# ---- ld_st_shift_reg ----
Fig. 1: ld_st_shift_reg, routing congestion map
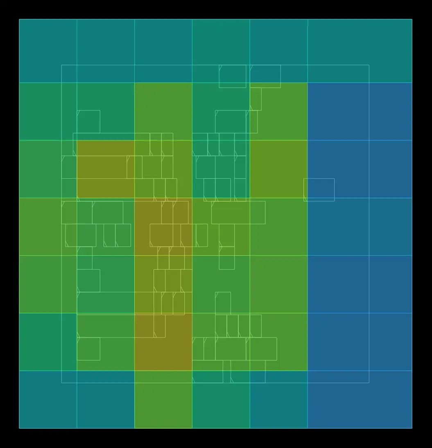

### src/rtl/ld_st_shift_reg.sv
// ld_st_shift_reg: 4-bit universal register.
// Modes are hold, parallel load, shift left and shift right.
// clr is an asynchronous clear to 0000 and has the highest priority.
// set is a synchronous, active-low preset to 1111 and overrides the mode select.
// out is driven directly from the state flops.
module ld_st_shift_reg (
    input  logic       clk,
    input  logic       clr,
    input  logic       set,
    input  logic [1:0] cntrl,
    input  logic       inLS,
    input  logic       inRS,
    input  logic [3:0] in,
    output logic [3:0] out
);

    // Mode encoding of cntrl
    typedef enum logic [1:0] {
        MODE_HOLD = 2'b00,
        MODE_LOAD = 2'b01,
        MODE_SHL  = 2'b10,
        MODE_SHR  = 2'b11
    } mode_e;

    localparam logic [3:0] CLEAR_VAL  = 4'b0000;
    localparam logic [3:0] PRESET_VAL = 4'b1111;

    mode_e      mode;
    logic [3:0] out_d;
    logic [3:0] out_q;

    assign mode = mode_e'(cntrl);

    // Next-state select: preset beats every mode; shifts are logical, with no wrap-around
    always_comb begin
        out_d = out_q;
        if (!set) begin
            out_d = PRESET_VAL;
        end else begin
            case (mode)
                MODE_HOLD: out_d = out_q;
                MODE_LOAD: out_d = in;
                MODE_SHL:  out_d = {out_q[2:0], inLS};
                MODE_SHR:  out_d = {inRS, out_q[3:1]};
                default:   out_d = out_q;
            endcase
        end
    end

    // State register; clr clears it at once, without waiting for a clock edge
    always_ff @(posedge clk or posedge clr) begin
        if (clr) begin
            out_q <= CLEAR_VAL;
        end else begin
            out_q <= out_d;
        end
    end

    assign out = out_q;

endmodule

### config.mk
export PLATFORM = sky130hd
export DESIGN_NAME = ld_st_shift_reg
export DESIGN_NICKNAME = d
export VERILOG_FILES = /design/src/rtl/ld_st_shift_reg.sv
export SDC_FILE = /design/constraint.sdc
export NUM_CORES = 1
export LEC_CHECK = 0
export ABC_AREA = 1
export CAP_MARGIN = 10
export CORE_AREA = 5 5 42 44
export CTS_CLUSTER_DIAMETER = 30
export CTS_CLUSTER_SIZE = 14
export DETAILED_ROUTE_END_ITERATION = 6
export DIE_AREA = 0 0 47 49
export GPL_TIMING_DRIVEN = 0
export PLACE_DENSITY = 0.54
export SYNTH_ARGS = -nofsm -noshare
export SYNTH_HDL_FRONTEND = slang
export SYNTH_SLANG_ARGS = --single-unit
### constraint.sdc
create_clock -name clk -period 1.2 [get_ports clk]
set_clock_uncertainty 0.15 [all_clocks]
set_input_delay 0.18 -clock clk [delete_from_list [all_inputs] [get_ports clk]]
set_output_delay 0.18 -clock clk [all_outputs]
set_load 0.01 [all_outputs]
# ---- spi_adc_stream ----
--- config.mk ---
export PLATFORM = sky130hd
export DESIGN_NAME = spi_adc_stream
export DESIGN_NICKNAME = d
export VERILOG_FILES = /design/src/rtl/spi_adc_stream.sv
export SDC_FILE = /design/constraint.sdc
export NUM_CORES = 1
export LEC_CHECK = 0
export ABC_CLOCK_PERIOD_IN_PS = 2600
export CAP_MARGIN = 20
export CORE_UTILIZATION = 45
export CTS_BUF_LIST = sky130_fd_sc_hd__clkbuf_4
export CTS_CLUSTER_DIAMETER = 200
export CTS_CLUSTER_SIZE = 16
export DETAILED_ROUTE_END_ITERATION = 8
export PLACE_DENSITY = 0.72
export SLEW_MARGIN = 20
export SYNTH_ARGS = -nofsm -noshare
export SYNTH_HDL_FRONTEND = slang
export SYNTH_SLANG_ARGS = --single-unit
--- constraint.sdc ---
create_clock -name clk -period 2.6 [get_ports clk]
set_clock_uncertainty 0.05 [all_clocks]
set_input_delay 0.52 -clock clk [delete_from_list [all_inputs] [get_ports clk]]
set_output_delay 0.52 -clock clk [all_outputs]
set_load 0.02 [all_outputs]
--- src/rtl/spi_adc_stream.sv ---
// spi_adc_stream: SPI reader for ADCS7476-class serial ADCs, single-shot or fixed-rate.
// SCLK and CS are registered outputs driven from a clk-enable divider; no derived clocks.
module spi_adc_stream #(
    parameter int unsigned DATA_W    = 12,
    parameter int unsigned LEAD_Z    = 4,
    parameter int unsigned FRAME_W   = 16,
    parameter int unsigned HALF_DIV  = 4,
    parameter int unsigned QUIET_CYC = 5,
    parameter int unsigned PERIOD    = 2500
) (
    input  logic              clk,
    input  logic              rst,
    input  logic              continuous,
    input  logic              read,
    input  logic              miso,
    output logic              sclk,
    output logic              cs,
    output logic [DATA_W-1:0] audio,
    output logic              new_data,
    output logic              busy,
    output logic              overrun,
    output logic              lead_err
);

    localparam int unsigned CNT_MAX = (HALF_DIV > QUIET_CYC) ? HALF_DIV : QUIET_CYC;
    localparam int unsigned CW      = $clog2(CNT_MAX + 1);
    localparam int unsigned PW      = $clog2(PERIOD + 1);
    localparam int unsigned BW      = $clog2(FRAME_W + 1);

    localparam logic [CW-1:0] HALF_LAST  = CW'(HALF_DIV - 1);
    localparam logic [CW-1:0] QUIET_LAST = CW'(QUIET_CYC - 1);
    localparam logic [PW-1:0] PER_LAST   = PW'(PERIOD - 1);
    localparam logic [BW-1:0] BIT_LAST   = BW'(FRAME_W - 1);

    typedef enum logic [1:0] {
        IDLE,
        SETUP,
        SHIFT,
        QUIET
    } state_t;

    state_t              state;
    logic [CW-1:0]       cnt;
    logic [BW-1:0]       bit_cnt;
    logic [PW-1:0]       per_cnt;
    logic [FRAME_W-1:0]  shreg;
    logic                cont_trig;
    logic                trigger;
    logic                lead_any;

    always_comb begin
        cont_trig = continuous && (per_cnt == '0);
        trigger   = cont_trig || (read && !continuous);
        lead_any  = 1'b0;
        for (int unsigned i = 0; i < LEAD_Z; i++) begin
            lead_any = lead_any | shreg[FRAME_W-1-i];
        end
    end

    always_ff @(posedge clk) begin
        if (!rst) begin
            state    <= IDLE;
            cs       <= 1'b1;
            sclk     <= 1'b1;
            audio    <= '0;
            new_data <= 1'b0;
            busy     <= 1'b0;
            overrun  <= 1'b0;
            lead_err <= 1'b0;
            per_cnt  <= '0;
            shreg    <= '0;
            cnt      <= '0;
            bit_cnt  <= '0;
        end else begin
            new_data <= 1'b0;

            // Period counter free-runs only while continuous is held; dropping it re-arms at count 0.
            if (!continuous) begin
                per_cnt <= '0;
                overrun <= 1'b0;
            end else begin
                per_cnt <= (per_cnt == PER_LAST) ? '0 : per_cnt + 1'b1;
            end

            if (cont_trig && state != IDLE) begin
                overrun <= 1'b1;
            end

            case (state)
                IDLE: begin
                    if (trigger) begin
                        state <= SETUP;
                        cs    <= 1'b0;
                        sclk  <= 1'b1;
                        busy  <= 1'b1;
                        cnt   <= HALF_LAST;
                    end
                end
                SETUP: begin
                    if (cnt == '0) begin
                        state   <= SHIFT;
                        sclk    <= 1'b0;
                        cnt     <= HALF_LAST;
                        bit_cnt <= '0;
                    end else begin
                        cnt <= cnt - 1'b1;
                    end
                end
                SHIFT: begin
                    if (cnt != '0) begin
                        cnt <= cnt - 1'b1;
                    end else if (!sclk) begin
                        sclk  <= 1'b1;
                        shreg <= {shreg[FRAME_W-2:0], miso};
                        cnt   <= HALF_LAST;
                    end else if (bit_cnt == BIT_LAST) begin
                        state    <= QUIET;
                        cs       <= 1'b1;
                        audio    <= shreg[FRAME_W-LEAD_Z-1 -: DATA_W];
                        lead_err <= lead_any;
                        new_data <= 1'b1;
                        cnt      <= QUIET_LAST;
                    end else begin
                        bit_cnt <= bit_cnt + 1'b1;
                        sclk    <= 1'b0;
                        cnt     <= HALF_LAST;
                    end
                end
                QUIET: begin
                    if (cnt == '0) begin
                        state <= IDLE;
                        busy  <= 1'b0;
                    end else begin
                        cnt <= cnt - 1'b1;
                    end
                end
                default: begin
                    state <= IDLE;
                    cs    <= 1'b1;
                    sclk  <= 1'b1;
                    busy  <= 1'b0;
                end
            endcase
        end
    end

endmodule
# ---- width_arb2 ----
## src/rtl/width_arb_pkg.sv

```systemverilog
// Shared constants and the source-to-bus widening helper for width_arb2.
// Build option WIDTH_ARB_SIGN_EXT_EN switches widen() from zero- to sign-extension.
package width_arb_pkg;

    localparam logic SRC_A = 1'b0;
    localparam logic SRC_B = 1'b1;

    localparam int W_OUT_DEF = 32;
    localparam int CNT_W_DEF = 16;

    // Widest bus widen() can produce; callers size-cast the result down to their bus.
    localparam int MAX_W = 64;

    // Extends the low w_in bits of data to MAX_W bits.
    function automatic logic [MAX_W-1:0] widen(input logic [MAX_W-1:0] data,
                                               input int w_in);
        logic [MAX_W-1:0] res;
        logic             fill;
`ifdef WIDTH_ARB_SIGN_EXT_EN
        logic [5:0]       msb;
        msb  = 6'(w_in - 1);
        fill = data[msb];
`else
        fill = 1'b0;
`endif
        res = '0;
        for (int i = 0; i < MAX_W; i++) begin
            res[i] = (i < w_in) ? data[i] : fill;
        end
        return res;
    endfunction

endpackage

```

## src/rtl/width_arb2_rr_pick2.sv

```systemverilog
// Two-way round-robin picker: purely combinational; the priority register lives in the caller.
// req[0] is source A, req[1] is source B; prio names the favoured source on a tie.
module rr_pick2
    import width_arb_pkg::*;
(
    input  logic [1:0] req,
    input  logic       prio,
    output logic       grant,
    output logic       gnt_valid
);

    always_comb begin
        grant     = SRC_A;
        gnt_valid = |req;
        case (req)
            2'b01:   grant = SRC_A;
            2'b10:   grant = SRC_B;
            2'b11:   grant = prio;
            default: grant = SRC_A;
        endcase
    end

endmodule

```

## src/rtl/width_arb2.sv

```systemverilog
// Round-robin arbiter sharing one registered W_OUT-bit bus between a W_A and a W_B source.
// Define WIDTH_ARB_SIGN_EXT_EN to sign-extend granted words instead of zero-extending them.
module width_arb2
    import width_arb_pkg::*;
#(
    parameter int W_A   = 16,
    parameter int W_B   = 25,
    parameter int W_OUT = W_OUT_DEF,
    parameter int CNT_W = CNT_W_DEF
) (
    input  logic             clk,
    input  logic             rst_n,
    input  logic             a_valid,
    output logic             a_ready,
    input  logic [W_A-1:0]   a_data,
    input  logic             b_valid,
    output logic             b_ready,
    input  logic [W_B-1:0]   b_data,
    output logic             out_valid,
    input  logic             out_ready,
    output logic [W_OUT-1:0] out_data,
    output logic             out_src,
    output logic [CNT_W-1:0] cnt_a,
    output logic [CNT_W-1:0] cnt_b
);

    if (W_A > W_OUT || W_B > W_OUT || W_OUT > MAX_W) begin : g_bad_width
        $fatal(1, "width_arb2: W_A/W_B must not exceed W_OUT, W_OUT must not exceed MAX_W");
    end

    logic             prio;
    logic             grant;
    logic             gnt_valid;
    logic             can_load;
    logic             accept;
    logic [W_OUT-1:0] wide_a;
    logic [W_OUT-1:0] wide_b;

    rr_pick2 u_pick (
        .req       ({b_valid, a_valid}),
        .prio      (prio),
        .grant     (grant),
        .gnt_valid (gnt_valid)
    );

    // Handshake: a word moves on any rising edge where its valid and ready are both high.
    // Producers hold valid and data until that edge; the output register loads when it
    // is empty or being drained on the same edge, so a held out_ready gives 1 word/cycle.
    assign can_load = !out_valid || out_ready;
    assign accept   = rst_n && can_load && gnt_valid;
    assign a_ready  = accept && (grant == SRC_A);
    assign b_ready  = accept && (grant == SRC_B);

    assign wide_a = W_OUT'(widen(MAX_W'(a_data), W_A));
    assign wide_b = W_OUT'(widen(MAX_W'(b_data), W_B));

    always_ff @(posedge clk) begin
        if (!rst_n) begin
            out_valid <= 1'b0;
            out_data  <= '0;
            out_src   <= SRC_A;
            cnt_a     <= '0;
            cnt_b     <= '0;
            prio      <= SRC_A;
        end else begin
            if (accept) begin
                out_valid <= 1'b1;
                out_src   <= grant;
                out_data  <= (grant == SRC_B) ? wide_b : wide_a;
                // The loser of this grant is favoured next time both sources ask.
                prio      <= ~grant;
                if (grant == SRC_A) begin
                    cnt_a <= cnt_a + 1'b1;
                end else begin
                    cnt_b <= cnt_b + 1'b1;
                end
            end else if (out_valid && out_ready) begin
                out_valid <= 1'b0;
            end
        end
    end

endmodule

```

## config.mk

```make
export PLATFORM = sky130hd
export DESIGN_NAME = width_arb2
export DESIGN_NICKNAME = d
export VERILOG_FILES = /design/src/rtl/width_arb_pkg.sv /design/src/rtl/width_arb2_rr_pick2.sv /design/src/rtl/width_arb2.sv
export SDC_FILE = /design/constraint.sdc
export NUM_CORES = 1
export LEC_CHECK = 0
export CORE_MARGIN = 3
export CORE_UTILIZATION = 38
export DETAILED_ROUTE_END_ITERATION = 8
export PLACE_DENSITY = 0.76
export SLEW_MARGIN = 20
export SYNTH_ARGS = -nofsm -noshare
export SYNTH_HDL_FRONTEND = slang
export SYNTH_HIERARCHICAL = 1
export SYNTH_SLANG_ARGS = --single-unit
```

## constraint.sdc

```tcl
create_clock -name clk -period 2.2 [get_ports clk]
set_clock_uncertainty 0.15 [all_clocks]
set_input_delay 0.55 -clock clk [delete_from_list [all_inputs] [get_ports clk]]
set_output_delay 0.55 -clock clk [all_outputs]
set_load 0.02 [all_outputs]
```

Fig. 2: spi_adc_stream, where the registers sit
Scale bar: 20 µm. Other sequential cells in the stronger grey, the rest of the logic in the fainter grey.
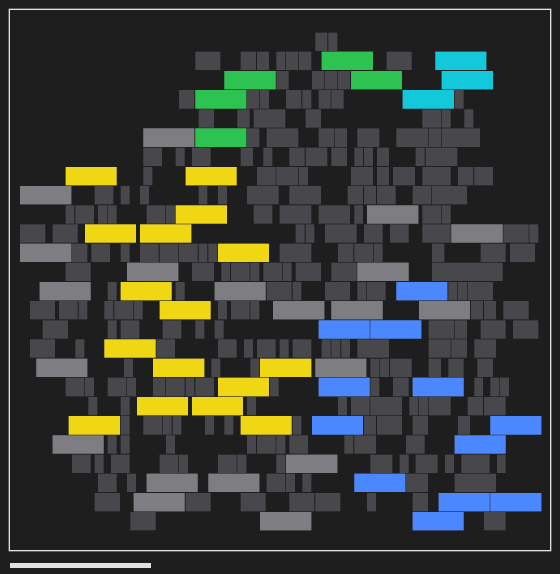
cnt: in cyan, flops 3. per_cnt: in blue, flops 12, where lower right. shreg: in yellow, flops 16. bit_cnt: in green, flops 5, where top centre.
Seq area share: 0.3954
P_seq: 969 µW
Sequential cell area: 1121 µm²

Fig. 3: spi_adc_stream, I/O nets highlighted
Scale bar: 20 µm.
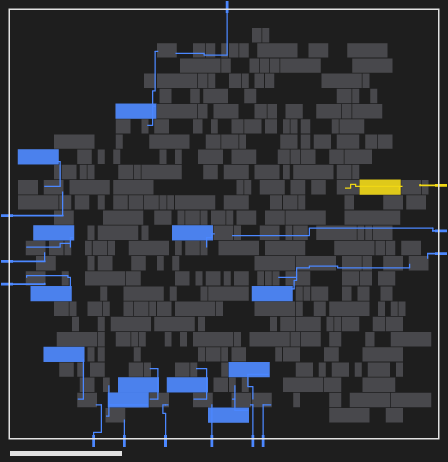
audio: in blue, bits 12, direction output, edge 6 bottom, 3 left, 2 right, 1 top, end cells 12, wire 253 µm. busy: in yellow, bits 1, direction output, edge right, end cells 1, wire 14.5 µm.
PortBufs: 22
# IOs: 23

==> flow_metrics.env, spi_adc_stream <==
# flow metrics
export IMPL_status="complete, no violations"
export IMPL_drt_iter0_drc=104
export IMPL_dr_pass1_iters=4
export IMPL_ys_top_cells_by_count="nand2_1, dfxtp_1, a21boi_0"
export IMPL_yosys_area_share_aoi=0.1754
export IMPL_fmax_mhz=468.6
export IMPL_ctsHoldBuffers=0
export IMPL_core_area_um2=5238
export IMPL_nFillCells=506
export IMPL_fp_utilization=0.4780
export IMPL_synth_most_common_cell="nand2_1"
export IMPL_endpoint="sclk"
export IMPL_cts_setup_buffers=0
export IMPL_r2r_start="bit_cnt[0]"
export IMPL_die_w_um=76.59
export IMPL_cts_buffers=5
export IMPL_critical_path_required_ns=2.03
export IMPL_r2r_cells=8
export IMPL_fa_ha_area_frac=0.05497
export IMPL_critical_path_top_delay_family="buffers and inverters"
export IMPL_met1Wirelength_um=2298
export IMPL_critPathMaxStageDelay_ns=0.67
export IMPL_final_max_slew_violation_count=0
export IMPL_ys_area_um2=2504
export IMPL_fin_crit_sh=0.8208
export IMPL_path_buffers=1
export IMPL_fin_tns_setup_ns=0
export IMPL_cts_tree="yes"
export IMPL_antenna_cells=0
spi_adc_stream: flip-flops by register name (all words and copies together) (netlist names):
name	flops
shreg	16
audio	12
per_cnt	12
bit_cnt	5
cnt	3
state	2
busy	1
cs	1
lead_err	1
new_data	1
overrun	1
sclk	1
spi_adc_stream: per-stage QoR:
step | power [mW] | instance area [µm²]
6_report | 1.953 | 2835
5_1_grt | 2.085 | 2835
4_1_cts | 1.972 | 2835
3_5_place_dp | 1.608 | 2785
3_3_place_gp | 1.594 | 2785
2_1_floorplan | 1.451 | 2504
spi_adc_stream: layout make-up:
class	instances	area (µm²)	share of cell area
Multi-Input combinational cell	206	1285	0.4532
Sequential cell	56	1121	0.3954
Timing Repair Buffer	26	250.2	0.08826
Tap cell	70	87.58	0.03089
Clock buffer	6	45.04	0.01589
Inverter	11	41.29	0.01456
Clock inverter	1	5.005	0.001765
spi_adc_stream: power by group:
group / switching, mW / internal, mW
registers: 0.0517 / 0.917
clock network: 0.252 / 0.111
logic: 0.349 / 0.272
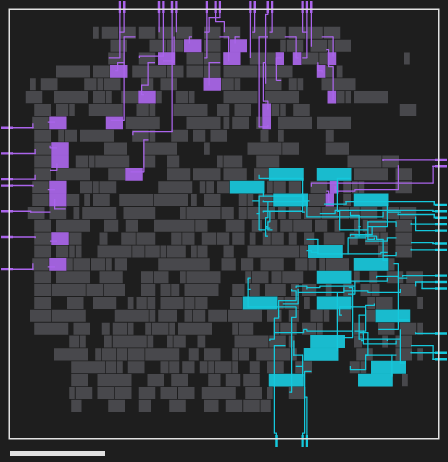
Fig. 4. I/O nets highlighted (width_arb2).
Scale bar: 20 µm.
cnt_b: in cyan, bits 16, direction output, edge 13 right, 3 bottom, end cells 16, wire 638 µm. b_data: in purple, bits 25, direction input, edge 16 top, 7 left, 2 right, end cells 25, wire 418 µm.
# IOs: 114
PortBufs: 106

==> flow_metrics.env, width_arb2 <==
# flow metrics
export IMPL_p_per_area_nw_per_um2=614.4
export IMPL_fmax_mhz=462.2
export IMPL_seq_cell_count=60
export IMPL_clock_buffers=12
export IMPL_fa_ha_area_frac=0.009221
export IMPL_combPwrFrac=0.161
export IMPL_avgSynthCellArea_um2=8.783
export IMPL_status="complete, no violations"
export IMPL_final_antenna_net_count=0
export IMPL_dp_hpwl_um=5333
export IMPL_final_max_slew_violation_count=0
export IMPL_grt_met3_usage=0.05500
export IMPL_drive_gt1_frac=0.1341
export IMPL_synth_distinct_cells=36
export IMPL_cts_setup_buffers=4
export IMPL_core_area_um2=6869
export IMPL_rsz0062_at_grt="false"
export IMPL_power_switching_uw=638.3
export IMPL_dp_cells=516
export IMPL_fin_tns_setup_ns=0
export IMPL_yosys_area_share_aoi=0.08668
export IMPL_yosysWarnings=6
export IMPL_ys_seq_frac=0.4426
[width_arb2: state kept, by name, indices dropped and copies added, names as in the netlist]
register / cells
cnt_b: 16
out_valid: 1
out_data: 25
prio: 1
out_src: 1
cnt_a: 16
[width_arb2: worst paths after layout]
path	startpoint	end	slack [ns]	depth (start not counted)
max	cnt_a[2]	cnt_a[2]	0.04	1
min	out_data[23]	out_data[23]	0.30	2
max reg2reg	prio	cnt_b[9]	0.20	7
min reg2reg	out_data[23]	out_data[23]	0.30	2
[width_arb2: cells in the final DEF, fill, tap and decap left out, drive strengths merged, types with 2 or more instances in the layout]
cell type	Yosys	layout
dfxtp	60	60
xor2	3	3
o21ai	4	4
nor2	35	35
or4	2	2
o31ai	2	2
nor3	4	4
and4	2	2
nand3	23	23
and2	2	2
ha	2	2
dlygate4sd2	0	3
or3	3	3
buf	12	30
xnor2	8	8
clkdlybuf4s50	0	99
nand4	7	7
conb	1	7
nand2	34	34
a211oi	16	16
nor2b	2	2
nand2b	9	9
bufinv	0	2
clkbuf	13	12
and3	4	4
mux2i	32	32
a21oi	13	13
nor4b	2	2
nor4	6	6
clkinv	1	2
inv	3	3
Fig. 5: ld_st_shift_reg, close-up of the layout
Scale bar: 10 µm. Region (0, 0) to (25, 25) µm. Cells in grey, sequential cells in the stronger grey; small squares are vias.
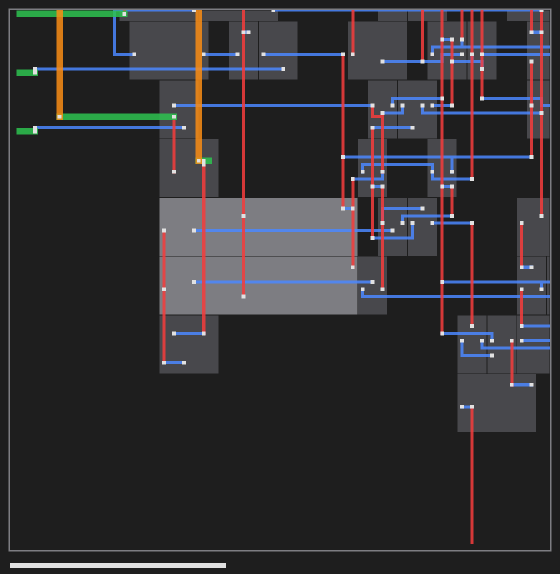
metal 4: in orange. metal 1: in blue. metal 2: in red. metal 3: in green.
Sequential cells in the window: 2. Netlist names of flops here include out (2). Most frequent: nor2_1 (7), nand3_1 (5). 25 logic cells have their middle in the window.

Notes on Fig. 1 above:
GRT met1 Usage: 0.08830
wire length per cell: 9.299 µm
post-layout util: 0.3214
global route hottest layer: met1
total track usage: 0.07193

==> flow_metrics.env, ld_st_shift_reg <==
# flow metrics
export IMPL_clk_latency_ns=0.23
export IMPL_pg_clk_uw=160
export IMPL_top_area_frac=0.3556
export IMPL_min_period_ns=1.109
export IMPL_die_area_um2=2303
export IMPL_postRouteWirelength_um=716
export IMPL_pg_seq_uw=155
export IMPL_swShare=0.2588
export IMPL_lay_top_count="nor2_1"
export IMPL_wl_met2_um=314
export IMPL_comb_power_uw=114
export IMPL_cts_tree="yes"
export IMPL_cts_repair_resized=13
export IMPL_antenna_found_initial=0
export IMPL_grt_overflow_total=0
export IMPL_status="complete, no violations"
export IMPL_setup_violations_final=0
export IMPL_grt_pass1_wl_um=1166
export IMPL_die_w_um=47
export IMPL_dp_hpwl_um=560.2
export IMPL_area_leaders="dfrtp_1, nor2_1, nand3_1"
export IMPL_fmax_mhz=902.0
export IMPL_end_kind="flip-flop"
export IMPL_ys_flops=4
export IMPL_intPower_uw=318.2
-- ld_st_shift_reg: metal layers --
layer	up-vias	GRT usage
li1	170	-
met1	128	0.08830
met2	10	0.08597
met3	4	0.02214
met4	0	0.08295
met5	-	0
-- ld_st_shift_reg: final cells by class --
cell class / instances / share of cell area
Inverter: 4 / 0.03333
Clock buffer: 3 / 0.05000
Sequential cell: 4 / 0.2222
Multi-Input combinational cell: 34 / 0.3444
Tap cell: 16 / 0.04444
Timing Repair Buffer: 15 / 0.2806
Buffer: 1 / 0.02500
-- ld_st_shift_reg: path summary, 6_finish.rpt --
check | end | from | cells after the start | slack, ns
setup / recovery | out[2] | set | 5 | 0.09
hold / removal | out[1] | cntrl[1] | 4 | 0.14
setup reg to reg | out[1] | out[2] | 5 | 0.15
hold reg to reg | out[3] | out[3] | 2 | 0.39
max in group asynchronous | out[0] | clr | 3 | 0.22
min in group asynchronous | out[2] | clr | 3 | 0.53
-- ld_st_shift_reg: kinds of logic after synthesis --
kind of cell           synth area share
buffers and inverters           0.09335
DFF                              0.3556
and+or+nand+nor                  0.5512

==> layout pictures side by side <==
Gate families picked out.
shot_01.png
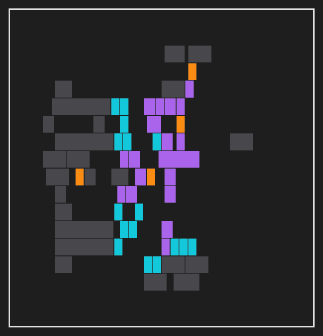
shot_02.png
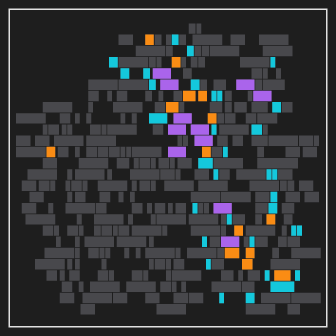
shot_03.png
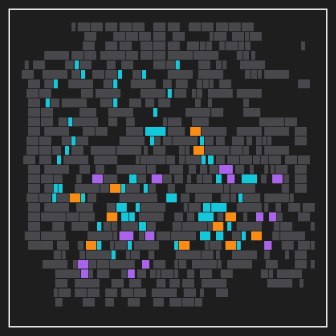
- fewest cells: shot_01.png
- most cells: shot_03.png
For ld_st_shift_reg, see shot_01.png.
For spi_adc_stream, see shot_02.png.
For width_arb2, see shot_03.png.

Key to shot_01.png:
nor cells: in cyan, cells 16. inv cells: in orange, cells 4, where centre. nand cells: in purple, cells 18, where centre.


# ---- pal_scan_ctrl ----
===== src/rtl/pal_pkg.sv =====
// rtl/pal_pkg.sv - shared state encoding and width helper for the palindrome scanner
package pal_pkg;

    typedef enum logic [1:0] {
        IDLE  = 2'd0,
        SHIFT = 2'd1,
        DRAIN = 2'd2,
        DONE  = 2'd3
    } pal_state_t;

    // A W-bit word has at most W-2 three-bit windows; this width holds that count.
    function automatic int pal_cnt_width(input int w);
        return $clog2(w - 1);
    endfunction

endpackage


===== src/rtl/pal3_det.sv =====
// rtl/pal3_det.sv - registered 3-bit palindromic window detector over a serial bit stream
module pal3_det (
    input  logic clk,
    input  logic rst,
    input  logic clr,
    input  logic en,
    input  logic bit_in,
    output logic hit
);

    logic       prev1;
    logic       prev2;
    logic [1:0] seen;

    // seen saturates at 2: once two bits of history exist every new bit closes a window.
    always_ff @(posedge clk) begin
        if (rst || clr) begin
            prev1 <= 1'b0;
            prev2 <= 1'b0;
            seen  <= 2'd0;
            hit   <= 1'b0;
        end else if (en) begin
            hit   <= (seen == 2'd2) && (bit_in == prev2);
            prev2 <= prev1;
            prev1 <= bit_in;
            if (seen != 2'd2) begin
                seen <= seen + 2'd1;
            end
        end else begin
            hit <= 1'b0;
        end
    end

endmodule


===== src/rtl/pal_scan_ctrl.sv =====
// rtl/pal_scan_ctrl.sv - counts 3-bit palindromic windows in each accepted word, MSB first
module pal_scan_ctrl
    import pal_pkg::*;
#(
    parameter int W  = 8,
    parameter int CW = pal_cnt_width(W)
) (
    input  logic          clk,
    input  logic          rst,
    input  logic          in_valid,
    output logic          in_ready,
    input  logic [W-1:0]  in_data,
    output logic          out_valid,
    input  logic          out_ready,
    output logic [CW-1:0] out_count,
    output logic          out_any,
    output logic          busy
);

    localparam int BW = $clog2(W);

    pal_state_t    state;
    pal_state_t    state_nxt;
    logic [W-1:0]  shreg;
    logic [BW-1:0] bit_cnt;
    logic [CW-1:0] hit_cnt;
    logic          accept;
    logic          det_en;
    logic          det_hit;
    logic          last_bit;

    assign accept   = in_valid && (state == IDLE);
    assign det_en   = (state == SHIFT);
    assign last_bit = (bit_cnt == BW'(W - 1));

    pal3_det u_det (
        .clk    (clk),
        .rst    (rst),
        .clr    (accept),
        .en     (det_en),
        .bit_in (shreg[W-1]),
        .hit    (det_hit)
    );

    always_ff @(posedge clk) begin
        if (rst) begin
            state <= IDLE;
        end else begin
            state <= state_nxt;
        end
    end

    always_comb begin
        state_nxt = state;
        in_ready  = 1'b0;
        out_valid = 1'b0;
        busy      = 1'b1;
        case (state)
            IDLE: begin
                in_ready = 1'b1;
                busy     = 1'b0;
                if (in_valid) begin
                    state_nxt = SHIFT;
                end
            end
            SHIFT: begin
                if (last_bit) begin
                    state_nxt = DRAIN;
                end
            end
            // One extra cycle so the hit registered on the final bit is counted.
            DRAIN: begin
                state_nxt = DONE;
            end
            DONE: begin
                out_valid = 1'b1;
                if (out_ready) begin
                    state_nxt = IDLE;
                end
            end
            default: begin
                state_nxt = IDLE;
            end
        endcase
    end

    always_ff @(posedge clk) begin
        if (rst) begin
            shreg   <= '0;
            bit_cnt <= '0;
            hit_cnt <= '0;
        end else if (accept) begin
            shreg   <= in_data;
            bit_cnt <= '0;
            hit_cnt <= '0;
        end else begin
            if (state == SHIFT) begin
                shreg   <= {shreg[W-2:0], 1'b0};
                bit_cnt <= bit_cnt + BW'(1);
            end
            if (det_hit && (state == SHIFT || state == DRAIN)) begin
                hit_cnt <= hit_cnt + CW'(1);
            end
        end
    end

    assign out_count = hit_cnt;
    assign out_any   = (hit_cnt != '0);

endmodule


===== config.mk =====
export PLATFORM = sky130hd
export DESIGN_NAME = pal_scan_ctrl
export DESIGN_NICKNAME = d
export VERILOG_FILES = /design/src/rtl/pal_pkg.sv /design/src/rtl/pal3_det.sv /design/src/rtl/pal_scan_ctrl.sv
export SDC_FILE = /design/constraint.sdc
export NUM_CORES = 1
export LEC_CHECK = 0
export CAP_MARGIN = 10
export CORE_MARGIN = 1
export CORE_UTILIZATION = 50
export CTS_CLUSTER_SIZE = 20
export DETAILED_ROUTE_END_ITERATION = 10
export PLACE_DENSITY = 0.79
export SLEW_MARGIN = 20
export SYNTH_ARGS = -nofsm -noshare
export SYNTH_HDL_FRONTEND = slang
export SYNTH_HIERARCHICAL = 1
export SYNTH_SLANG_ARGS = --single-unit

===== constraint.sdc =====
create_clock -name clk -period 1.64 [get_ports clk]
set_input_delay 0.164 -clock clk [delete_from_list [all_inputs] [get_ports clk]]
set_output_delay 0.164 -clock clk [all_outputs]
set_load 0.01 [all_outputs]

# ---- instr_mem_loader ----
==> src/rtl/instr_mem_loader_pkg.sv <==
// Shared types and constants for the instruction-memory serial loader.
package instr_mem_loader_pkg;

    localparam int DEPTH_DEFAULT  = 59;
    localparam int BYTES_PER_WORD = 4;

    typedef enum logic [1:0] {
        IDLE = 2'd0,
        RECV = 2'd1,
        CSUM = 2'd2,
        FIN  = 2'd3
    } state_e;

endpackage

==> src/rtl/instr_mem_loader_word_packer.sv <==
// Packs a byte stream MSB-first into 32-bit words; word_valid fires combinationally
// on the strobe carrying the last byte of a word.
module instr_word_packer
    import instr_mem_loader_pkg::*;
(
    input  logic        clk,
    input  logic        reset,
    input  logic        clear,
    input  logic        byte_valid,
    input  logic [7:0]  byte_in,
    output logic        word_valid,
    output logic [31:0] word
);

    localparam int CW = $clog2(BYTES_PER_WORD);
    localparam int SW = 8 * (BYTES_PER_WORD - 1);

    logic [CW-1:0] cnt_q, cnt_d;
    logic [SW-1:0] shift_q, shift_d;

    always_comb begin
        cnt_d   = cnt_q;
        shift_d = shift_q;
        if (clear) begin
            cnt_d   = '0;
            shift_d = '0;
        end else if (byte_valid) begin
            cnt_d   = cnt_q + CW'(1);
            shift_d = {shift_q[SW-9:0], byte_in};
        end
    end

    assign word_valid = byte_valid && !clear && (cnt_q == CW'(BYTES_PER_WORD - 1));
    assign word       = {shift_q, byte_in};

    always_ff @(posedge clk) begin
        if (reset) begin
            cnt_q   <= '0;
            shift_q <= '0;
        end else begin
            cnt_q   <= cnt_d;
            shift_q <= shift_d;
        end
    end

endmodule

==> src/rtl/instr_mem_loader.sv <==
// Serial loader: packs a byte stream into words, writes them from address 0,
// verifies a trailing checksum and holds the CPU in reset while loading.
module instr_mem_loader
    import instr_mem_loader_pkg::*;
#(
    parameter int DEPTH = DEPTH_DEFAULT,
    parameter int AW    = 6
) (
    input  logic          clk,
    input  logic          reset,
    input  logic          start,
    input  logic [AW:0]   word_count,
    input  logic          in_valid,
    input  logic [7:0]    in_data,
    output logic          in_ready,
    output logic          wr_en,
    output logic [AW-1:0] wr_addr,
    output logic [31:0]   wr_data,
    output logic          cpu_hold,
    output logic          busy,
    output logic          done,
    output logic          error
);

    localparam logic [AW:0] DEPTH_W = (AW+1)'(DEPTH);

    state_e        state_q, state_d;
    logic [AW:0]   count_q, count_d;
    logic [AW-1:0] idx_q, idx_d;
    logic [7:0]    sum_q, sum_d;
    logic          error_q, error_d;
    logic          in_ready_q, in_ready_d;
    logic          busy_q, busy_d;
    logic          done_q, done_d;
    logic          cpu_hold_q, cpu_hold_d;
    logic          wr_en_q, wr_en_d;
    logic [AW-1:0] wr_addr_q, wr_addr_d;
    logic [31:0]   wr_data_q, wr_data_d;

    logic          accept, count_ok, last_word, pk_clear, pk_strobe;
    logic          word_valid;
    logic [31:0]   word;

    assign accept    = in_valid && in_ready_q;
    assign count_ok  = (word_count != '0) && (word_count <= DEPTH_W);
    assign last_word = ({1'b0, idx_q} == (count_q - (AW+1)'(1)));
    assign pk_strobe = accept && (state_q == RECV);

    instr_word_packer u_packer (
        .clk        (clk),
        .reset      (reset),
        .clear      (pk_clear),
        .byte_valid (pk_strobe),
        .byte_in    (in_data),
        .word_valid (word_valid),
        .word       (word)
    );

    always_comb begin
        state_d   = state_q;
        count_d   = count_q;
        idx_d     = idx_q;
        sum_d     = sum_q;
        error_d   = error_q;
        wr_en_d   = 1'b0;
        wr_addr_d = wr_addr_q;
        wr_data_d = wr_data_q;
        pk_clear  = 1'b0;
        case (state_q)
            IDLE: if (start) begin
                if (count_ok) begin
                    state_d  = RECV;
                    count_d  = word_count;
                    idx_d    = '0;
                    sum_d    = '0;
                    error_d  = 1'b0;
                    pk_clear = 1'b1;
                end else begin
                    state_d = FIN;
                    error_d = 1'b1;
                end
            end
            RECV: if (accept) begin
                sum_d = sum_q + in_data;
                if (word_valid) begin
                    wr_en_d   = 1'b1;
                    wr_addr_d = idx_q;
                    wr_data_d = word;
                    idx_d     = idx_q + AW'(1);
                    if (last_word) state_d = CSUM;
                end
            end
            CSUM: if (accept) begin
                error_d = error_q | (in_data != sum_q);
                state_d = FIN;
            end
            FIN:     state_d = IDLE;
            default: state_d = IDLE;
        endcase

        in_ready_d = (state_d == RECV) || (state_d == CSUM);
        busy_d     = (state_d != IDLE);
        done_d     = (state_d == FIN);
        // A rejected start reaches FIN straight from IDLE with hold low; keep it low there.
        cpu_hold_d = (state_d == RECV) || (state_d == CSUM) || ((state_d == FIN) && cpu_hold_q);
    end

    always_ff @(posedge clk) begin
        if (reset) begin
            state_q    <= IDLE;
            count_q    <= '0;
            idx_q      <= '0;
            sum_q      <= '0;
            error_q    <= 1'b0;
            in_ready_q <= 1'b0;
            busy_q     <= 1'b0;
            done_q     <= 1'b0;
            cpu_hold_q <= 1'b0;
            wr_en_q    <= 1'b0;
            wr_addr_q  <= '0;
            wr_data_q  <= '0;
        end else begin
            state_q    <= state_d;
            count_q    <= count_d;
            idx_q      <= idx_d;
            sum_q      <= sum_d;
            error_q    <= error_d;
            in_ready_q <= in_ready_d;
            busy_q     <= busy_d;
            done_q     <= done_d;
            cpu_hold_q <= cpu_hold_d;
            wr_en_q    <= wr_en_d;
            wr_addr_q  <= wr_addr_d;
            wr_data_q  <= wr_data_d;
        end
    end

    assign in_ready = in_ready_q;
    assign wr_en    = wr_en_q;
    assign wr_addr  = wr_addr_q;
    assign wr_data  = wr_data_q;
    assign cpu_hold = cpu_hold_q;
    assign busy     = busy_q;
    assign done     = done_q;
    assign error    = error_q;

endmodule

==> config.mk <==
export PLATFORM = sky130hd
export DESIGN_NAME = instr_mem_loader
export DESIGN_NICKNAME = d
export VERILOG_FILES = /design/src/rtl/instr_mem_loader_pkg.sv /design/src/rtl/instr_mem_loader_word_packer.sv /design/src/rtl/instr_mem_loader.sv
export SDC_FILE = /design/constraint.sdc
export NUM_CORES = 1
export LEC_CHECK = 0
export CAP_MARGIN = 15
export CORE_MARGIN = 1.5
export CORE_UTILIZATION = 45
export DETAILED_ROUTE_END_ITERATION = 10
export PLACE_DENSITY = 0.71
export SYNTH_ARGS = -nofsm -noshare
export SYNTH_HDL_FRONTEND = slang
export SYNTH_SLANG_ARGS = --single-unit
==> constraint.sdc <==
create_clock -name clk -period 3.9 [get_ports clk]
set_input_delay 1.17 -clock clk [delete_from_list [all_inputs] [get_ports clk]]
set_output_delay 1.17 -clock clk [all_outputs]
set_load 0.02 [all_outputs]

==> gallery <==
Close-up of the layout.
image #1
Scale bar: 10 µm. Region (0, 0) to (25, 25) µm. Cells in grey, sequential cells in the stronger grey; small squares are vias.
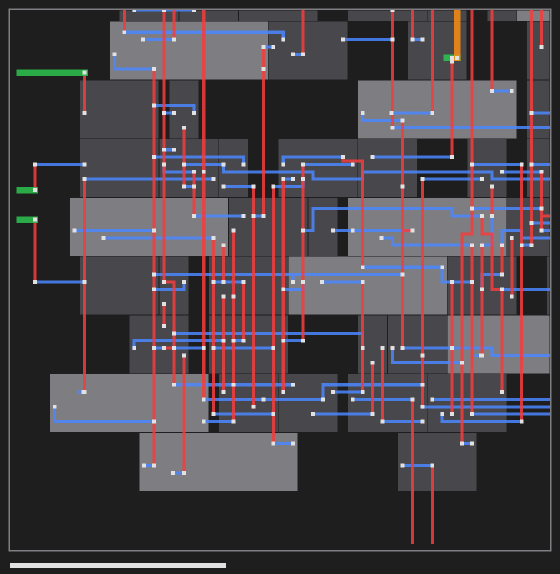
image #2
Scale bar: 10 µm. Region (12, 12) to (37, 37) µm. Cells in grey, sequential cells in the stronger grey; small squares are vias.
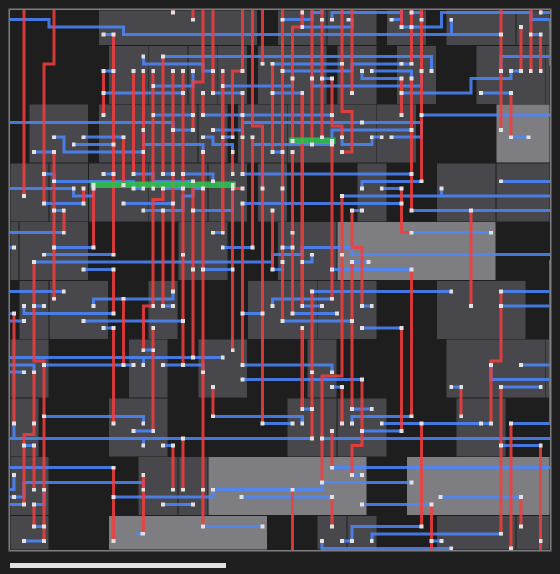
instr_mem_loader -> image #2
pal_scan_ctrl -> image #1
Of these, largest die: image #2

Fig. 6: pal_scan_ctrl, I/O nets highlighted
Scale bar: 10 µm.
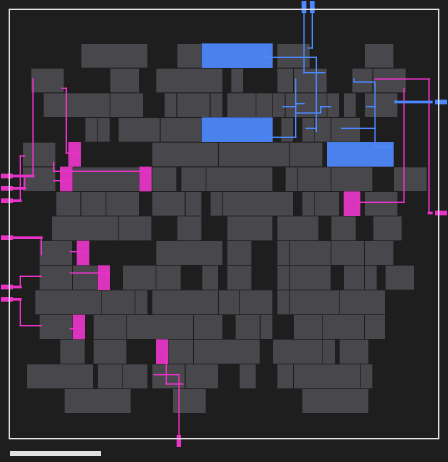
in_data: in magenta, bits 8, direction input, edge 6 left, 1 right, 1 bottom, end cells 8, wire 122 µm. out_count: in blue, bits 3, direction output, edge 2 top, 1 right, end cells 3, wire 66.4 µm.
# IOs: 19
PortBufs: 18

==> flow_metrics.env, pal_scan_ctrl <==
# flow metrics
export IMPL_layout_area_comb_um2=554.3
export IMPL_grt_overflow_total=0
export IMPL_grt_usage=0.2052
export IMPL_top_area_frac=0.4113
export IMPL_avgSynthCellArea_um2=9.829
export IMPL_peakVddDrop_mv=0.9871
export IMPL_worstSetupPathType="reg -> reg"
export IMPL_clk_latency_ns=0.29
export IMPL_r2r_cells=5
export IMPL_synth_logic_top_family="simple AND/OR/NAND/NOR gates"
export IMPL_lay_top_count="dfxtp_1"
export IMPL_worstPathMaxFanout=4
export IMPL_rsz0062_at_grt="false"
export IMPL_r2r_start="state[0]"
export IMPL_die_y_um=47.22
export IMPL_final_antenna_net_count=0
export IMPL_cts_root_buffer_cell="clkbuf_4"
export IMPL_yosysWarnings=6
export IMPL_combPwrFrac=0.464
export IMPL_min_delay_start="in_data[6]"
export IMPL_cts_htree_levels=1
export IMPL_ys_async_sr_fraction=0
export IMPL_vias_per_cell=5.150
export IMPL_status="complete, no violations"
export IMPL_clockBufferDepth=2
export IMPL_final_max_slew_violation_count=0
export IMPL_cp_start_kind="flip-flop"
export IMPL_endpoint="state[0]"
export IMPL_synth_edff_count=0
==> pal_scan_ctrl: metal layers <==
layer,part of all wire,up-vias,track usage
met5,0,-,0
met4,0.016,0,0.08571
met3,0.022,4,0.02308
met2,0.50,17,0.3944
met1,0.46,366,0.2248
li1,-,401,-
==> pal_scan_ctrl: cell type report <==
class	instances	share of cell area
inverter	8	0.02346
tap	25	0.02444
multi-input combinational	72	0.4330
clock buffer	4	0.02053
sequential	21	0.3324
timing repair buffer	23	0.1662
==> pal_scan_ctrl: per-stage QoR <==
step	area, µm²	cells	setup WS, ns	hold WS, ns	util
floorplan	1022	104	0.1516	0.2329	-
global placement	1244	148	0.1913	0.4726	0.6832
detailed placement	1244	148	0.1371	0.4840	0.6832
CTS	1280	153	0.1192	0.4449	0.7031
global route	1280	153	0.06826	0.4818	0.7031
finish	1280	153	0.1247	0.4478	0.7031
==> pal_scan_ctrl: state kept, by name, indices dropped and copies added, names as in the netlist <==
register and count:
out_count 3, u_det/prev1 1, u_det/hit 1, shreg 8
state 2, u_det/seen 2, u_det/prev2 1, bit_cnt 3
Fig. 7: instr_mem_loader, routing congestion map
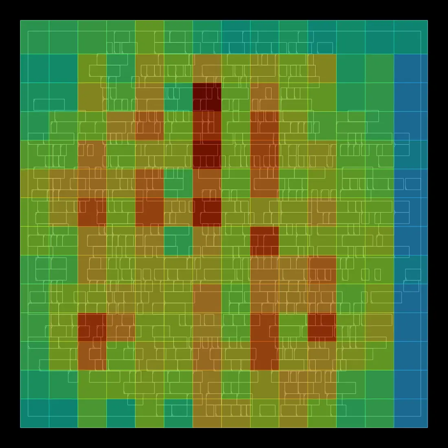
total track usage: 0.1983
wire length per cell: 13.78 µm
GRT met1 Usage: 0.2625

==> flow_metrics.env, instr_mem_loader <==
# flow metrics
export IMPL_status="complete, no violations"
export IMPL_antenna_found_initial=0
export IMPL_met3WireLength_um=439
export IMPL_ys_flop_type="dfxtp_1"
export IMPL_clk_latency_ns=0.36
export IMPL_drive_gt1_frac=0.06557
export IMPL_fin_util=0.5577
export IMPL_clkPwrFrac=0.294
export IMPL_warnings=27
export IMPL_worstSetupPathType="in -> reg"
export IMPL_drc=0
export IMPL_cts_repair_resized=0
export IMPL_area_leaders="dfxtp_1, nand2_1, a21oi_1"
export IMPL_cts_tree="yes"
export IMPL_grt_busiest_layer="met2"
export IMPL_fin_tns_setup_ns=0
export IMPL_syn_num_nets=528
export IMPL_ys_async_sr_fraction=0
export IMPL_r2r_end="cpu_hold"
export IMPL_synth_edff_count=0
export IMPL_power_switching_uw=608.6
export IMPL_lay_top_count="nand2_1"
-- instr_mem_loader: cells in the mapped netlist, types with 2 or more instances --
master    number
nand2_1      145
dfxtp_1       93
a21oi_1       84
nor2_1        25
clkbuf_1      22
ha_1          12
nand3_1       10
nand2b_1       6
o21ai_0        6
xnor2_1        6
xor2_1         6
buf_2          5
nor2b_1        5
a21o_1         4
inv_1          4
nor4_1         4
a211oi_1       3
and3_1         3
buf_6          3
nand4_1        3
or3_1          3
or4_1          3
a221o_1        2
a31oi_1        2
mux2i_1        2
nor3_1         2
nor3_2         2
-- instr_mem_loader: sequential cells by signal, indices dropped and copies added (netlist names), 2 cells and up --
name,count
sum_q,8
idx_q,6
u_packer.shift_q,24
count_q,7
u_packer.cnt_q,2
wr_addr,6
state_q,2
wr_data,32
-- instr_mem_loader: area by class of cell --
type / count / area [µm²]
clock buffer: 10 / 127.6
clock inverter: 6 / 46.29
fill: 775 / 3857
inverter: 4 / 15.01
multi-input combinational: 368 / 2017
sequential: 93 / 1862
tap: 108 / 135.1
timing repair buffer: 68 / 660.6

# ---- instruction_fetch ----
Fig. 8: instruction_fetch, gate families picked out
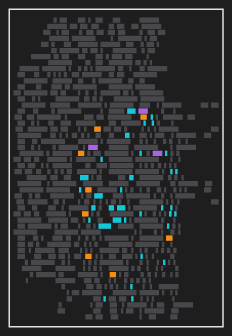

$ cat config.mk
export PLATFORM = sky130hd
export DESIGN_NAME = instruction_fetch
export DESIGN_NICKNAME = d
export VERILOG_FILES = /design/src/rtl/pipeline_pkg.sv /design/src/rtl/if_id.sv /design/src/rtl/instruction_fetch.sv
export SDC_FILE = /design/constraint.sdc
export NUM_CORES = 1
export LEC_CHECK = 0
export ABC_AREA = 1
export CAP_MARGIN = 20
export CELL_PAD_IN_SITES_DETAIL_PLACEMENT = 1
export CELL_PAD_IN_SITES_GLOBAL_PLACEMENT = 1
export CORE_ASPECT_RATIO = 1.5
export CORE_MARGIN = 1
export CORE_UTILIZATION = 37
export CTS_BUF_LIST = sky130_fd_sc_hd__clkbuf_2 sky130_fd_sc_hd__clkbuf_4 sky130_fd_sc_hd__clkbuf_8
export CTS_CLUSTER_DIAMETER = 200
export CTS_CLUSTER_SIZE = 20
export DETAILED_ROUTE_END_ITERATION = 10
export PLACE_DENSITY = 0.89
export SKIP_LAST_GASP = 1
export SLEW_MARGIN = 25
export SYNTH_ARGS = -nofsm -noshare
export SYNTH_HDL_FRONTEND = slang
export SYNTH_SLANG_ARGS = --single-unit
export TNS_END_PERCENT = 100
$ cat constraint.sdc
create_clock -name clock -period 3 [get_ports clock]
set_clock_uncertainty 0.2 [all_clocks]
set_input_delay 0.3 -clock clock [delete_from_list [all_inputs] [get_ports clock]]
set_output_delay 0.3 -clock clock [all_outputs]
set_load 0.05 [all_outputs]
$ cat src/rtl/pipeline_pkg.sv
// Shared pipeline definitions used by the fetch stage and its IF/ID register.
//   PC_W      : width of a word address into instruction memory
//   INSTR_W   : instruction width
//   NOP_INSTR : encoding injected as a bubble
//   fetch_state_t : fetch-control FSM states
//   pc_inc()  : word-address increment, wrapping modulo 2**PC_W
package pipeline_pkg;

  localparam int PC_W    = 11;
  localparam int INSTR_W = 32;
  localparam logic [INSTR_W-1:0] NOP_INSTR = 32'h0;

  // BOOT : first cycle(s) after reset, nothing requested yet
  // RUN  : normal streaming
  // HOLD : stalled with a returned word parked in the hold buffer
  typedef enum logic [1:0] {
    BOOT = 2'd0,
    RUN  = 2'd1,
    HOLD = 2'd2
  } fetch_state_t;

  function automatic logic [PC_W-1:0] pc_inc(input logic [PC_W-1:0] pc);
    return pc + PC_W'(1);
  endfunction

endpackage

$ cat src/rtl/if_id.sv
// IF/ID pipeline register.
// Ports:
//   clock, reset_n : clock and asynchronous active-low reset
//   load           : capture data/pc/valid this edge
//   flush          : force a bubble (NOP, pc 0, invalid); wins over load
//   data, pc, valid: next contents
//   instruction, current_pc, instr_valid : registered outputs to decode
module if_id
  import pipeline_pkg::*;
(
  input  logic               clock,
  input  logic               reset_n,
  input  logic               load,
  input  logic               flush,
  input  logic [INSTR_W-1:0] data,
  input  logic [PC_W-1:0]    pc,
  input  logic               valid,
  output logic [INSTR_W-1:0] instruction,
  output logic [PC_W-1:0]    current_pc,
  output logic               instr_valid
);

  always_ff @(posedge clock or negedge reset_n) begin
    if (!reset_n) begin
      instruction <= NOP_INSTR;
      current_pc  <= '0;
      instr_valid <= 1'b0;
    end else if (flush) begin
      instruction <= NOP_INSTR;
      current_pc  <= '0;
      instr_valid <= 1'b0;
    end else if (load) begin
      instruction <= data;
      current_pc  <= pc;
      instr_valid <= valid;
    end
  end

endmodule

$ cat src/rtl/instruction_fetch.sv
// Instruction fetch stage: drives a PC into a synchronous instruction memory
// (read data one cycle after the strobe) and registers the returned word,
// together with its address + 1, into the IF/ID register.
// A stall freezes the PC and the IF/ID register; a word that returns while
// stalled is parked in a one-entry hold buffer and delivered first on
// release. branch_taken overrides stall, redirects the PC and flushes.
// Ports:
//   clock, reset_n          : clock, asynchronous active-low reset
//   stall                   : hold request from downstream
//   branch_taken            : redirect request
//   jump_dest_addr[10:0]    : redirect target word address
//   imem_addr[10:0]         : memory read address (= PC register)
//   imem_rd_en              : memory read strobe
//   imem_data[31:0]         : memory read data, one cycle after imem_rd_en
//   instruction[31:0]       : registered instruction to decode
//   current_pc[10:0]        : registered fetched address + 1
//   instr_valid             : instruction/current_pc hold a real fetch
//   stall_cycles[15:0]      : saturating stall counter, present only when
//                             the macro IF_STALL_CNT_EN is defined
module instruction_fetch
  import pipeline_pkg::*;
#(
  parameter logic [PC_W-1:0] RESET_PC = 11'd0
) (
  input  logic               clock,
  input  logic               reset_n,
  input  logic               stall,
  input  logic               branch_taken,
  input  logic [PC_W-1:0]    jump_dest_addr,
  output logic [PC_W-1:0]    imem_addr,
  output logic               imem_rd_en,
  input  logic [INSTR_W-1:0] imem_data,
  output logic [INSTR_W-1:0] instruction,
  output logic [PC_W-1:0]    current_pc,
  output logic               instr_valid
`ifdef IF_STALL_CNT_EN
  ,
  output logic [15:0]        stall_cycles
`endif
);

  fetch_state_t state, state_next;

  logic [PC_W-1:0]    pc_q;
  logic [PC_W-1:0]    req_pc;
  logic               req_valid;
  logic [INSTR_W-1:0] hold_data;
  logic [PC_W-1:0]    hold_pc;
  logic               hold_valid;

  logic               issue;
  logic               capture;
  logic               ifid_load;
  logic               ifid_flush;
  logic [INSTR_W-1:0] ifid_data;
  logic [PC_W-1:0]    ifid_pc;
  logic               ifid_valid;

  assign imem_addr  = pc_q;
  // The strobe is gated by reset so memory sees no request while held in reset.
  assign imem_rd_en = issue & reset_n;

  always_comb begin
    state_next = state;
    issue      = 1'b0;
    capture    = 1'b0;
    ifid_load  = 1'b0;
    ifid_flush = 1'b0;
    ifid_data  = NOP_INSTR;
    ifid_pc    = '0;
    ifid_valid = 1'b0;

    if (branch_taken) begin
      ifid_flush = 1'b1;
      state_next = RUN;
    end else if (stall) begin
      // A response in flight must be caught now; memory will not repeat it.
      capture = req_valid;
      if (req_valid) begin
        state_next = HOLD;
      end
    end else begin
      issue      = 1'b1;
      ifid_load  = 1'b1;
      state_next = RUN;
      // hold_valid and req_valid are never both set: capture clears the
      // request and no new request issues while stalled.
      if (hold_valid) begin
        ifid_data  = hold_data;
        ifid_pc    = pc_inc(hold_pc);
        ifid_valid = 1'b1;
      end else if (req_valid) begin
        ifid_data  = imem_data;
        ifid_pc    = pc_inc(req_pc);
        ifid_valid = 1'b1;
      end
    end
  end

  always_ff @(posedge clock or negedge reset_n) begin
    if (!reset_n) begin
      state      <= BOOT;
      pc_q       <= RESET_PC;
      req_valid  <= 1'b0;
      hold_valid <= 1'b0;
    end else begin
      state <= state_next;
      if (branch_taken) begin
        pc_q       <= jump_dest_addr;
        req_valid  <= 1'b0;
        hold_valid <= 1'b0;
      end else if (issue) begin
        pc_q       <= pc_inc(pc_q);
        req_valid  <= 1'b1;
        hold_valid <= 1'b0;
      end else if (capture) begin
        req_valid  <= 1'b0;
        hold_valid <= 1'b1;
      end
    end
  end

  // Address/data payloads are qualified by req_valid/hold_valid and need no reset.
  always_ff @(posedge clock) begin
    if (issue) begin
      req_pc <= pc_q;
    end
    if (capture) begin
      hold_data <= imem_data;
      hold_pc   <= req_pc;
    end
  end

  if_id u_if_id (
    .clock       (clock),
    .reset_n     (reset_n),
    .load        (ifid_load),
    .flush       (ifid_flush),
    .data        (ifid_data),
    .pc          (ifid_pc),
    .valid       (ifid_valid),
    .instruction (instruction),
    .current_pc  (current_pc),
    .instr_valid (instr_valid)
  );

`ifdef IF_STALL_CNT_EN
  always_ff @(posedge clock or negedge reset_n) begin
    if (!reset_n) begin
      stall_cycles <= '0;
    end else if (stall && !branch_taken && (stall_cycles != 16'hFFFF)) begin
      stall_cycles <= stall_cycles + 16'd1;
    end
  end
`endif

endmodule

# ---- rv32i_trace_buffer ----
$ cat src/rtl/rv_debug_pkg.sv
// Shared definitions for the rv32i debug trace path: FSM state encodings and
// the layout of one trace record as stored in the trace RAM.
package rv_debug_pkg;

   typedef enum logic [1:0] {
      ST_IDLE    = 2'd0,
      ST_ARMED   = 2'd1,
      ST_CAPTURE = 2'd2,
      ST_DRAIN   = 2'd3
   } trace_state_t;

   // Record layout, MSB to LSB: {pc, instruction, stall, flush, stamp}
   function automatic int rec_w(input int xlen, input int cnt_w);
      return 2 * xlen + 2 + cnt_w;
   endfunction

   function automatic int stamp_lsb();
      return 0;
   endfunction

   function automatic int flush_bit(input int cnt_w);
      return cnt_w;
   endfunction

   function automatic int stall_bit(input int cnt_w);
      return cnt_w + 1;
   endfunction

   function automatic int instr_lsb(input int cnt_w);
      return cnt_w + 2;
   endfunction

   function automatic int pc_lsb(input int xlen, input int cnt_w);
      return xlen + cnt_w + 2;
   endfunction

endpackage

$ cat src/rtl/trace_ram.sv
// Trace storage: one synchronous write port, one asynchronous read port so the
// drain side can present the oldest entry in the same cycle (fall-through).
module trace_ram #(
   parameter int DEPTH = 32,
   parameter int WIDTH = 98
) (
   input  logic                     clk,
   input  logic                     wr_en,
   input  logic [$clog2(DEPTH)-1:0] wr_addr,
   input  logic [WIDTH-1:0]         wr_data,
   input  logic [$clog2(DEPTH)-1:0] rd_addr,
   output logic [WIDTH-1:0]         rd_data
);

   logic [WIDTH-1:0] mem [DEPTH];

   // Write one record per enabled cycle; contents are never cleared
   always_ff @(posedge clk) begin
      if (wr_en) begin
         mem[wr_addr] <= wr_data;
      end
   end

   assign rd_data = mem[rd_addr];

endmodule

$ cat src/rtl/rv32i_trace_buffer.sv
// Trace capture unit: waits for a trigger, records per-cycle CPU debug samples
// into a ring buffer, stops on full / cycle budget / manual stop, then drains
// the buffer oldest-first over a valid/ready port.
module rv32i_trace_buffer
   import rv_debug_pkg::*;
#(
   parameter int XLEN       = 32,
   parameter int DEPTH      = 32,
   parameter int CNT_W      = 32,
   parameter int REC_STALLS = 1
) (
   input  logic                       clk,
   input  logic                       reset,
   input  logic                       arm,
   input  logic                       stop,
   input  logic                       mode,
   input  logic                       trig_en,
   input  logic [XLEN-1:0]            trig_pc,
   input  logic [CNT_W-1:0]           max_cycles,
   input  logic [XLEN-1:0]            in_pc,
   input  logic [XLEN-1:0]            in_instr,
   input  logic                       in_stall,
   input  logic                       in_flush,
   output logic                       out_valid,
   input  logic                       out_ready,
   output logic [XLEN-1:0]            out_pc,
   output logic [XLEN-1:0]            out_instr,
   output logic                       out_stall,
   output logic                       out_flush,
   output logic [CNT_W-1:0]           out_stamp,
   output logic [$clog2(DEPTH):0]     count,
   output logic                       overflow,
   output logic                       busy,
   output logic [1:0]                 state
);

   localparam int AW        = $clog2(DEPTH);
   localparam int CW        = AW + 1;
   localparam int REC_W     = rec_w(XLEN, CNT_W);
   localparam int STAMP_LSB = stamp_lsb();
   localparam int FLUSH_BIT = flush_bit(CNT_W);
   localparam int STALL_BIT = stall_bit(CNT_W);
   localparam int INSTR_LSB = instr_lsb(CNT_W);
   localparam int PC_LSB    = pc_lsb(XLEN, CNT_W);

   trace_state_t      state_q, state_d;
   logic              mode_q, trig_en_q;
   logic [XLEN-1:0]   trig_pc_q;
   logic [CNT_W-1:0]  max_cycles_q;
   logic [CNT_W-1:0]  cycle_q, cycle_d, wr_stamp;
   logic [AW-1:0]     wr_ptr, rd_ptr;
   logic [CW-1:0]     count_q;
   logic              overflow_q, busy_q;
   logic              wr_en, pop, clear, trigger, full;
   logic [REC_W-1:0]  wr_data, rd_data;

   assign trigger   = !trig_en_q || (in_pc == trig_pc_q);
   assign full      = (count_q == CW'(DEPTH));
   assign out_valid = (state_q == ST_DRAIN) && (count_q != '0);

   // Next-state, write-enable and stamp selection for the capture FSM
   always_comb begin
      state_d  = state_q;
      cycle_d  = cycle_q;
      wr_en    = 1'b0;
      wr_stamp = cycle_q;
      pop      = 1'b0;
      clear    = 1'b0;
      case (state_q)
         ST_IDLE: begin
            if (arm) begin
               clear   = 1'b1;
               state_d = ST_ARMED;
            end
         end
         ST_ARMED: begin
            if (stop) begin
               state_d = ST_IDLE;
            end else if (trigger) begin
               wr_en    = 1'b1;
               wr_stamp = '0;
               cycle_d  = CNT_W'(1);
               state_d  = ST_CAPTURE;
            end
         end
         ST_CAPTURE: begin
            if (stop) begin
               state_d = ST_DRAIN;
            end else begin
               wr_en   = (REC_STALLS != 0) || !in_stall;
               cycle_d = cycle_q + 1'b1;
               if (!mode_q && wr_en && (count_q == CW'(DEPTH - 1))) begin
                  state_d = ST_DRAIN;
               end
               if ((max_cycles_q != '0) && (cycle_d == max_cycles_q)) begin
                  state_d = ST_DRAIN;
               end
            end
         end
         ST_DRAIN: begin
            pop = out_valid && out_ready;
            if (count_q == '0) begin
               state_d = ST_IDLE;
            end
         end
         default: state_d = ST_IDLE;
      endcase
   end

   // State, pointers, occupancy and cycle counter
   always_ff @(posedge clk) begin
      if (reset) begin
         state_q    <= ST_IDLE;
         count_q    <= '0;
         wr_ptr     <= '0;
         rd_ptr     <= '0;
         cycle_q    <= '0;
         overflow_q <= 1'b0;
         busy_q     <= 1'b0;
      end else begin
         state_q <= state_d;
         cycle_q <= cycle_d;
         busy_q  <= (state_d == ST_ARMED) || (state_d == ST_CAPTURE);
         if (clear) begin
            count_q    <= '0;
            wr_ptr     <= '0;
            rd_ptr     <= '0;
            overflow_q <= 1'b0;
         end else if (wr_en) begin
            wr_ptr <= wr_ptr + 1'b1;
            if (full) begin
               rd_ptr     <= rd_ptr + 1'b1;
               overflow_q <= 1'b1;
            end else begin
               count_q <= count_q + 1'b1;
            end
         end else if (pop) begin
            rd_ptr  <= rd_ptr + 1'b1;
            count_q <= count_q - 1'b1;
         end
      end
   end

   // Capture configuration is frozen at arm time
   always_ff @(posedge clk) begin
      if (clear) begin
         mode_q       <= mode;
         trig_en_q    <= trig_en;
         trig_pc_q    <= trig_pc;
         max_cycles_q <= max_cycles;
      end
   end

   assign wr_data = {in_pc, in_instr, in_stall, in_flush, wr_stamp};

   trace_ram #(
      .DEPTH (DEPTH),
      .WIDTH (REC_W)
   ) u_ram (
      .clk     (clk),
      .wr_en   (wr_en),
      .wr_addr (wr_ptr),
      .wr_data (wr_data),
      .rd_addr (rd_ptr),
      .rd_data (rd_data)
   );

   assign out_pc    = rd_data[PC_LSB +: XLEN];
   assign out_instr = rd_data[INSTR_LSB +: XLEN];
   assign out_stall = rd_data[STALL_BIT];
   assign out_flush = rd_data[FLUSH_BIT];
   assign out_stamp = rd_data[STAMP_LSB +: CNT_W];
   assign count     = count_q;
   assign overflow  = overflow_q;
   assign busy      = busy_q;
   assign state     = state_q;

endmodule
$ cat config.mk
export PLATFORM = sky130hd
export DESIGN_NAME = rv32i_trace_buffer
export DESIGN_NICKNAME = d
export VERILOG_FILES = /design/src/rtl/rv_debug_pkg.sv /design/src/rtl/trace_ram.sv /design/src/rtl/rv32i_trace_buffer.sv
export SDC_FILE = /design/constraint.sdc
export NUM_CORES = 2
export LEC_CHECK = 0
export CAP_MARGIN = 25
export CELL_PAD_IN_SITES_DETAIL_PLACEMENT = 0
export CELL_PAD_IN_SITES_GLOBAL_PLACEMENT = 2
export CORE_MARGIN = 3
export CORE_UTILIZATION = 53
export CTS_CLUSTER_DIAMETER = 150
export DETAILED_ROUTE_END_ITERATION = 10
export GPL_TIMING_DRIVEN = 0
export PLACE_DENSITY_LB_ADDON = 0.25
export RECOVER_POWER = 100
export SLEW_MARGIN = 20
export SYNTH_ARGS = -nofsm -noshare
export SYNTH_HDL_FRONTEND = slang
export SYNTH_SLANG_ARGS = --single-unit
$ cat constraint.sdc
create_clock -name clk -period 32.4 [get_ports clk]
set_clock_uncertainty 0.15 [all_clocks]
set_input_delay 4.86 -clock clk [delete_from_list [all_inputs] [get_ports clk]]
set_output_delay 4.86 -clock clk [all_outputs]
set_load 0.01 [all_outputs]
# ---- seq_alu ----
[src/rtl/seq_alu.sv]
// Multi-cycle ALU: single-cycle logic/arithmetic/compare ops, iterative one-bit-per-cycle shifts.
// start/busy/done handshake; result stays registered until the next accepted operation.
module seq_alu #(
  parameter int XLEN    = 32,
  parameter int SHAMT_W = 5
) (
  input  logic              clk,
  input  logic              rst,
  input  logic              start,
  input  logic [3:0]        operation,
  input  logic [XLEN-1:0]   a,
  input  logic [XLEN-1:0]   b,
  output logic              busy,
  output logic              done,
  output logic [XLEN-1:0]   result,
  output logic              zero
);

  localparam logic [3:0] ALU_ADD = 4'd0;
  localparam logic [3:0] ALU_SUB = 4'd1;
  localparam logic [3:0] ALU_SLL = 4'd2;
  localparam logic [3:0] ALU_SRL = 4'd3;
  localparam logic [3:0] ALU_SRA = 4'd4;
  localparam logic [3:0] ALU_LT  = 4'd5;
  localparam logic [3:0] ALU_LTU = 4'd6;
  localparam logic [3:0] ALU_XOR = 4'd7;
  localparam logic [3:0] ALU_OR  = 4'd8;
  localparam logic [3:0] ALU_AND = 4'd9;
  localparam logic [3:0] ALU_EQ  = 4'd10;

  typedef enum logic {
    IDLE,
    SHIFT
  } state_t;

  typedef enum logic [1:0] {
    SH_LL,
    SH_RL,
    SH_RA
  } shift_kind_t;

  state_t              state_reg, state_next;
  shift_kind_t         kind_reg, kind_next;
  logic [XLEN-1:0]     result_reg, result_next;
  logic [SHAMT_W-1:0]  count_reg, count_next;
  logic                sign_reg, sign_next;
  logic                done_reg, done_next;

  logic [SHAMT_W-1:0]  shamt;
  logic                is_shift;
  shift_kind_t         kind_decoded;
  logic [XLEN-1:0]     sum, diff;
  logic                lt_flag, ltu_flag, eq_flag;
  logic [XLEN-1:0]     xor_bits, or_bits, and_bits;
  logic [XLEN-1:0]     shl_one, shr_one;
  logic                fill_bit;
  logic [XLEN-1:0]     single_result;

  assign shamt    = b[SHAMT_W-1:0];
  assign sum      = a + b;
  assign diff     = a - b;
  assign lt_flag  = $signed(a) < $signed(b);
  assign ltu_flag = a < b;
  assign eq_flag  = a == b;

  // Right shifts inject either zero or the sign bit captured at acceptance.
  assign fill_bit = (kind_reg == SH_RA) ? sign_reg : 1'b0;

  genvar gi;
  generate
    for (gi = 0; gi < XLEN; gi++) begin : g_bit
      assign xor_bits[gi] = a[gi] ^ b[gi];
      assign or_bits[gi]  = a[gi] | b[gi];
      assign and_bits[gi] = a[gi] & b[gi];

      if (gi == 0) begin : g_lsb
        assign shl_one[gi] = 1'b0;
      end else begin : g_upper
        assign shl_one[gi] = result_reg[gi-1];
      end

      if (gi == XLEN - 1) begin : g_msb
        assign shr_one[gi] = fill_bit;
      end else begin : g_lower
        assign shr_one[gi] = result_reg[gi+1];
      end
    end
  endgenerate

  always_comb begin
    is_shift     = 1'b0;
    kind_decoded = SH_LL;
    case (operation)
      ALU_SLL: begin is_shift = 1'b1; kind_decoded = SH_LL; end
      ALU_SRL: begin is_shift = 1'b1; kind_decoded = SH_RL; end
      ALU_SRA: begin is_shift = 1'b1; kind_decoded = SH_RA; end
      default: begin is_shift = 1'b0; kind_decoded = SH_LL; end
    endcase
  end

  // Shifts only land here with a zero amount, so they pass operand A through.
  always_comb begin
    single_result = '0;
    case (operation)
      ALU_ADD: single_result = sum;
      ALU_SUB: single_result = diff;
      ALU_SLL,
      ALU_SRL,
      ALU_SRA: single_result = a;
      ALU_LT:  single_result = {{(XLEN-1){1'b0}}, lt_flag};
      ALU_LTU: single_result = {{(XLEN-1){1'b0}}, ltu_flag};
      ALU_XOR: single_result = xor_bits;
      ALU_OR:  single_result = or_bits;
      ALU_AND: single_result = and_bits;
      ALU_EQ:  single_result = {{(XLEN-1){1'b0}}, eq_flag};
      default: single_result = '0;
    endcase
  end

  always_comb begin
    state_next  = state_reg;
    kind_next   = kind_reg;
    result_next = result_reg;
    count_next  = count_reg;
    sign_next   = sign_reg;
    done_next   = 1'b0;
    case (state_reg)
      IDLE: begin
        if (start) begin
          if (is_shift && (shamt != '0)) begin
            result_next = a;
            count_next  = shamt;
            kind_next   = kind_decoded;
            sign_next   = a[XLEN-1];
            state_next  = SHIFT;
          end else begin
            result_next = single_result;
            done_next   = 1'b1;
          end
        end
      end
      SHIFT: begin
        result_next = (kind_reg == SH_LL) ? shl_one : shr_one;
        count_next  = count_reg - 1'b1;
        if (count_reg == SHAMT_W'(1)) begin
          state_next = IDLE;
          done_next  = 1'b1;
        end
      end
      default: begin
        state_next = IDLE;
      end
    endcase
  end

  always_ff @(posedge clk or posedge rst) begin
    if (rst) begin
      state_reg  <= IDLE;
      kind_reg   <= SH_LL;
      result_reg <= '0;
      count_reg  <= '0;
      sign_reg   <= 1'b0;
      done_reg   <= 1'b0;
    end else begin
      state_reg  <= state_next;
      kind_reg   <= kind_next;
      result_reg <= result_next;
      count_reg  <= count_next;
      sign_reg   <= sign_next;
      done_reg   <= done_next;
    end
  end

  assign busy   = (state_reg == SHIFT);
  assign done   = done_reg;
  assign result = result_reg;
  assign zero   = (result_reg == '0);

endmodule

[config.mk]
export PLATFORM = sky130hd
export DESIGN_NAME = seq_alu
export DESIGN_NICKNAME = d
export VERILOG_FILES = /design/src/rtl/seq_alu.sv
export SDC_FILE = /design/constraint.sdc
export NUM_CORES = 1
export LEC_CHECK = 0
export ABC_AREA = 1
export CAP_MARGIN = 10
export CORE_MARGIN = 2
export CORE_UTILIZATION = 38
export DETAILED_ROUTE_END_ITERATION = 10
export MAX_ROUTING_LAYER = met4
export SETUP_SLACK_MARGIN = 0.02
export SKIP_CTS_REPAIR_TIMING = 1
export SLEW_MARGIN = 20
export SYNTH_ARGS = -nofsm -noshare
export SYNTH_HDL_FRONTEND = slang
export SYNTH_SLANG_ARGS = --single-unit
[constraint.sdc]
create_clock -name clk -period 1.9 [get_ports clk]
set_input_delay 0.475 -clock clk [delete_from_list [all_inputs] [get_ports clk]]
set_output_delay 0.475 -clock clk [all_outputs]
set_load 0.01 [all_outputs]
Fig. 9: seq_alu, I/O nets highlighted
Scale bar: 50 µm.
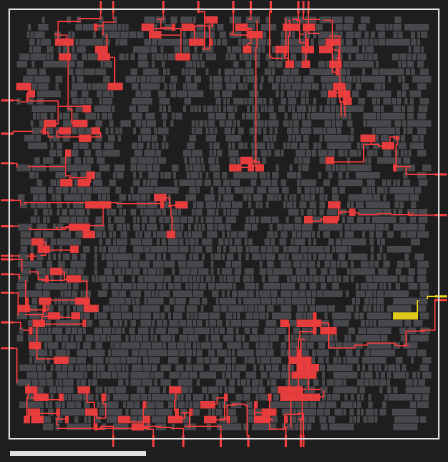
done: in yellow, bits 1, direction output, edge right, end cells 1, wire 10.5 µm. a: in red, bits 32, direction input, edge 11 left, 10 top, 8 bottom, 3 right, end cells 129, wire 1,670 µm.
# IOs: 106
PortBufs: 105

==> flow_metrics.env, seq_alu <==
# flow metrics
export IMPL_nFillCells=1933
export IMPL_status="finished with violations"
export IMPL_violations="negative setup slack"
export IMPL_r2r_cells=7
export IMPL_dpl_instance_area_um2=13670
export IMPL_p_leak_nw=8.791
export IMPL_swShare=0.4669
export IMPL_synthToLayoutAreaGrowth_pct=91.43
export IMPL_fin_util=0.7350
export IMPL_setup_violations_final=30
export IMPL_wl_per_cell_um=18.09
export IMPL_ys_area_um2=8932
export IMPL_dp_hpwl_um=34270
export IMPL_synth_edff_count=0
export IMPL_vias=12936
export IMPL_yosysWarnings=0
export IMPL_dr_pass1_iters=5
export IMPL_finalWorstSetupSlack_ns=-0.2328
export IMPL_cts_buffers=5
export IMPL_vias_per_cell=5.291
export IMPL_final_area_um2=17100
seq_alu: layer usage:
metal,track usage,vias to the layer above,wire length (µm)
li1,-,6195,-
met1,0.4686,6128,19510
met2,0.5257,538,20700
met3,0.02836,75,3024
met4,0.07056,0,998
met5,-,-,0
seq_alu: kinds of logic after synthesis:
| logic type | share of synthesized area |
|---|---|
| DFF | 0.1177 |
| buffers and inverters | 0.1813 |
| and+or+nand+nor | 0.3870 |
| adders and majority gates | 0.1418 |
| AOI/OAI and AO/OA | 0.1723 |
seq_alu: synthesized netlist by cell type (all sizes together), types with 2 or more instances:
cell type and number:
nand2 510, inv 353, nand3 141, nor2 127, ha 98, a21oi 82, o21ai 65, dfrtp 42
buf 40, o221ai 28, o22ai 27, a221oi 23, nand4 20, clkbuf 18, nor3 15, o211ai 12
nor4 9, o21bai 7, and2 3, and3 3, a21o 2, fa 2, or2 2
seq_alu: area by class of cell:
class	instances	share of cell area
clock buffers	6	0.008122
clock inverters	2	0.0007317
inverters	353	0.08415
multi-input cells	1180	0.5451
flip-flops and latches	42	0.06154
well taps	319	0.02334
repair buffers	543	0.2770
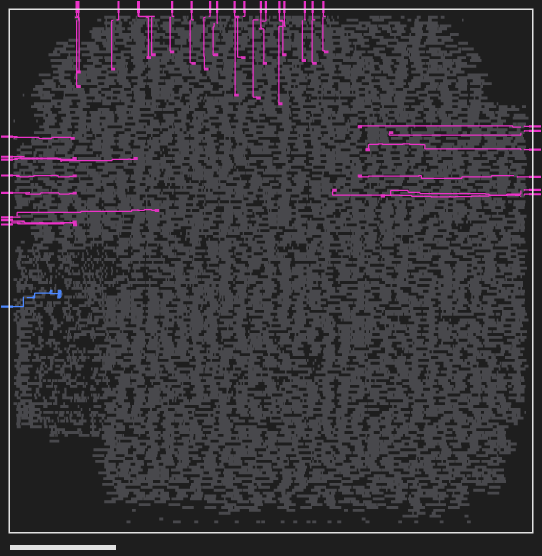
Fig. 10. I/O nets highlighted (rv32i_trace_buffer).
Scale bar: 100 µm.
stop: in blue, bits 1, direction input, edge left, end cells 5, wire 68.8 µm. out_pc: in magenta, bits 32, direction output, edge 18 top, 8 left, 6 right, end cells 32, wire 2,710 µm.
# IOs: 246
PortBufs: 245

Fig. 11: rv32i_trace_buffer, where the registers sit
Scale bar: 100 µm. Other sequential cells in the stronger grey, the rest of the logic in the fainter grey.
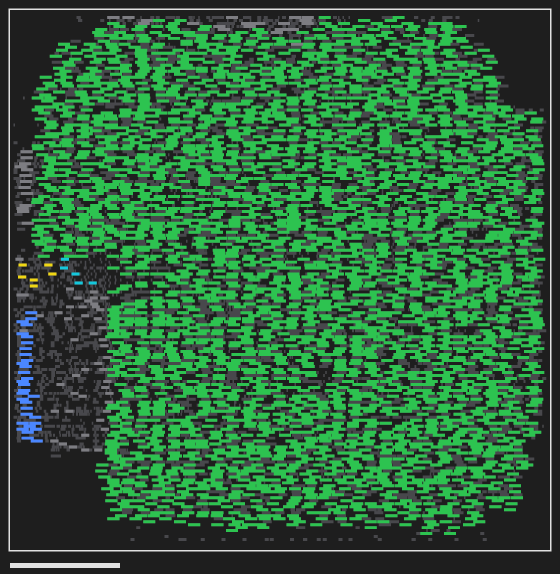
max_cycles_q: in blue, flops 32. wr_ptr: in cyan, flops 5, where middle left. count: in yellow, flops 6, where middle left. u_ram.mem: in green, flops 3,136, where widely spread.
Another 80 sequential cells are not coloured.
Seq area share: 0.6750
Sequential cell area: 97,290 µm²
P_seq: 4.62 mW
post-layout util: 0.6164

==> flow_metrics.env, rv32i_trace_buffer <==
# flow metrics
export IMPL_intPower_mw=6.769
export IMPL_cts_root_buffer_cell="clkbuf_16"
export IMPL_critPathMostFrequentCell="clkbuf_1"
export IMPL_status="finished with violations"
export IMPL_hold_viol_final=0
export IMPL_avgSynthCellArea_um2=24.10
export IMPL_cp_cell_sequence="dlygate4sd3_1 > xnor2_1 > nand4_1 > nor4_1 > clkbuf_1 > a21boi_0 > o21ai_0 > nand3_1 > nor2_1 > clkbuf_1 > clkbuf_1 > clkbuf_1 > clkbuf_1"
export IMPL_tightest_slew_ns=2.364
export IMPL_synth_distinct_cells=78
export IMPL_grt_overflow_total=0
export IMPL_ys_area_um2=125400
export IMPL_setup_violations_final=0
export IMPL_globalplace_congestion=0.7868
export IMPL_violations="max-capacitance violations, max-slew violations"
export IMPL_r2r_cells=12
export IMPL_lay_top_count="edfxtp_1"
export IMPL_final_max_slew_violation_count=1552
export IMPL_fin_crit_sh=0.4563
export IMPL_die_w_um=492.4
export IMPL_ys_flop_type="edfxtp_1"
export IMPL_dp_hpwl_um=222000
export IMPL_cts_buffers=341
export IMPL_drv_cap=77
[rv32i_trace_buffer: kinds of logic (layout without fill, tap and decap cells)]
| family | after synthesis | after routing | synth area share |
|---|---|---|---|
| muxes | 1085 | 1085 | 0.1854 |
| buffers and inverters | 284 | 1499 | 0.009401 |
| adders and majority gates | 16 | 16 | 0.001657 |
| other | 0 | 8 | 0 |
| AOI/OAI and AO/OA | 120 | 120 | 0.005928 |
| and+or+nand+nor | 360 | 360 | 0.01615 |
| xor gates and xnor gates | 77 | 77 | 0.005379 |
| DFF | 3259 | 3259 | 0.7761 |
[rv32i_trace_buffer: tightest hold or removal path, stage by stage (launching register included)]
cell and delay, ns:
dfxtp_1 0.33, nor2_1 0.05, nor2_1 0.07
[rv32i_trace_buffer: routing by layer]
metal,GRT usage,up-vias,routed length [µm]
met4,0.07276,0,10100
met2,0.4321,3550,159200
met1,0.4140,33568,131900
met3,0.05086,540,34370
li1,-,24370,-
met5,0,-,0
[rv32i_trace_buffer: metrics by stage]
stage | setup WS [ns] | cells
floorplan | 18.59 | 5201
global placement | 2.840 | 8578
detailed placement | 20.00 | 8910
CTS | 21.01 | 9498
global route | 17.41 | 9551
finish | 17.61 | 9556
Fig. 12: instruction_fetch, close-up of the layout
Scale bar: 10 µm. Region (11, 23) to (36, 48) µm. Cells in grey, sequential cells in the stronger grey; small squares are vias.
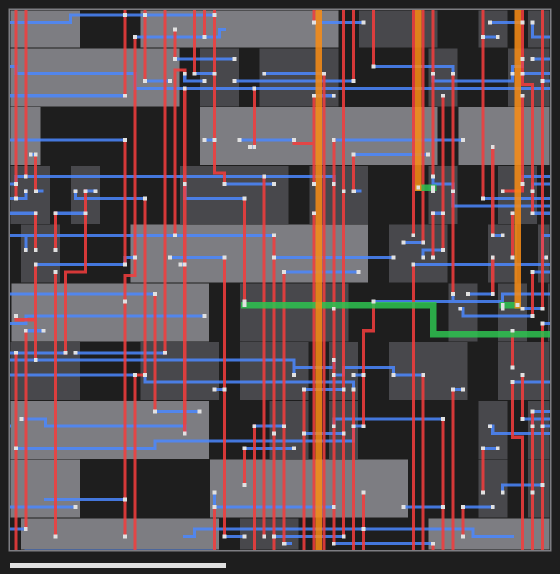
metal 3: in green. metal 4: in orange. metal 1: in blue. metal 2: in red.
41 logic cells have their middle in the window. Sequential cells in the window: 9. Netlist names of flops here include hold_data (4), u_if_id.instruction (4). Most frequent: nand2_1 (9), dfrtp_1 (5), clkdlybuf4s50_1 (5).

Fig. 13: instruction_fetch, routing congestion map
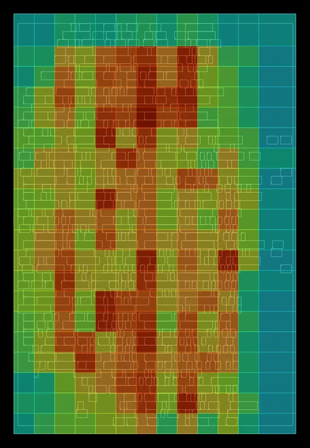
global route hottest layer: met2
post-layout util: 0.4971
GRT met1 Usage: 0.2163
met3 usage: 0.03953
met2 Usage GRT: 0.4105

## Picture notes: Fig. 8
xor and xnor cells: in orange, cells 8. nor cells: in cyan, cells 33. fa/ha/maj cells: in purple, cells 3.
combinational share of cell area: 0.2462
Layout Cells excl Fill: 724

==> flow_metrics.env, instruction_fetch <==
# flow metrics
export IMPL_status="complete, no violations"
export IMPL_seq_share=0.4852
export IMPL_arrival_ns=1.80
export IMPL_cts_tree="yes"
export IMPL_clock_buffers=9
export IMPL_power_switching_uw=889.1
export IMPL_io_pins=103
export IMPL_cts_root_buffer_cell="clkbuf_8"
export IMPL_core_area_um2=12640
export IMPL_synth_simple_area_share=0.1727
export IMPL_layout_area_comb_um2=1546
export IMPL_inv_count=31
export IMPL_cp_num_cells=1
export IMPL_grt_pass1_vias=4301
export IMPL_dpl_instance_area_um2=6005
export IMPL_comb_power_uw=486
export IMPL_drc=0
export IMPL_min_delay_start="imem_addr[10]"
export IMPL_dp_hpwl_um=9665
export IMPL_nets=613
export IMPL_finalWorstSetupSlack_ns=0.7006
export IMPL_pg_clk_mw=1.16
export IMPL_clk_share=0.04262
export IMPL_portBuffers=102
export IMPL_cts_repair_resized=0
## instruction_fetch: routing by layer
metal	global-route usage	wire length, µm	up-vias
li1	-	-	1780
met1	0.2163	4972	1978
met2	0.4105	7779	100
met3	0.03953	484	28
met4	0.09888	398	0
met5	0	0	-
## instruction_fetch: cell usage after synthesis (2+ instances only)
cell type | count | area (µm²)
ha_1 | 3 | 37.54
nor2_1 | 24 | 90.09
nand3_2 | 3 | 30.03
nand4_1 | 4 | 25.02
edfxtp_1 | 54 | 1622
o21ai_0 | 41 | 205.2
o21ai_1 | 9 | 45.04
xnor2_1 | 2 | 17.52
nor2_4 | 3 | 33.78
nand3_1 | 24 | 120.1
nor2_2 | 4 | 25.02
o211ai_1 | 5 | 37.54
buf_2 | 10 | 50.05
clkbuf_1 | 3 | 11.26
buf_6 | 4 | 45.04
buf_4 | 3 | 22.52
inv_2 | 4 | 15.01
a21oi_1 | 5 | 25.02
a22oi_1 | 32 | 240.2
nand2_1 | 126 | 473.0
dfrtp_1 | 57 | 1426
inv_1 | 27 | 101.4
xor2_1 | 6 | 52.55

# ---- target_reset_scheduler ----
Fig. 14: target_reset_scheduler, gate families picked out
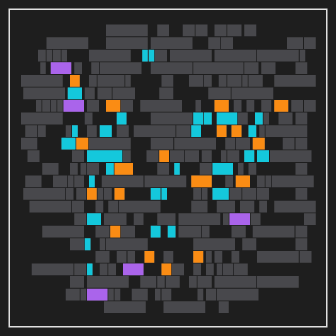

--- src/rtl/target_reset_scheduler.sv ---
// Power-cycle scheduler: arbitrates host, watchdog and optional periodic requests into trigger pulses.
// Latency: a pending request seen in IDLE with throttle low fires trigger on the next cycle.
// Backpressure: target_throttle high holds the FSM; requests stay pending and are coalesced.
//
// Ports:
//   clk, rst           clock, asynchronous active-high reset
//   host_req           pulse, request one power cycle
//   wd_en, heartbeat   watchdog arm level / heartbeat pulse from target
//   period_en          periodic campaign enable (only with TARGET_SCHED_PERIODIC_EN)
//   target_throttle    high while target_control_power is cycling
//   err_clr            pulse, clears err_no_response
//   trigger, host_ack  1-cycle pulses in the FIRE cycle
//   cause              last fired cause: 0 none, 1 host, 2 watchdog, 3 periodic
//   cycle_count        saturating count of fired cycles
//   busy               high whenever the FSM is not IDLE
//   err_no_response    sticky, throttle failed to rise after a trigger
// Optional feature macro: TARGET_SCHED_PERIODIC_EN (periodic campaign counter).

module target_reset_scheduler #(
    parameter int WATCHDOG_CYCLES = 1000,
    parameter int SETTLE_CYCLES   = 4,
    parameter int HOLDOFF_CYCLES  = 16,
    parameter int PERIOD_CYCLES   = 256,
    parameter int COUNT_W         = 16
) (
    input  logic               clk,
    input  logic               rst,
    input  logic               host_req,
    input  logic               wd_en,
    input  logic               heartbeat,
    input  logic               period_en,
    input  logic               target_throttle,
    input  logic               err_clr,
    output logic               trigger,
    output logic               host_ack,
    output logic [1:0]         cause,
    output logic [COUNT_W-1:0] cycle_count,
    output logic               busy,
    output logic               err_no_response
);

    localparam int TMR_MAX = (SETTLE_CYCLES > HOLDOFF_CYCLES) ? SETTLE_CYCLES : HOLDOFF_CYCLES;
    localparam int TMR_W   = $clog2(TMR_MAX + 1);
    localparam int WD_W    = $clog2(WATCHDOG_CYCLES + 1);

    localparam logic [TMR_W-1:0] SETTLE_LAST  = TMR_W'(SETTLE_CYCLES - 1);
    localparam logic [TMR_W-1:0] HOLDOFF_LAST = TMR_W'(HOLDOFF_CYCLES - 1);
    // Terminal compare one below WATCHDOG_CYCLES-1 so that the counter "reaching"
    // WATCHDOG_CYCLES-1 and the pending flag rising happen on the same edge.
    localparam logic [WD_W-1:0]  WD_TERM      = WD_W'(WATCHDOG_CYCLES - 2);

    typedef enum logic [2:0] {
        IDLE,
        FIRE,
        WAIT_BUSY,
        WAIT_DONE,
        HOLDOFF
    } state_t;

    state_t           state;
    logic [TMR_W-1:0] tmr;
    logic             host_pend;
    logic             wd_pend;
    logic             per_pend;
    logic [WD_W-1:0]  wd_cnt;
    logic             go;
    logic             err_set;

    assign go      = (state == IDLE) && (host_pend || wd_pend || per_pend) && !target_throttle;
    assign err_set = (state == WAIT_BUSY) && !target_throttle && (tmr == SETTLE_LAST);

    // Main sequencer; all outputs registered here.
    always_ff @(posedge clk or posedge rst) begin
        if (rst) begin
            state           <= IDLE;
            tmr             <= '0;
            trigger         <= 1'b0;
            host_ack        <= 1'b0;
            cause           <= 2'd0;
            cycle_count     <= '0;
            busy            <= 1'b0;
            err_no_response <= 1'b0;
        end else begin
            trigger  <= 1'b0;
            host_ack <= 1'b0;
            case (state)
                IDLE: begin
                    if (go) begin
                        state    <= FIRE;
                        busy     <= 1'b1;
                        trigger  <= 1'b1;
                        host_ack <= host_pend;
                        cause    <= host_pend ? 2'd1 : (wd_pend ? 2'd2 : 2'd3);
                        if (cycle_count != '1) begin
                            cycle_count <= cycle_count + 1'b1;
                        end
                    end
                end
                FIRE: begin
                    state <= WAIT_BUSY;
                    tmr   <= '0;
                end
                WAIT_BUSY: begin
                    if (target_throttle) begin
                        state <= WAIT_DONE;
                    end else if (tmr == SETTLE_LAST) begin
                        state <= HOLDOFF;
                        tmr   <= '0;
                    end else begin
                        tmr <= tmr + 1'b1;
                    end
                end
                WAIT_DONE: begin
                    if (!target_throttle) begin
                        state <= HOLDOFF;
                        tmr   <= '0;
                    end
                end
                HOLDOFF: begin
                    if (tmr == HOLDOFF_LAST) begin
                        state <= IDLE;
                        busy  <= 1'b0;
                    end else begin
                        tmr <= tmr + 1'b1;
                    end
                end
                default: begin
                    state <= IDLE;
                    busy  <= 1'b0;
                end
            endcase

            // A fresh timeout beats a same-cycle clear.
            if (err_set) begin
                err_no_response <= 1'b1;
            end else if (err_clr) begin
                err_no_response <= 1'b0;
            end
        end
    end

    // Host request: a new request beats the FIRE-cycle clear.
    always_ff @(posedge clk or posedge rst) begin
        if (rst) begin
            host_pend <= 1'b0;
        end else if (host_req) begin
            host_pend <= 1'b1;
        end else if (state == FIRE) begin
            host_pend <= 1'b0;
        end
    end

    // Watchdog: counts IDLE cycles without heartbeat, paused while the target is busy externally.
    always_ff @(posedge clk or posedge rst) begin
        if (rst) begin
            wd_cnt  <= '0;
            wd_pend <= 1'b0;
        end else if (!wd_en) begin
            wd_cnt  <= '0;
            wd_pend <= 1'b0;
        end else begin
            if (state == FIRE) begin
                wd_pend <= 1'b0;
            end
            if (state != IDLE || heartbeat) begin
                wd_cnt <= '0;
            end else if (!target_throttle) begin
                if (wd_cnt == WD_TERM) begin
                    wd_pend <= 1'b1;
                    wd_cnt  <= '0;
                end else begin
                    wd_cnt <= wd_cnt + 1'b1;
                end
            end
        end
    end

`ifdef TARGET_SCHED_PERIODIC_EN
    localparam int PER_W = $clog2(PERIOD_CYCLES + 1);
    localparam logic [PER_W-1:0] PER_TERM = PER_W'(PERIOD_CYCLES - 2);

    logic [PER_W-1:0] per_cnt;

    // Periodic campaign: same counting rules as the watchdog, without heartbeat.
    always_ff @(posedge clk or posedge rst) begin
        if (rst) begin
            per_cnt  <= '0;
            per_pend <= 1'b0;
        end else if (!period_en) begin
            per_cnt  <= '0;
            per_pend <= 1'b0;
        end else begin
            if (state == FIRE) begin
                per_pend <= 1'b0;
            end
            if (state != IDLE) begin
                per_cnt <= '0;
            end else if (!target_throttle) begin
                if (per_cnt == PER_TERM) begin
                    per_pend <= 1'b1;
                    per_cnt  <= '0;
                end else begin
                    per_cnt <= per_cnt + 1'b1;
                end
            end
        end
    end
`else
    logic unused_period;

    assign per_pend      = 1'b0;
    assign unused_period = period_en ^ (PERIOD_CYCLES == 0);
`endif

endmodule

--- config.mk ---
export PLATFORM = sky130hd
export DESIGN_NAME = target_reset_scheduler
export DESIGN_NICKNAME = d
export VERILOG_FILES = /design/src/rtl/target_reset_scheduler.sv
export SDC_FILE = /design/constraint.sdc
export NUM_CORES = 1
export LEC_CHECK = 0
export CAP_MARGIN = 20
export CORE_MARGIN = 2
export CORE_UTILIZATION = 54
export DETAILED_ROUTE_END_ITERATION = 10
export GPL_ROUTABILITY_DRIVEN = 0
export PLACE_DENSITY = 0.78
export SKIP_CTS_REPAIR_TIMING = 1
export SLEW_MARGIN = 20
export SYNTH_ARGS = -nofsm -noshare
export SYNTH_HDL_FRONTEND = slang
export SYNTH_SLANG_ARGS = --single-unit
--- constraint.sdc ---
create_clock -name clk -period 2.9 [get_ports clk]
set_clock_uncertainty 0.15 [all_clocks]
set_input_delay 0.87 -clock clk [delete_from_list [all_inputs] [get_ports clk]]
set_output_delay 0.87 -clock clk [all_outputs]
set_load 0.1 [all_outputs]
# ---- pulse_gen ----
===== src/rtl/pulse_gen.sv =====
// ---------------------------------------------------------------------------
// pulse_gen
//   Programmable pulse-train transmitter for the IO test path. A single-cycle
//   start request launches num_pulses pulses. Each pulse is high_len cycles
//   high followed by max(low_len,1) cycles low. Every generated edge is also
//   reported as a one-cycle strobe, so a looped-back edge detector can be
//   compared against it one-for-one.
//
// Ports
//   clk         in   system clock, rising edge
//   rst_n       in   asynchronous active-low reset
//   start       in   single-cycle request, sampled only while idle
//   abort       in   level; cancels a train in progress (wins over start)
//   high_len    in   [CNT_W] high-phase length, sampled with start
//   low_len     in   [CNT_W] low-phase length, sampled with start (0 -> 1)
//   num_pulses  in   [NUM_W] pulse count, sampled with start
//   dout        out  generated waveform (registered)
//   busy        out  train in progress (registered)
//   done        out  one-cycle completion strobe (registered)
//   pos_edge    out  high in the first cycle dout is 1 (registered)
//   neg_edge    out  high in the first cycle dout is 0 after a high phase
// ---------------------------------------------------------------------------
module pulse_gen #(
  parameter int CNT_W = 16,
  parameter int NUM_W = 8
) (
  input  logic             clk,
  input  logic             rst_n,
  input  logic             start,
  input  logic             abort,
  input  logic [CNT_W-1:0] high_len,
  input  logic [CNT_W-1:0] low_len,
  input  logic [NUM_W-1:0] num_pulses,
  output logic             dout,
  output logic             busy,
  output logic             done,
  output logic             pos_edge,
  output logic             neg_edge
);

  typedef enum logic [1:0] {
    S_IDLE = 2'd0,
    S_HIGH = 2'd1,
    S_LOW  = 2'd2
  } state_t;

  localparam logic [CNT_W-1:0] CNT_ZERO = '0;
  localparam logic [CNT_W-1:0] CNT_ONE  = {{(CNT_W-1){1'b0}}, 1'b1};
  localparam logic [NUM_W-1:0] NUM_ZERO = '0;
  localparam logic [NUM_W-1:0] NUM_ONE  = {{(NUM_W-1){1'b0}}, 1'b1};

  state_t           state_r;
  logic [CNT_W-1:0] phase_cnt_r;   // cycles left in current phase, minus one
  logic [CNT_W-1:0] high_len_r;
  logic [CNT_W-1:0] low_len_r;     // already clamped to at least 1
  logic [NUM_W-1:0] rem_r;         // pulses still to run after the current one
  logic             dout_r;
  logic             busy_r;
  logic             done_r;
  logic             pos_edge_r;
  logic             neg_edge_r;

  logic [CNT_W-1:0] low_len_eff_s;
  logic             start_ok_s;

  // Clamp the requested low length to at least one cycle.
  always_comb begin
    low_len_eff_s = low_len;
    if (low_len == CNT_ZERO) begin
      low_len_eff_s = CNT_ONE;
    end else begin
      low_len_eff_s = low_len;
    end
  end

  // A start produces a waveform only with a non-empty train and high phase.
  always_comb begin
    start_ok_s = 1'b0;
    if ((num_pulses != NUM_ZERO) && (high_len != CNT_ZERO)) begin
      start_ok_s = 1'b1;
    end else begin
      start_ok_s = 1'b0;
    end
  end

  // Train sequencer: state, phase counters and all registered outputs.
  always_ff @(posedge clk or negedge rst_n) begin
    if (!rst_n) begin
      state_r     <= S_IDLE;
      phase_cnt_r <= CNT_ZERO;
      high_len_r  <= CNT_ZERO;
      low_len_r   <= CNT_ZERO;
      rem_r       <= NUM_ZERO;
      dout_r      <= 1'b0;
      busy_r      <= 1'b0;
      done_r      <= 1'b0;
      pos_edge_r  <= 1'b0;
      neg_edge_r  <= 1'b0;
    end else begin
      // Strobes are one cycle wide unless re-asserted below.
      done_r     <= 1'b0;
      pos_edge_r <= 1'b0;
      neg_edge_r <= 1'b0;

      case (state_r)
        S_IDLE: begin
          dout_r <= 1'b0;
          busy_r <= 1'b0;
          // Abort in the same cycle drops the start entirely.
          if (start && !abort) begin
            if (start_ok_s) begin
              high_len_r  <= high_len;
              low_len_r   <= low_len_eff_s;
              rem_r       <= num_pulses - NUM_ONE;
              phase_cnt_r <= high_len - CNT_ONE;
              state_r     <= S_HIGH;
              dout_r      <= 1'b1;
              busy_r      <= 1'b1;
              pos_edge_r  <= 1'b1;
            end else begin
              // Degenerate request: acknowledge so the requester never hangs.
              done_r <= 1'b1;
            end
          end else begin
            state_r <= S_IDLE;
          end
        end

        S_HIGH: begin
          if (abort) begin
            state_r    <= S_IDLE;
            dout_r     <= 1'b0;
            busy_r     <= 1'b0;
            neg_edge_r <= dout_r;
          end else if (phase_cnt_r == CNT_ZERO) begin
            state_r     <= S_LOW;
            dout_r      <= 1'b0;
            neg_edge_r  <= 1'b1;
            phase_cnt_r <= low_len_r - CNT_ONE;
          end else begin
            phase_cnt_r <= phase_cnt_r - CNT_ONE;
          end
        end

        S_LOW: begin
          if (abort) begin
            state_r    <= S_IDLE;
            dout_r     <= 1'b0;
            busy_r     <= 1'b0;
            neg_edge_r <= dout_r;
          end else if (phase_cnt_r == CNT_ZERO) begin
            if (rem_r != NUM_ZERO) begin
              rem_r       <= rem_r - NUM_ONE;
              state_r     <= S_HIGH;
              dout_r      <= 1'b1;
              pos_edge_r  <= 1'b1;
              phase_cnt_r <= high_len_r - CNT_ONE;
            end else begin
              // Final low phase has run in full; finish the train.
              state_r <= S_IDLE;
              busy_r  <= 1'b0;
              done_r  <= 1'b1;
            end
          end else begin
            phase_cnt_r <= phase_cnt_r - CNT_ONE;
          end
        end

        default: begin
          state_r <= S_IDLE;
          dout_r  <= 1'b0;
          busy_r  <= 1'b0;
        end
      endcase
    end
  end

  assign dout     = dout_r;
  assign busy     = busy_r;
  assign done     = done_r;
  assign pos_edge = pos_edge_r;
  assign neg_edge = neg_edge_r;

endmodule


===== config.mk =====
export PLATFORM = sky130hd
export DESIGN_NAME = pulse_gen
export DESIGN_NICKNAME = d
export VERILOG_FILES = /design/src/rtl/pulse_gen.sv
export SDC_FILE = /design/constraint.sdc
export NUM_CORES = 1
export LEC_CHECK = 0
export ABC_AREA = 1
export CORE_MARGIN = 1
export CORE_UTILIZATION = 25
export CTS_BUF_LIST = sky130_fd_sc_hd__clkbuf_4 sky130_fd_sc_hd__clkbuf_8
export DETAILED_ROUTE_END_ITERATION = 10
export SKIP_LAST_GASP = 1
export SYNTH_ARGS = -nofsm -noshare
export SYNTH_HDL_FRONTEND = slang
export SYNTH_SLANG_ARGS = --single-unit

===== constraint.sdc =====
create_clock -name clk -period 2.15 [get_ports clk]
set_clock_uncertainty 0.15 [all_clocks]
set_input_delay 0.3225 -clock clk [delete_from_list [all_inputs] [get_ports clk]]
set_output_delay 0.3225 -clock clk [all_outputs]
set_load 0.02 [all_outputs]

# ---- gpr_alu_exec_unit ----
$ cat src/rtl/gpr_alu_exec_unit.sv
// Execute stage with a GPR bank and SGPR: one instruction per handshake, condition flags,
// and either a single-cycle or a DATA_W-cycle shift-add multiply.
module gpr_alu_exec_unit #(
    parameter int unsigned DATA_W  = 16,
    parameter int unsigned NREG    = 32,
    parameter bit          MUL_SEQ = 1'b1
) (
    input  logic              clk,
    input  logic              sys_rst,
    input  logic              ir_valid,
    input  logic [31:0]       ir,
    output logic              ir_ready,
    output logic              done,
    output logic              err,
    output logic [3:0]        flags,
    output logic [DATA_W-1:0] sgpr,
    input  logic [4:0]        dbg_raddr,
    output logic [DATA_W-1:0] dbg_rdata
);
    localparam int unsigned IDX_W = (NREG > 1) ? $clog2(NREG) : 1;
    localparam int unsigned CNT_W = $clog2(DATA_W);
    localparam int unsigned PW    = 2 * DATA_W;

    localparam logic [4:0] OpMovsgpr = 5'h00, OpMov  = 5'h01, OpAdd  = 5'h02, OpSub  = 5'h03;
    localparam logic [4:0] OpMul     = 5'h04, OpOr   = 5'h05, OpAnd  = 5'h06, OpXor  = 5'h07;
    localparam logic [4:0] OpXnor    = 5'h08, OpNand = 5'h09, OpNor  = 5'h0A, OpNot  = 5'h0B;

    typedef enum logic [0:0] {StIdle, StMul} state_t;
    state_t state_q, state_d;

    logic [DATA_W-1:0] gpr [NREG];
    logic [DATA_W-1:0] sgpr_q, mul_a_q;
    logic [PW-1:0]     mul_p_q;
    logic [4:0]        mul_rd_q;
    logic [CNT_W-1:0]  cnt_q;
    logic [3:0]        flags_q;
    logic              done_q, err_q;

    logic [4:0]  oper, rdst, rsrc1, rsrc2;
    logic        imm_mode;
    logic [15:0] isrc;
    assign oper     = ir[31:27];
    assign rdst     = ir[26:22];
    assign rsrc1    = ir[21:17];
    assign imm_mode = ir[16];
    assign rsrc2    = ir[15:11];
    assign isrc     = ir[15:0];

    function automatic logic idx_ok(input logic [4:0] idx);
        return 32'(idx) < NREG;
    endfunction

    // Sign from the low half, zero over the whole product, carry/overflow from the high half.
    function automatic logic [3:0] mul_flags(input logic [PW-1:0] p);
        return {p[DATA_W-1], p == '0, |p[PW-1:DATA_W], |p[PW-1:DATA_W]};
    endfunction

    logic [DATA_W-1:0] a_val, r2_val, b_val, imm_ext;
    logic              accept, is_unary, is_binary, uses_rs1, uses_rs2, bad, start_seq;

    assign a_val     = idx_ok(rsrc1) ? gpr[rsrc1[IDX_W-1:0]] : '0;
    assign r2_val    = idx_ok(rsrc2) ? gpr[rsrc2[IDX_W-1:0]] : '0;
    assign dbg_rdata = idx_ok(dbg_raddr) ? gpr[dbg_raddr[IDX_W-1:0]] : '0;
    assign accept    = ir_valid && ir_ready;

    always_comb begin
        imm_ext        = '0;
        imm_ext[15:0]  = isrc;
        is_unary       = (oper == OpMov) || (oper == OpNot);
        is_binary      = (oper >= OpAdd) && (oper <= OpNor);
        if (imm_mode)      b_val = imm_ext;
        else if (is_unary) b_val = a_val;
        else               b_val = r2_val;
        uses_rs1  = is_binary || (is_unary && !imm_mode);
        uses_rs2  = is_binary && !imm_mode;
        bad       = (oper > OpNot) || !idx_ok(rdst) || (uses_rs1 && !idx_ok(rsrc1)) ||
                    (uses_rs2 && !idx_ok(rsrc2));
        start_seq = MUL_SEQ && accept && (oper == OpMul) && !bad;
    end

    logic [DATA_W:0]   sum, diff;
    logic [PW-1:0]     a_ext, b_ext, prod;
    logic [DATA_W-1:0] alu_res;
    logic              alu_c, alu_o, keep_co;
    logic [3:0]        alu_flags;

    always_comb begin
        a_ext = '0;
        b_ext = '0;
        a_ext[DATA_W-1:0] = a_val;
        b_ext[DATA_W-1:0] = b_val;
        prod    = a_ext * b_ext;
        sum     = {1'b0, a_val} + {1'b0, b_val};
        diff    = {1'b0, a_val} - {1'b0, b_val};
        alu_res = '0;
        alu_c   = 1'b0;
        alu_o   = 1'b0;
        keep_co = 1'b0;
        case (oper)
            OpMovsgpr: begin alu_res = sgpr_q; keep_co = 1'b1; end
            OpMov:     begin alu_res = b_val;  keep_co = 1'b1; end
            OpAdd: begin
                alu_res = sum[DATA_W-1:0];
                alu_c   = sum[DATA_W];
                alu_o   = (a_val[DATA_W-1] == b_val[DATA_W-1]) &&
                          (alu_res[DATA_W-1] != a_val[DATA_W-1]);
            end
            OpSub: begin
                alu_res = diff[DATA_W-1:0];
                alu_c   = diff[DATA_W];  // borrow
                alu_o   = (a_val[DATA_W-1] != b_val[DATA_W-1]) &&
                          (alu_res[DATA_W-1] != a_val[DATA_W-1]);
            end
            OpMul:   alu_res = prod[DATA_W-1:0];
            OpOr:    alu_res = a_val | b_val;
            OpAnd:   alu_res = a_val & b_val;
            OpXor:   alu_res = a_val ^ b_val;
            OpXnor:  alu_res = ~(a_val ^ b_val);
            OpNand:  alu_res = ~(a_val & b_val);
            OpNor:   alu_res = ~(a_val | b_val);
            OpNot:   alu_res = ~b_val;
            default: alu_res = '0;
        endcase
        if (oper == OpMul) alu_flags = mul_flags(prod);
        else alu_flags = {alu_res[DATA_W-1], alu_res == '0,
                          keep_co ? flags_q[1:0] : {alu_c, alu_o}};
    end

    logic [DATA_W:0]   mul_sum;
    logic [PW-1:0]     mul_p_next;
    logic              mul_last;

    assign mul_sum    = {1'b0, mul_p_q[PW-1:DATA_W]} + (mul_p_q[0] ? {1'b0, mul_a_q} : '0);
    assign mul_p_next = {mul_sum, mul_p_q[DATA_W-1:1]};
    assign mul_last   = (cnt_q == CNT_W'(DATA_W - 1));

    logic              wr_en, sgpr_en, flags_en, done_d, err_d;
    logic [4:0]        wr_idx;
    logic [DATA_W-1:0] wr_data, sgpr_d;
    logic [3:0]        flags_d;

    always_comb begin
        wr_en    = 1'b0;
        sgpr_en  = 1'b0;
        flags_en = 1'b0;
        done_d   = 1'b0;
        err_d    = 1'b0;
        wr_idx   = rdst;
        wr_data  = alu_res;
        sgpr_d   = prod[PW-1:DATA_W];
        flags_d  = alu_flags;
        if (state_q == StMul) begin
            if (mul_last) begin
                wr_en    = 1'b1;
                sgpr_en  = 1'b1;
                flags_en = 1'b1;
                done_d   = 1'b1;
                wr_idx   = mul_rd_q;
                wr_data  = mul_p_next[DATA_W-1:0];
                sgpr_d   = mul_p_next[PW-1:DATA_W];
                flags_d  = mul_flags(mul_p_next);
            end
        end else if (accept && !start_seq) begin
            done_d   = 1'b1;
            err_d    = bad;
            wr_en    = !bad;
            flags_en = !bad;
            sgpr_en  = !bad && (oper == OpMul);
        end
    end

    always_ff @(posedge clk or posedge sys_rst) begin
        if (sys_rst) state_q <= StIdle;
        else         state_q <= state_d;
    end

    always_comb begin
        state_d = state_q;
        unique case (state_q)
            StIdle: if (start_seq) state_d = StMul;
            StMul:  if (mul_last)  state_d = StIdle;
        endcase
    end

    always_comb begin
        ir_ready = (state_q == StIdle);
    end

    always_ff @(posedge clk or posedge sys_rst) begin
        if (sys_rst) begin
            for (int unsigned i = 0; i < NREG; i++) gpr[i] <= '0;
            sgpr_q   <= '0;
            flags_q  <= '0;
            done_q   <= 1'b0;
            err_q    <= 1'b0;
            mul_a_q  <= '0;
            mul_p_q  <= '0;
            mul_rd_q <= '0;
            cnt_q    <= '0;
        end else begin
            done_q <= done_d;
            err_q  <= err_d;
            if (wr_en)    gpr[wr_idx[IDX_W-1:0]] <= wr_data;
            if (sgpr_en)  sgpr_q  <= sgpr_d;
            if (flags_en) flags_q <= flags_d;
            if (start_seq) begin
                mul_a_q  <= a_val;
                mul_p_q  <= {{DATA_W{1'b0}}, b_val};
                mul_rd_q <= rdst;
                cnt_q    <= '0;
            end else if (state_q == StMul) begin
                mul_p_q <= mul_p_next;
                cnt_q   <= cnt_q + CNT_W'(1);
            end
        end
    end

    assign done  = done_q;
    assign err   = err_q;
    assign flags = flags_q;
    assign sgpr  = sgpr_q;
endmodule

$ cat config.mk
export PLATFORM = sky130hd
export DESIGN_NAME = gpr_alu_exec_unit
export DESIGN_NICKNAME = d
export VERILOG_FILES = /design/src/rtl/gpr_alu_exec_unit.sv
export SDC_FILE = /design/constraint.sdc
export NUM_CORES = 2
export LEC_CHECK = 0
export CAP_MARGIN = 20
export CORE_MARGIN = 10
export CORE_UTILIZATION = 58
export CTS_CLUSTER_SIZE = 14
export DETAILED_ROUTE_END_ITERATION = 8
export HOLD_SLACK_MARGIN = 0.12
export PLACE_DENSITY_LB_ADDON = 0.3
export SYNTH_ARGS = -nofsm -noshare
export SYNTH_HDL_FRONTEND = slang
export SYNTH_SLANG_ARGS = --single-unit
$ cat constraint.sdc
create_clock -name clk -period 18.7 [get_ports clk]
set_clock_uncertainty 0.2 [all_clocks]
set_input_delay 1.87 -clock clk [delete_from_list [all_inputs] [get_ports clk]]
set_output_delay 1.87 -clock clk [all_outputs]
set_load 0.03 [all_outputs]
# ---- sdram_burst_copy_dma ----
### src/rtl/sdram_dma_pkg.sv
// Shared types and helpers for the SDRAM burst copy DMA.
// The optional running checksum is enabled with `define SDRAM_DMA_CHECKSUM_EN.
package sdram_dma_pkg;

  typedef enum logic [1:0] {IDLE, RUN, DONE} top_state_t;
  typedef enum logic {RI, RREQ} rd_state_t;
  typedef enum logic {WI, WBURST} wr_state_t;

  // Wide enough for any practical DATA_W/8; the top slices what it needs.
  localparam logic [63:0] BYTE_EN_ALL = '1;

  // Burst length: whatever is left, capped at the maximum burst.
  function automatic logic [31:0] burst_min(input logic [31:0] left, input logic [31:0] bmax);
    return (left < bmax) ? left : bmax;
  endfunction

endpackage

### src/rtl/sdram_dma_fifo.sv
// Show-ahead staging FIFO: head is the oldest word, valid whenever count != 0.
// Read is asynchronous so the write port sees data in the same cycle it pops.
module sdram_dma_fifo #(
  parameter int DATA_W = 32,
  parameter int DEPTH  = 64
) (
  input  logic                       clk,
  input  logic                       rst_n,
  input  logic                       push,
  input  logic [DATA_W-1:0]          push_data,
  input  logic                       pop,
  output logic [DATA_W-1:0]          head,
  output logic [$clog2(DEPTH):0]     count
);
  localparam int AW = $clog2(DEPTH);

  logic [DATA_W-1:0] mem [DEPTH];
  logic [AW-1:0]     wr_ptr_reg;
  logic [AW-1:0]     rd_ptr_reg;
  logic [AW:0]       count_reg;

  // Storage array; no reset so it maps onto RAM.
  always_ff @(posedge clk) begin
    if (push) mem[wr_ptr_reg] <= push_data;
  end

  // Pointers and occupancy; push and pop together leave count unchanged.
  always_ff @(posedge clk or negedge rst_n) begin
    if (!rst_n) begin
      wr_ptr_reg <= '0;
      rd_ptr_reg <= '0;
      count_reg  <= '0;
    end else begin
      if (push) wr_ptr_reg <= wr_ptr_reg + AW'(1);
      if (pop)  rd_ptr_reg <= rd_ptr_reg + AW'(1);
      case ({push, pop})
        2'b10:   count_reg <= count_reg + (AW+1)'(1);
        2'b01:   count_reg <= count_reg - (AW+1)'(1);
        default: count_reg <= count_reg;
      endcase
    end
  end

  assign head  = mem[rd_ptr_reg];
  assign count = count_reg;

endmodule

### src/rtl/sdram_burst_copy_dma.sv
// Burst copy engine: reads LEN words from SRC on one Avalon-MM port and writes
// them to DST on another, staging through a FIFO. Read and write engines run
// concurrently; reads are only issued when the FIFO can absorb the whole burst.
// Optional: `define SDRAM_DMA_CHECKSUM_EN adds a running sum of written words.
module sdram_burst_copy_dma
  import sdram_dma_pkg::*;
#(
  parameter int DATA_W     = 32,
  parameter int ADDR_W     = 30,
  parameter int BURST_W    = 8,
  parameter int BURST_MAX  = 16,
  parameter int FIFO_DEPTH = 64,
  parameter int LEN_W      = 24
) (
  input  logic                clk_clk,
  input  logic                reset_reset_n,
  input  logic                start,
  input  logic [ADDR_W-1:0]   src_addr,
  input  logic [ADDR_W-1:0]   dst_addr,
  input  logic [LEN_W-1:0]    len,
  output logic                busy,
  output logic                done,
  output logic [ADDR_W-1:0]   rd_address,
  output logic [BURST_W-1:0]  rd_burstcount,
  output logic                rd_read,
  input  logic                rd_waitrequest,
  input  logic [DATA_W-1:0]   rd_readdata,
  input  logic                rd_readdatavalid,
  output logic [ADDR_W-1:0]   wr_address,
  output logic [BURST_W-1:0]  wr_burstcount,
  output logic                wr_write,
  output logic [DATA_W-1:0]   wr_writedata,
  output logic [DATA_W/8-1:0] wr_byteenable,
  input  logic                wr_waitrequest
`ifdef SDRAM_DMA_CHECKSUM_EN
  ,
  output logic [DATA_W-1:0]   checksum
`endif
);
  localparam int CNT_W = $clog2(FIFO_DEPTH) + 1;

  top_state_t top_state, top_next;
  rd_state_t  rd_state, rd_next;
  wr_state_t  wr_state, wr_next;

  logic [ADDR_W-1:0]  rd_addr_reg, wr_addr_reg;       // address of the next burst
  logic [LEN_W-1:0]   rd_left_reg, wr_left_reg;       // words not yet requested / written
  logic [CNT_W-1:0]   rd_pending_reg;                 // requested beats not yet returned
  logic [BURST_W-1:0] wr_beats_reg;                   // beats left in current write burst
  logic [ADDR_W-1:0]  rd_address_reg, wr_address_reg;
  logic [BURST_W-1:0] rd_burstcount_reg, wr_burstcount_reg;
  logic               done_reg;

  logic               start_ok, rd_accept, wr_accept, wr_last, rd_issue, wr_issue;
  logic [LEN_W-1:0]   issue_left;
  logic [ADDR_W-1:0]  issue_addr;
  logic [BURST_W-1:0] rd_size, wr_size;
  logic [CNT_W-1:0]   fifo_count;
  logic [DATA_W-1:0]  fifo_head;

  assign start_ok  = (top_state == IDLE) && start;
  assign rd_read   = (rd_state == RREQ);
  assign wr_write  = (wr_state == WBURST);
  assign rd_accept = rd_read && !rd_waitrequest;
  assign wr_accept = wr_write && !wr_waitrequest;
  assign wr_last   = wr_accept && (wr_left_reg == LEN_W'(1));
  assign busy      = (top_state == RUN);
  assign done      = done_reg;

  // The first read burst is issued straight from the start inputs so the
  // request appears one cycle after start.
  assign issue_left = start_ok ? len : rd_left_reg;
  assign issue_addr = start_ok ? src_addr : rd_addr_reg;
  assign rd_size    = BURST_W'(burst_min(32'(issue_left), BURST_MAX));
  assign wr_size    = BURST_W'(burst_min(32'(wr_left_reg), BURST_MAX));
  assign rd_issue   = (rd_state == RI) && (start_ok || top_state == RUN) && (issue_left != '0)
                   && (32'(fifo_count) + 32'(rd_pending_reg) + 32'(rd_size) <= 32'(FIFO_DEPTH));
  assign wr_issue   = (wr_state == WI) && (top_state == RUN) && (wr_left_reg != '0)
                   && (32'(fifo_count) >= 32'(wr_size));

  assign rd_address    = rd_address_reg;
  assign rd_burstcount = rd_burstcount_reg;
  assign wr_address    = wr_address_reg;
  assign wr_burstcount = wr_burstcount_reg;
  assign wr_writedata  = wr_write ? fifo_head : '0;
  assign wr_byteenable = BYTE_EN_ALL[DATA_W/8-1:0];

  sdram_dma_fifo #(.DATA_W(DATA_W), .DEPTH(FIFO_DEPTH)) u_fifo (
    .clk       (clk_clk),
    .rst_n     (reset_reset_n),
    .push      (rd_readdatavalid),
    .push_data (rd_readdata),
    .pop       (wr_accept),
    .head      (fifo_head),
    .count     (fifo_count)
  );

  // State registers for the top, read and write FSMs.
  always_ff @(posedge clk_clk or negedge reset_reset_n) begin
    if (!reset_reset_n) begin
      top_state <= IDLE;
      rd_state  <= RI;
      wr_state  <= WI;
    end else begin
      top_state <= top_next;
      rd_state  <= rd_next;
      wr_state  <= wr_next;
    end
  end

  // Next-state logic for all three FSMs.
  always_comb begin
    top_next = top_state;
    rd_next  = rd_state;
    wr_next  = wr_state;
    case (top_state)
      IDLE:    if (start) top_next = (len == '0) ? DONE : RUN;
      RUN:     if (wr_last) top_next = DONE;
      DONE:    top_next = IDLE;
      default: top_next = IDLE;
    endcase
    case (rd_state)
      RI:      if (rd_issue) rd_next = RREQ;
      RREQ:    if (rd_accept) rd_next = RI;
      default: rd_next = RI;
    endcase
    case (wr_state)
      WI:      if (wr_issue) wr_next = WBURST;
      WBURST:  if (wr_accept && wr_beats_reg == BURST_W'(1)) wr_next = WI;
      default: wr_next = WI;
    endcase
  end

  // Read engine datapath: burst header, next address, words left, beats in flight.
  always_ff @(posedge clk_clk or negedge reset_reset_n) begin
    if (!reset_reset_n) begin
      rd_addr_reg       <= '0;
      rd_left_reg       <= '0;
      rd_pending_reg    <= '0;
      rd_address_reg    <= '0;
      rd_burstcount_reg <= '0;
    end else begin
      if (start_ok) begin
        rd_addr_reg <= src_addr;
        rd_left_reg <= len;
      end
      if (rd_issue) begin
        rd_address_reg    <= issue_addr;
        rd_burstcount_reg <= rd_size;
      end
      if (rd_accept) begin
        rd_addr_reg <= rd_address_reg + ADDR_W'(rd_burstcount_reg);
        rd_left_reg <= rd_left_reg - LEN_W'(rd_burstcount_reg);
      end
      rd_pending_reg <= rd_pending_reg
                      + (rd_accept ? CNT_W'(rd_burstcount_reg) : CNT_W'(0))
                      - (rd_readdatavalid ? CNT_W'(1) : CNT_W'(0));
    end
  end

  // Write engine datapath: header held for the whole burst, address advances at burst end.
  always_ff @(posedge clk_clk or negedge reset_reset_n) begin
    if (!reset_reset_n) begin
      wr_addr_reg       <= '0;
      wr_left_reg       <= '0;
      wr_beats_reg      <= '0;
      wr_address_reg    <= '0;
      wr_burstcount_reg <= '0;
    end else begin
      if (start_ok) begin
        wr_addr_reg <= dst_addr;
        wr_left_reg <= len;
      end
      if (wr_issue) begin
        wr_address_reg    <= wr_addr_reg;
        wr_burstcount_reg <= wr_size;
        wr_beats_reg      <= wr_size;
      end
      if (wr_accept) begin
        wr_beats_reg <= wr_beats_reg - BURST_W'(1);
        wr_left_reg  <= wr_left_reg - LEN_W'(1);
        if (wr_beats_reg == BURST_W'(1))
          wr_addr_reg <= wr_address_reg + ADDR_W'(wr_burstcount_reg);
      end
    end
  end

  // Completion pulse, one cycle after the FSM passes through DONE.
  always_ff @(posedge clk_clk or negedge reset_reset_n) begin
    if (!reset_reset_n) done_reg <= 1'b0;
    else                done_reg <= (top_state == DONE);
  end

`ifdef SDRAM_DMA_CHECKSUM_EN
  logic [DATA_W-1:0] checksum_reg;

  // Running sum of accepted write beats, cleared by an accepted start.
  always_ff @(posedge clk_clk or negedge reset_reset_n) begin
    if (!reset_reset_n)  checksum_reg <= '0;
    else if (start_ok)   checksum_reg <= '0;
    else if (wr_accept)  checksum_reg <= checksum_reg + wr_writedata;
  end

  assign checksum = checksum_reg;
`endif

endmodule

### config.mk
export PLATFORM = sky130hd
export DESIGN_NAME = sdram_burst_copy_dma
export DESIGN_NICKNAME = d
export VERILOG_FILES = /design/src/rtl/sdram_dma_pkg.sv /design/src/rtl/sdram_dma_fifo.sv /design/src/rtl/sdram_burst_copy_dma.sv
export SDC_FILE = /design/constraint.sdc
export NUM_CORES = 2
export LEC_CHECK = 0
export CAP_MARGIN = 20
export CORE_ASPECT_RATIO = 0.75
export CORE_MARGIN = 2
export CORE_UTILIZATION = 60
export CTS_BUF_LIST = sky130_fd_sc_hd__clkbuf_16
export CTS_CLUSTER_SIZE = 24
export DETAILED_ROUTE_END_ITERATION = 12
export PLACE_DENSITY_LB_ADDON = 0.08
export RECOVER_POWER = 100
export SYNTH_ARGS = -nofsm -noshare
export SYNTH_HDL_FRONTEND = slang
export SYNTH_SLANG_ARGS = --single-unit
### constraint.sdc
create_clock -name clk_clk -period 5.76 [get_ports clk_clk]
set_input_delay 1.152 -clock clk_clk [delete_from_list [all_inputs] [get_ports clk_clk]]
set_output_delay 1.152 -clock clk_clk [all_outputs]
set_load 0.01 [all_outputs]
Fig. 15: pulse_gen, gate families picked out
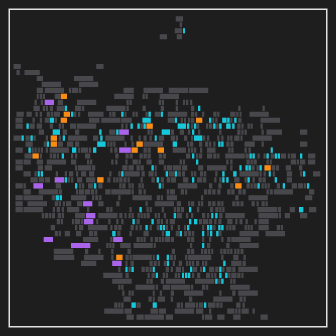
xor and xnor cells: in orange, cells 15. nor cells: in cyan, cells 129. fa/ha/maj cells: in purple, cells 12.
most used logic cell in the final layout: nand2_1
combinational share of cell area: 0.4633
Layout Cells excl Fill: 1,183

Fig. 16: pulse_gen, close-up of the layout
Scale bar: 10 µm. Region (24, 24) to (49, 49) µm. Cells in grey, sequential cells in the stronger grey; small squares are vias.
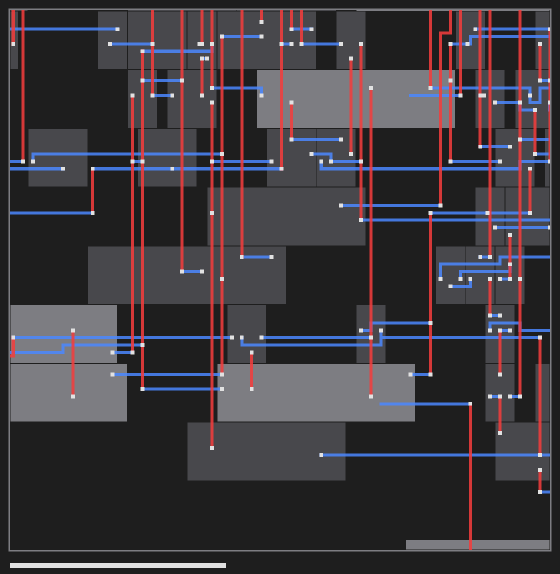
metal 2: in red. metal 1: in blue.
Sequential cells in the window: 4. Netlist names of flops here include high_len_r (2), state_r (2). Most frequent: nand2_1 (8), inv_1 (5). 32 logic cells have their middle in the window.

==> flow_metrics.env, pulse_gen <==
# flow metrics
export IMPL_syn_inst=808
export IMPL_fp_utilization=0.2569
export IMPL_hold_viol_final=0
export IMPL_synth_edff_count=0
export IMPL_seq_share=0.2391
export IMPL_arrival_ns=2.15
export IMPL_drive_gt1_frac=0.1373
export IMPL_cts_buffers=9
export IMPL_pg_seq_mw=2.44
export IMPL_grt_usage=0.1620
export IMPL_grt_pass1_vias=5019
export IMPL_placementRows=51
export IMPL_portBuffers=48
export IMPL_end_kind="flip-flop"
export IMPL_yosysWarnings=0
export IMPL_critPathMostFrequentCell="nand2_1"
export IMPL_status="complete, no violations"
export IMPL_min_period_ns=2.039
export IMPL_synth_most_common_cell="nand2_1"
export IMPL_worstPathMaxFanout=8
export IMPL_clk_share=0.03053
export IMPL_synthToLayoutAreaGrowth_pct=30.68
==> pulse_gen: routing by layer <==
| layer | up-vias | wire, µm | global-route usage |
|---|---|---|---|
| met3 | 15 | 926 | 0.02848 |
| met2 | 134 | 7231 | 0.2629 |
| li1 | 2790 | - | - |
| met1 | 2490 | 7304 | 0.2146 |
| met4 | 0 | 235 | 0.05767 |
| met5 | - | 0 | 0 |
==> pulse_gen: registers in the layout (all words and copies together), names as in the netlist, 2 cells and up <==
| register | cells |
|---|---|
| phase_cnt_r | 16 |
| low_len_r | 16 |
| rem_r | 8 |
| high_len_r | 16 |
| state_r | 2 |
==> pulse_gen: per-stage QoR <==
stage / hold WS (ns) / TNS [ns] / util / setup WS, ns
2_1_floorplan: -0.1231 / 0 / - / 0.2120
6_report: 0.3201 / 0 / 0.3357 / 0.1107
3_5_place_dp: 0.2190 / -11.64 / 0.3196 / -0.4350
5_1_grt: 0.3776 / -0.03955 / 0.3357 / -0.01513
3_3_place_gp: 0.2171 / -10.15 / 0.3196 / -0.3683
4_1_cts: 0.3363 / 0 / 0.3307 / 0.009448
==> pulse_gen: cells by family after synthesis <==
family	Yosys count
simple gates	510
fa+ha+maj	12
buf+inv	113
xor+xnor	15
compound gates	95
flops	63
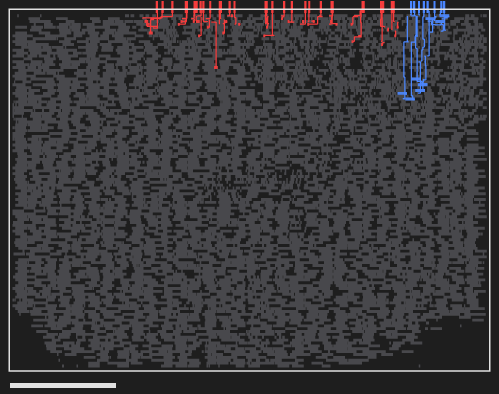
Fig. 17. I/O nets highlighted (sdram_burst_copy_dma).
Scale bar: 100 µm.
src_addr: in red, bits 30, direction input, edge top, end cells 30, wire 719 µm. wr_burstcount: in blue, bits 8, direction output, edge top, end cells 8, wire 542 µm.
PortBufs: 233
# IOs: 238

==> flow_metrics.env, sdram_burst_copy_dma <==
# flow metrics
export IMPL_status="finished with violations"
export IMPL_violations="max-capacitance violations, max-slew violations"
export IMPL_drive_gt1_frac=0.2168
export IMPL_fp_utilization=0.6058
export IMPL_vias=47612
export IMPL_final_max_slew_violation_count=3300
export IMPL_worstSetupPathType="reg -> out"
export IMPL_intPower_mw=33.86
export IMPL_comb_power_mw=15.4
export IMPL_power_switching_mw=15.13
export IMPL_grtUsageMet2=0.4349
export IMPL_drv_cap=95
export IMPL_met3WireLength_um=24240
export IMPL_yosys_area_share_aoi=0.02779
export IMPL_min_path_cells=2
export IMPL_synthToLayoutAreaGrowth_pct=13.37
export IMPL_r2r_slack_ns=0.28
export IMPL_grt_overflow_total=0
export IMPL_seq_power_share=0.406
export IMPL_r2r_start="rd_left_reg[9]"
export IMPL_largest_cell_class="registers"
export IMPL_grt_pass1_wl_um=330700
-- sdram_burst_copy_dma: what timing repair did --
| item | CTS | global route |
|---|---|---|
| hold buffers | 0 | 0 |
| pin swaps | 0 | 0 |
| setup endpoints to repair | 1 | 1 |
| resized | 1 | 1 |
-- sdram_burst_copy_dma: through the flow --
step | setup WS (ns) | hold slack, ns | instance area [µm²] | total power, mW | instances
after detailed placement | -0.06738 | 0.4723 | 97290 | 35.79 | 6776
after floorplan | 0.9558 | 0.4422 | 91110 | 29.64 | 4585
after CTS | 0.01172 | 0.4389 | 104000 | 49.40 | 7156
after global placement | 0.1071 | 0.4636 | 97290 | 35.61 | 6776
after global routing | 0.008411 | 0.5137 | 103300 | 50.83 | 7184
final | 0.07983 | 0.4895 | 103300 | 48.99 | 7188
-- sdram_burst_copy_dma: cell families (layout without fill, tap and decap cells) --
kind of cell | after synthesis | in the layout
buf+inv | 367 | 963
mux | 740 | 740
compound gates | 386 | 386
xor+xnor | 80 | 80
fa+ha+maj | 75 | 75
flops | 2271 | 2271
simple gates | 657 | 657
other cells | 2 | 16
-- sdram_burst_copy_dma: worst min-delay path, stage by stage (launching register included) --
cell     delay (ns)
dfrtp_1        0.35
nand2_1        0.05
nand3_1        0.06
Fig. 18: target_reset_scheduler, where the registers sit
Scale bar: 20 µm. Other sequential cells in the stronger grey, the rest of the logic in the fainter grey.
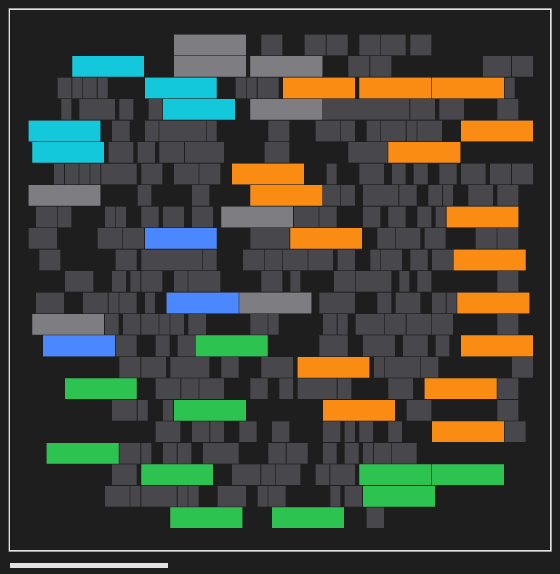
wd_cnt: in green, flops 10. cycle_count: in orange, flops 16. tmr: in cyan, flops 5, where upper left. state: in blue, flops 3.
Sequential cell area: 1051 µm²
P_seq: 831 µW
Seq area share: 0.4019
post-layout util: 0.6537

Notes on Fig. 14 above:
nor cells: in cyan, cells 28. and/or cells: in orange, cells 18. fa/ha/maj cells: in purple, cells 5.
most used logic cell in the final layout: dfrtp_1
Layout Cells excl Fill: 303
combinational share of cell area: 0.4191

==> flow_metrics.env, target_reset_scheduler <==
# flow metrics
export IMPL_cts_tree="yes"
export IMPL_muxShareOfSynthArea=0.009513
export IMPL_top_area_frac=0.4701
export IMPL_grt_pass1_wl_um=7355
export IMPL_pg_clk_uw=449
export IMPL_nFillCells=325
export IMPL_hold_viol_final=0
export IMPL_syn_area_um2=2236
export IMPL_fin_crit_sh=0.8444
export IMPL_lay_top_cells="dfrtp_1, buf_4, nand2_1, nand3_1"
export IMPL_dp_worst_setup_slack_ns=0.1434
export IMPL_fmax_mhz=408.4
export IMPL_antenna_cells=0
export IMPL_grt_usage=0.2107
export IMPL_status="complete, no violations"
export IMPL_synth_most_common_cell="dfrtp_1"
export IMPL_grt_max_degree=43
export IMPL_intPower_mw=1.225
export IMPL_peakVddDrop_mv=0.5496
export IMPL_drv_cap=0
export IMPL_p_per_area_nw_per_um2=871.8
export IMPL_portBuffers=28
[target_reset_scheduler: path summary, 6_finish.rpt]
kind	startpoint	endpoint	cells past startpoint
setup / recovery	target_throttle	wd_cnt[8]	5
max in group asynchronous	rst	state[2]	3
min in group asynchronous	rst	cycle_count[7]	3
hold reg to reg	cause[0]	cause[0]	1
hold / removal	cause[0]	cause[0]	1
setup reg to reg	tmr[0]	tmr[3]	7
[target_reset_scheduler: cells by family (layout without fill, tap and decap cells)]
| group | count (synthesis) | count (layout) |
|---|---|---|
| and+or+nand+nor | 95 | 95 |
| xor gates and xnor gates | 13 | 13 |
| muxes | 2 | 2 |
| buffers and inverters | 18 | 50 |
| AOI/OAI and AO/OA | 46 | 46 |
| DFF | 42 | 42 |
| adders and majority gates | 5 | 5 |
[target_reset_scheduler: registers in the layout, indices dropped and copies added (netlist names)]
signal,cells
wd_cnt,10
host_pend,1
host_ack,1
wd_pend,1
cycle_count,16
cause,2
err_no_response,1
state,3
trigger,1
tmr,5
busy,1
Fig. 19: gpr_alu_exec_unit, routing congestion map
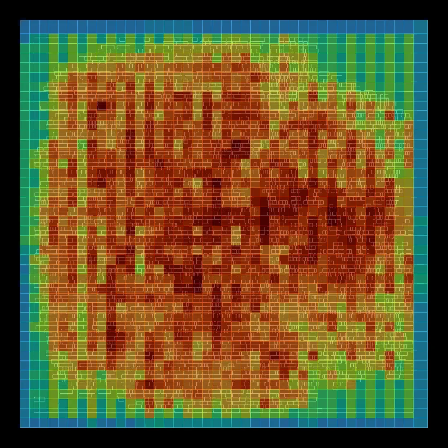
wire length per cell: 32.23 µm
GRT met1 Usage: 0.4485
met3 usage: 0.1071
met2 Usage GRT: 0.5286
global route hottest layer: met2

==> flow_metrics.env, gpr_alu_exec_unit <==
# flow metrics
export IMPL_nMultiInputCombCells=2737
export IMPL_nets=4010
export IMPL_ys_async_sr_fraction=1.000
export IMPL_min_delay_start="mul_a_q[11]"
export IMPL_worstSetupPathType="in -> reg"
export IMPL_vias_per_cell=7.248
export IMPL_fa_ha_area_frac=0.07829
export IMPL_xor_share=0.006288
export IMPL_clk_pin_slew_worst_paths_ns=0.06
export IMPL_fin_tns_setup_ns=0
export IMPL_dp_hpwl_um=100100
export IMPL_status="complete, no violations"
export IMPL_critical_path_required_ns=19.01
export IMPL_cts_tree="yes"
export IMPL_cts_repair_resized=0
export IMPL_grt_overflow_total=0
export IMPL_die_y_um=292.9
-- gpr_alu_exec_unit: Yosys cell counts (all sizes together), types with 97 or more instances --
| cell type | n |
|---|---|
| mux2i | 140 |
| dfrtp | 592 |
| inv | 155 |
| fa | 97 |
| ha | 115 |
| mux2 | 371 |
| o21ai | 285 |
| buf | 102 |
| nand2 | 487 |
| nor2 | 188 |
| clkbuf | 222 |
| mux4 | 370 |
-- gpr_alu_exec_unit: power by group through the flow --
stage / logic, mW / registers, mW / clock network, mW
after floorplan: 1.36 / 1.73 / 0
after global placement: 1.90 / 1.79 / 0
after detailed placement: 1.94 / 1.80 / 0
after CTS: 1.95 / 1.78 / 1.42
after global routing: 2.14 / 1.82 / 1.47
final: 1.99 / 1.80 / 1.41
-- gpr_alu_exec_unit: routing by layer --
metal / part of all wire / vias to the layer above / wire length, µm
li1: - / 14034 / -
met3: 0.13 / 684 / 19810
met5: 0 / - / 0
met4: 0.083 / 0 / 12740
met1: 0.36 / 17338 / 54820
met2: 0.43 / 2541 / 66490


==> screenshots <==
I/O nets highlighted.
picture 1
Scale bar: 20 µm.
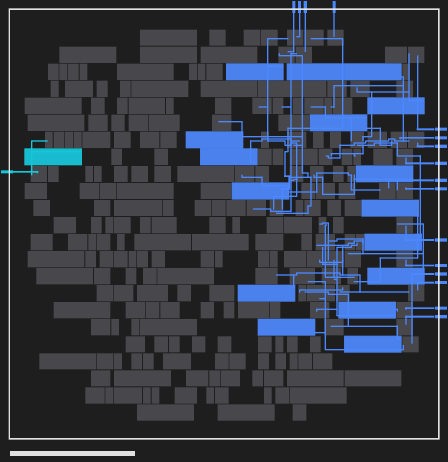
picture 2
Scale bar: 100 µm.
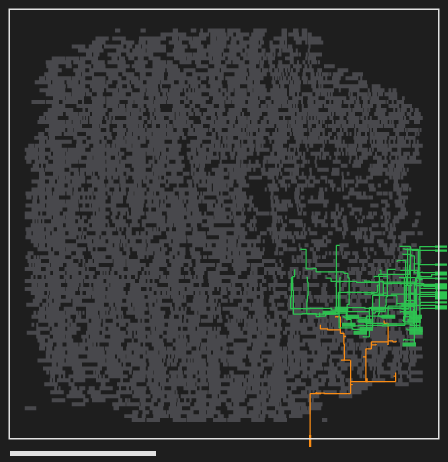
picture 3
Scale bar: 20 µm.
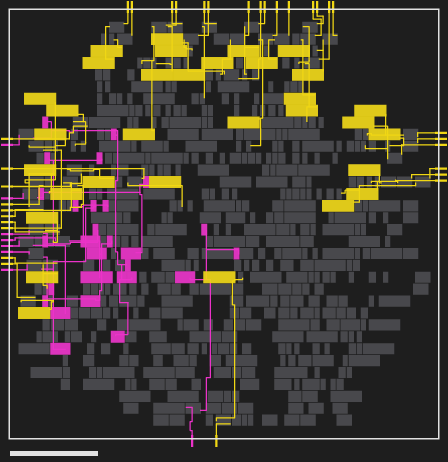
picture 4
Scale bar: 50 µm.
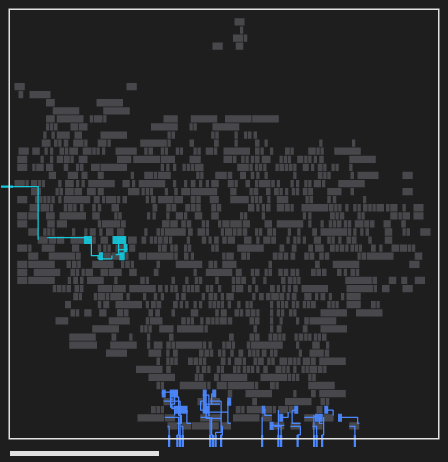
picture 5
Scale bar: 20 µm.
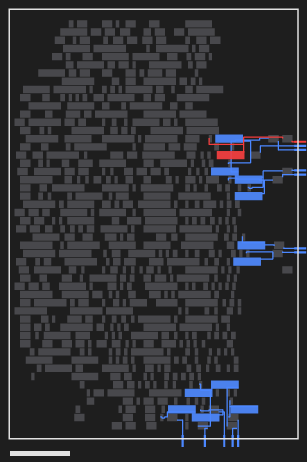
picture 6
Scale bar: 10 µm.
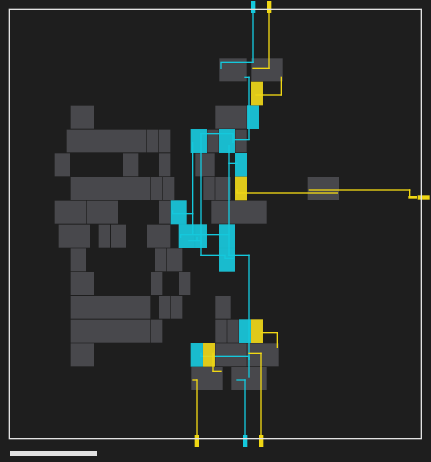
Picture 6 comes from ld_st_shift_reg.
Picture 4 comes from pulse_gen.
Picture 2 comes from gpr_alu_exec_unit.
Picture 3 comes from instr_mem_loader.
Picture 1 comes from target_reset_scheduler.
Picture 5 comes from instruction_fetch.
The one with the largest die is picture 2.


==> screenshots <==
Routing congestion map.
(a)
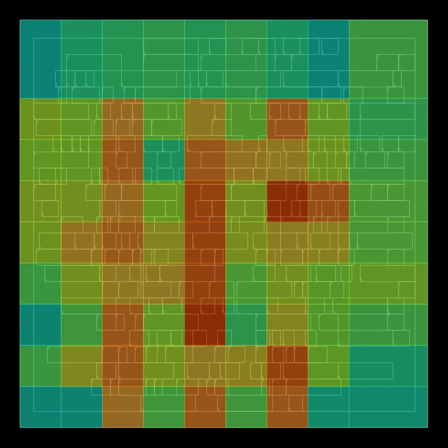
(b)
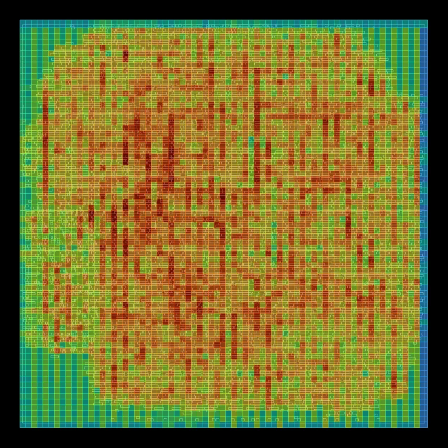
(c)
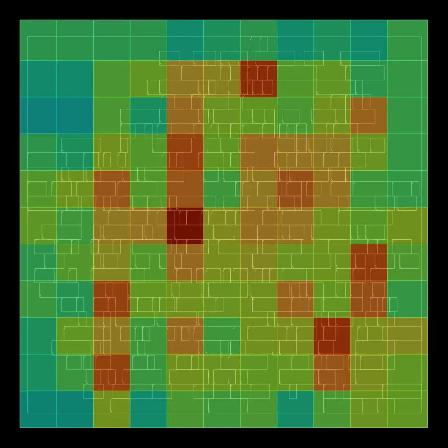
(d)
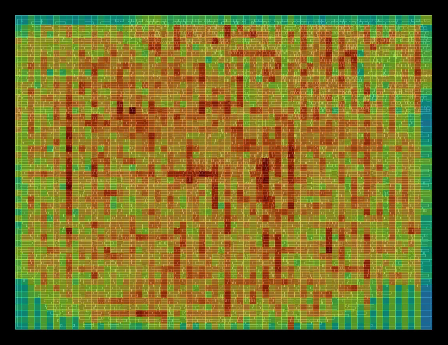
(e)
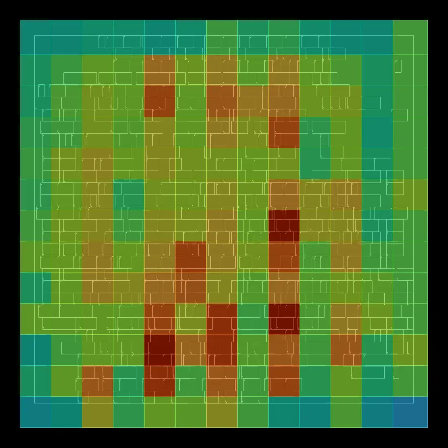
(f)
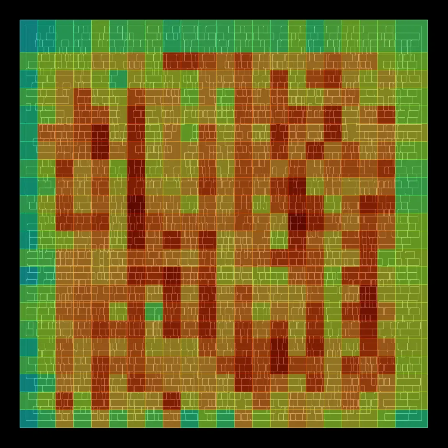
(c) -> spi_adc_stream
(a) -> target_reset_scheduler
(d) -> sdram_burst_copy_dma
(f) -> seq_alu
(b) -> rv32i_trace_buffer
(e) -> width_arb2

Power is estimated from default activity; no workload was simulated.
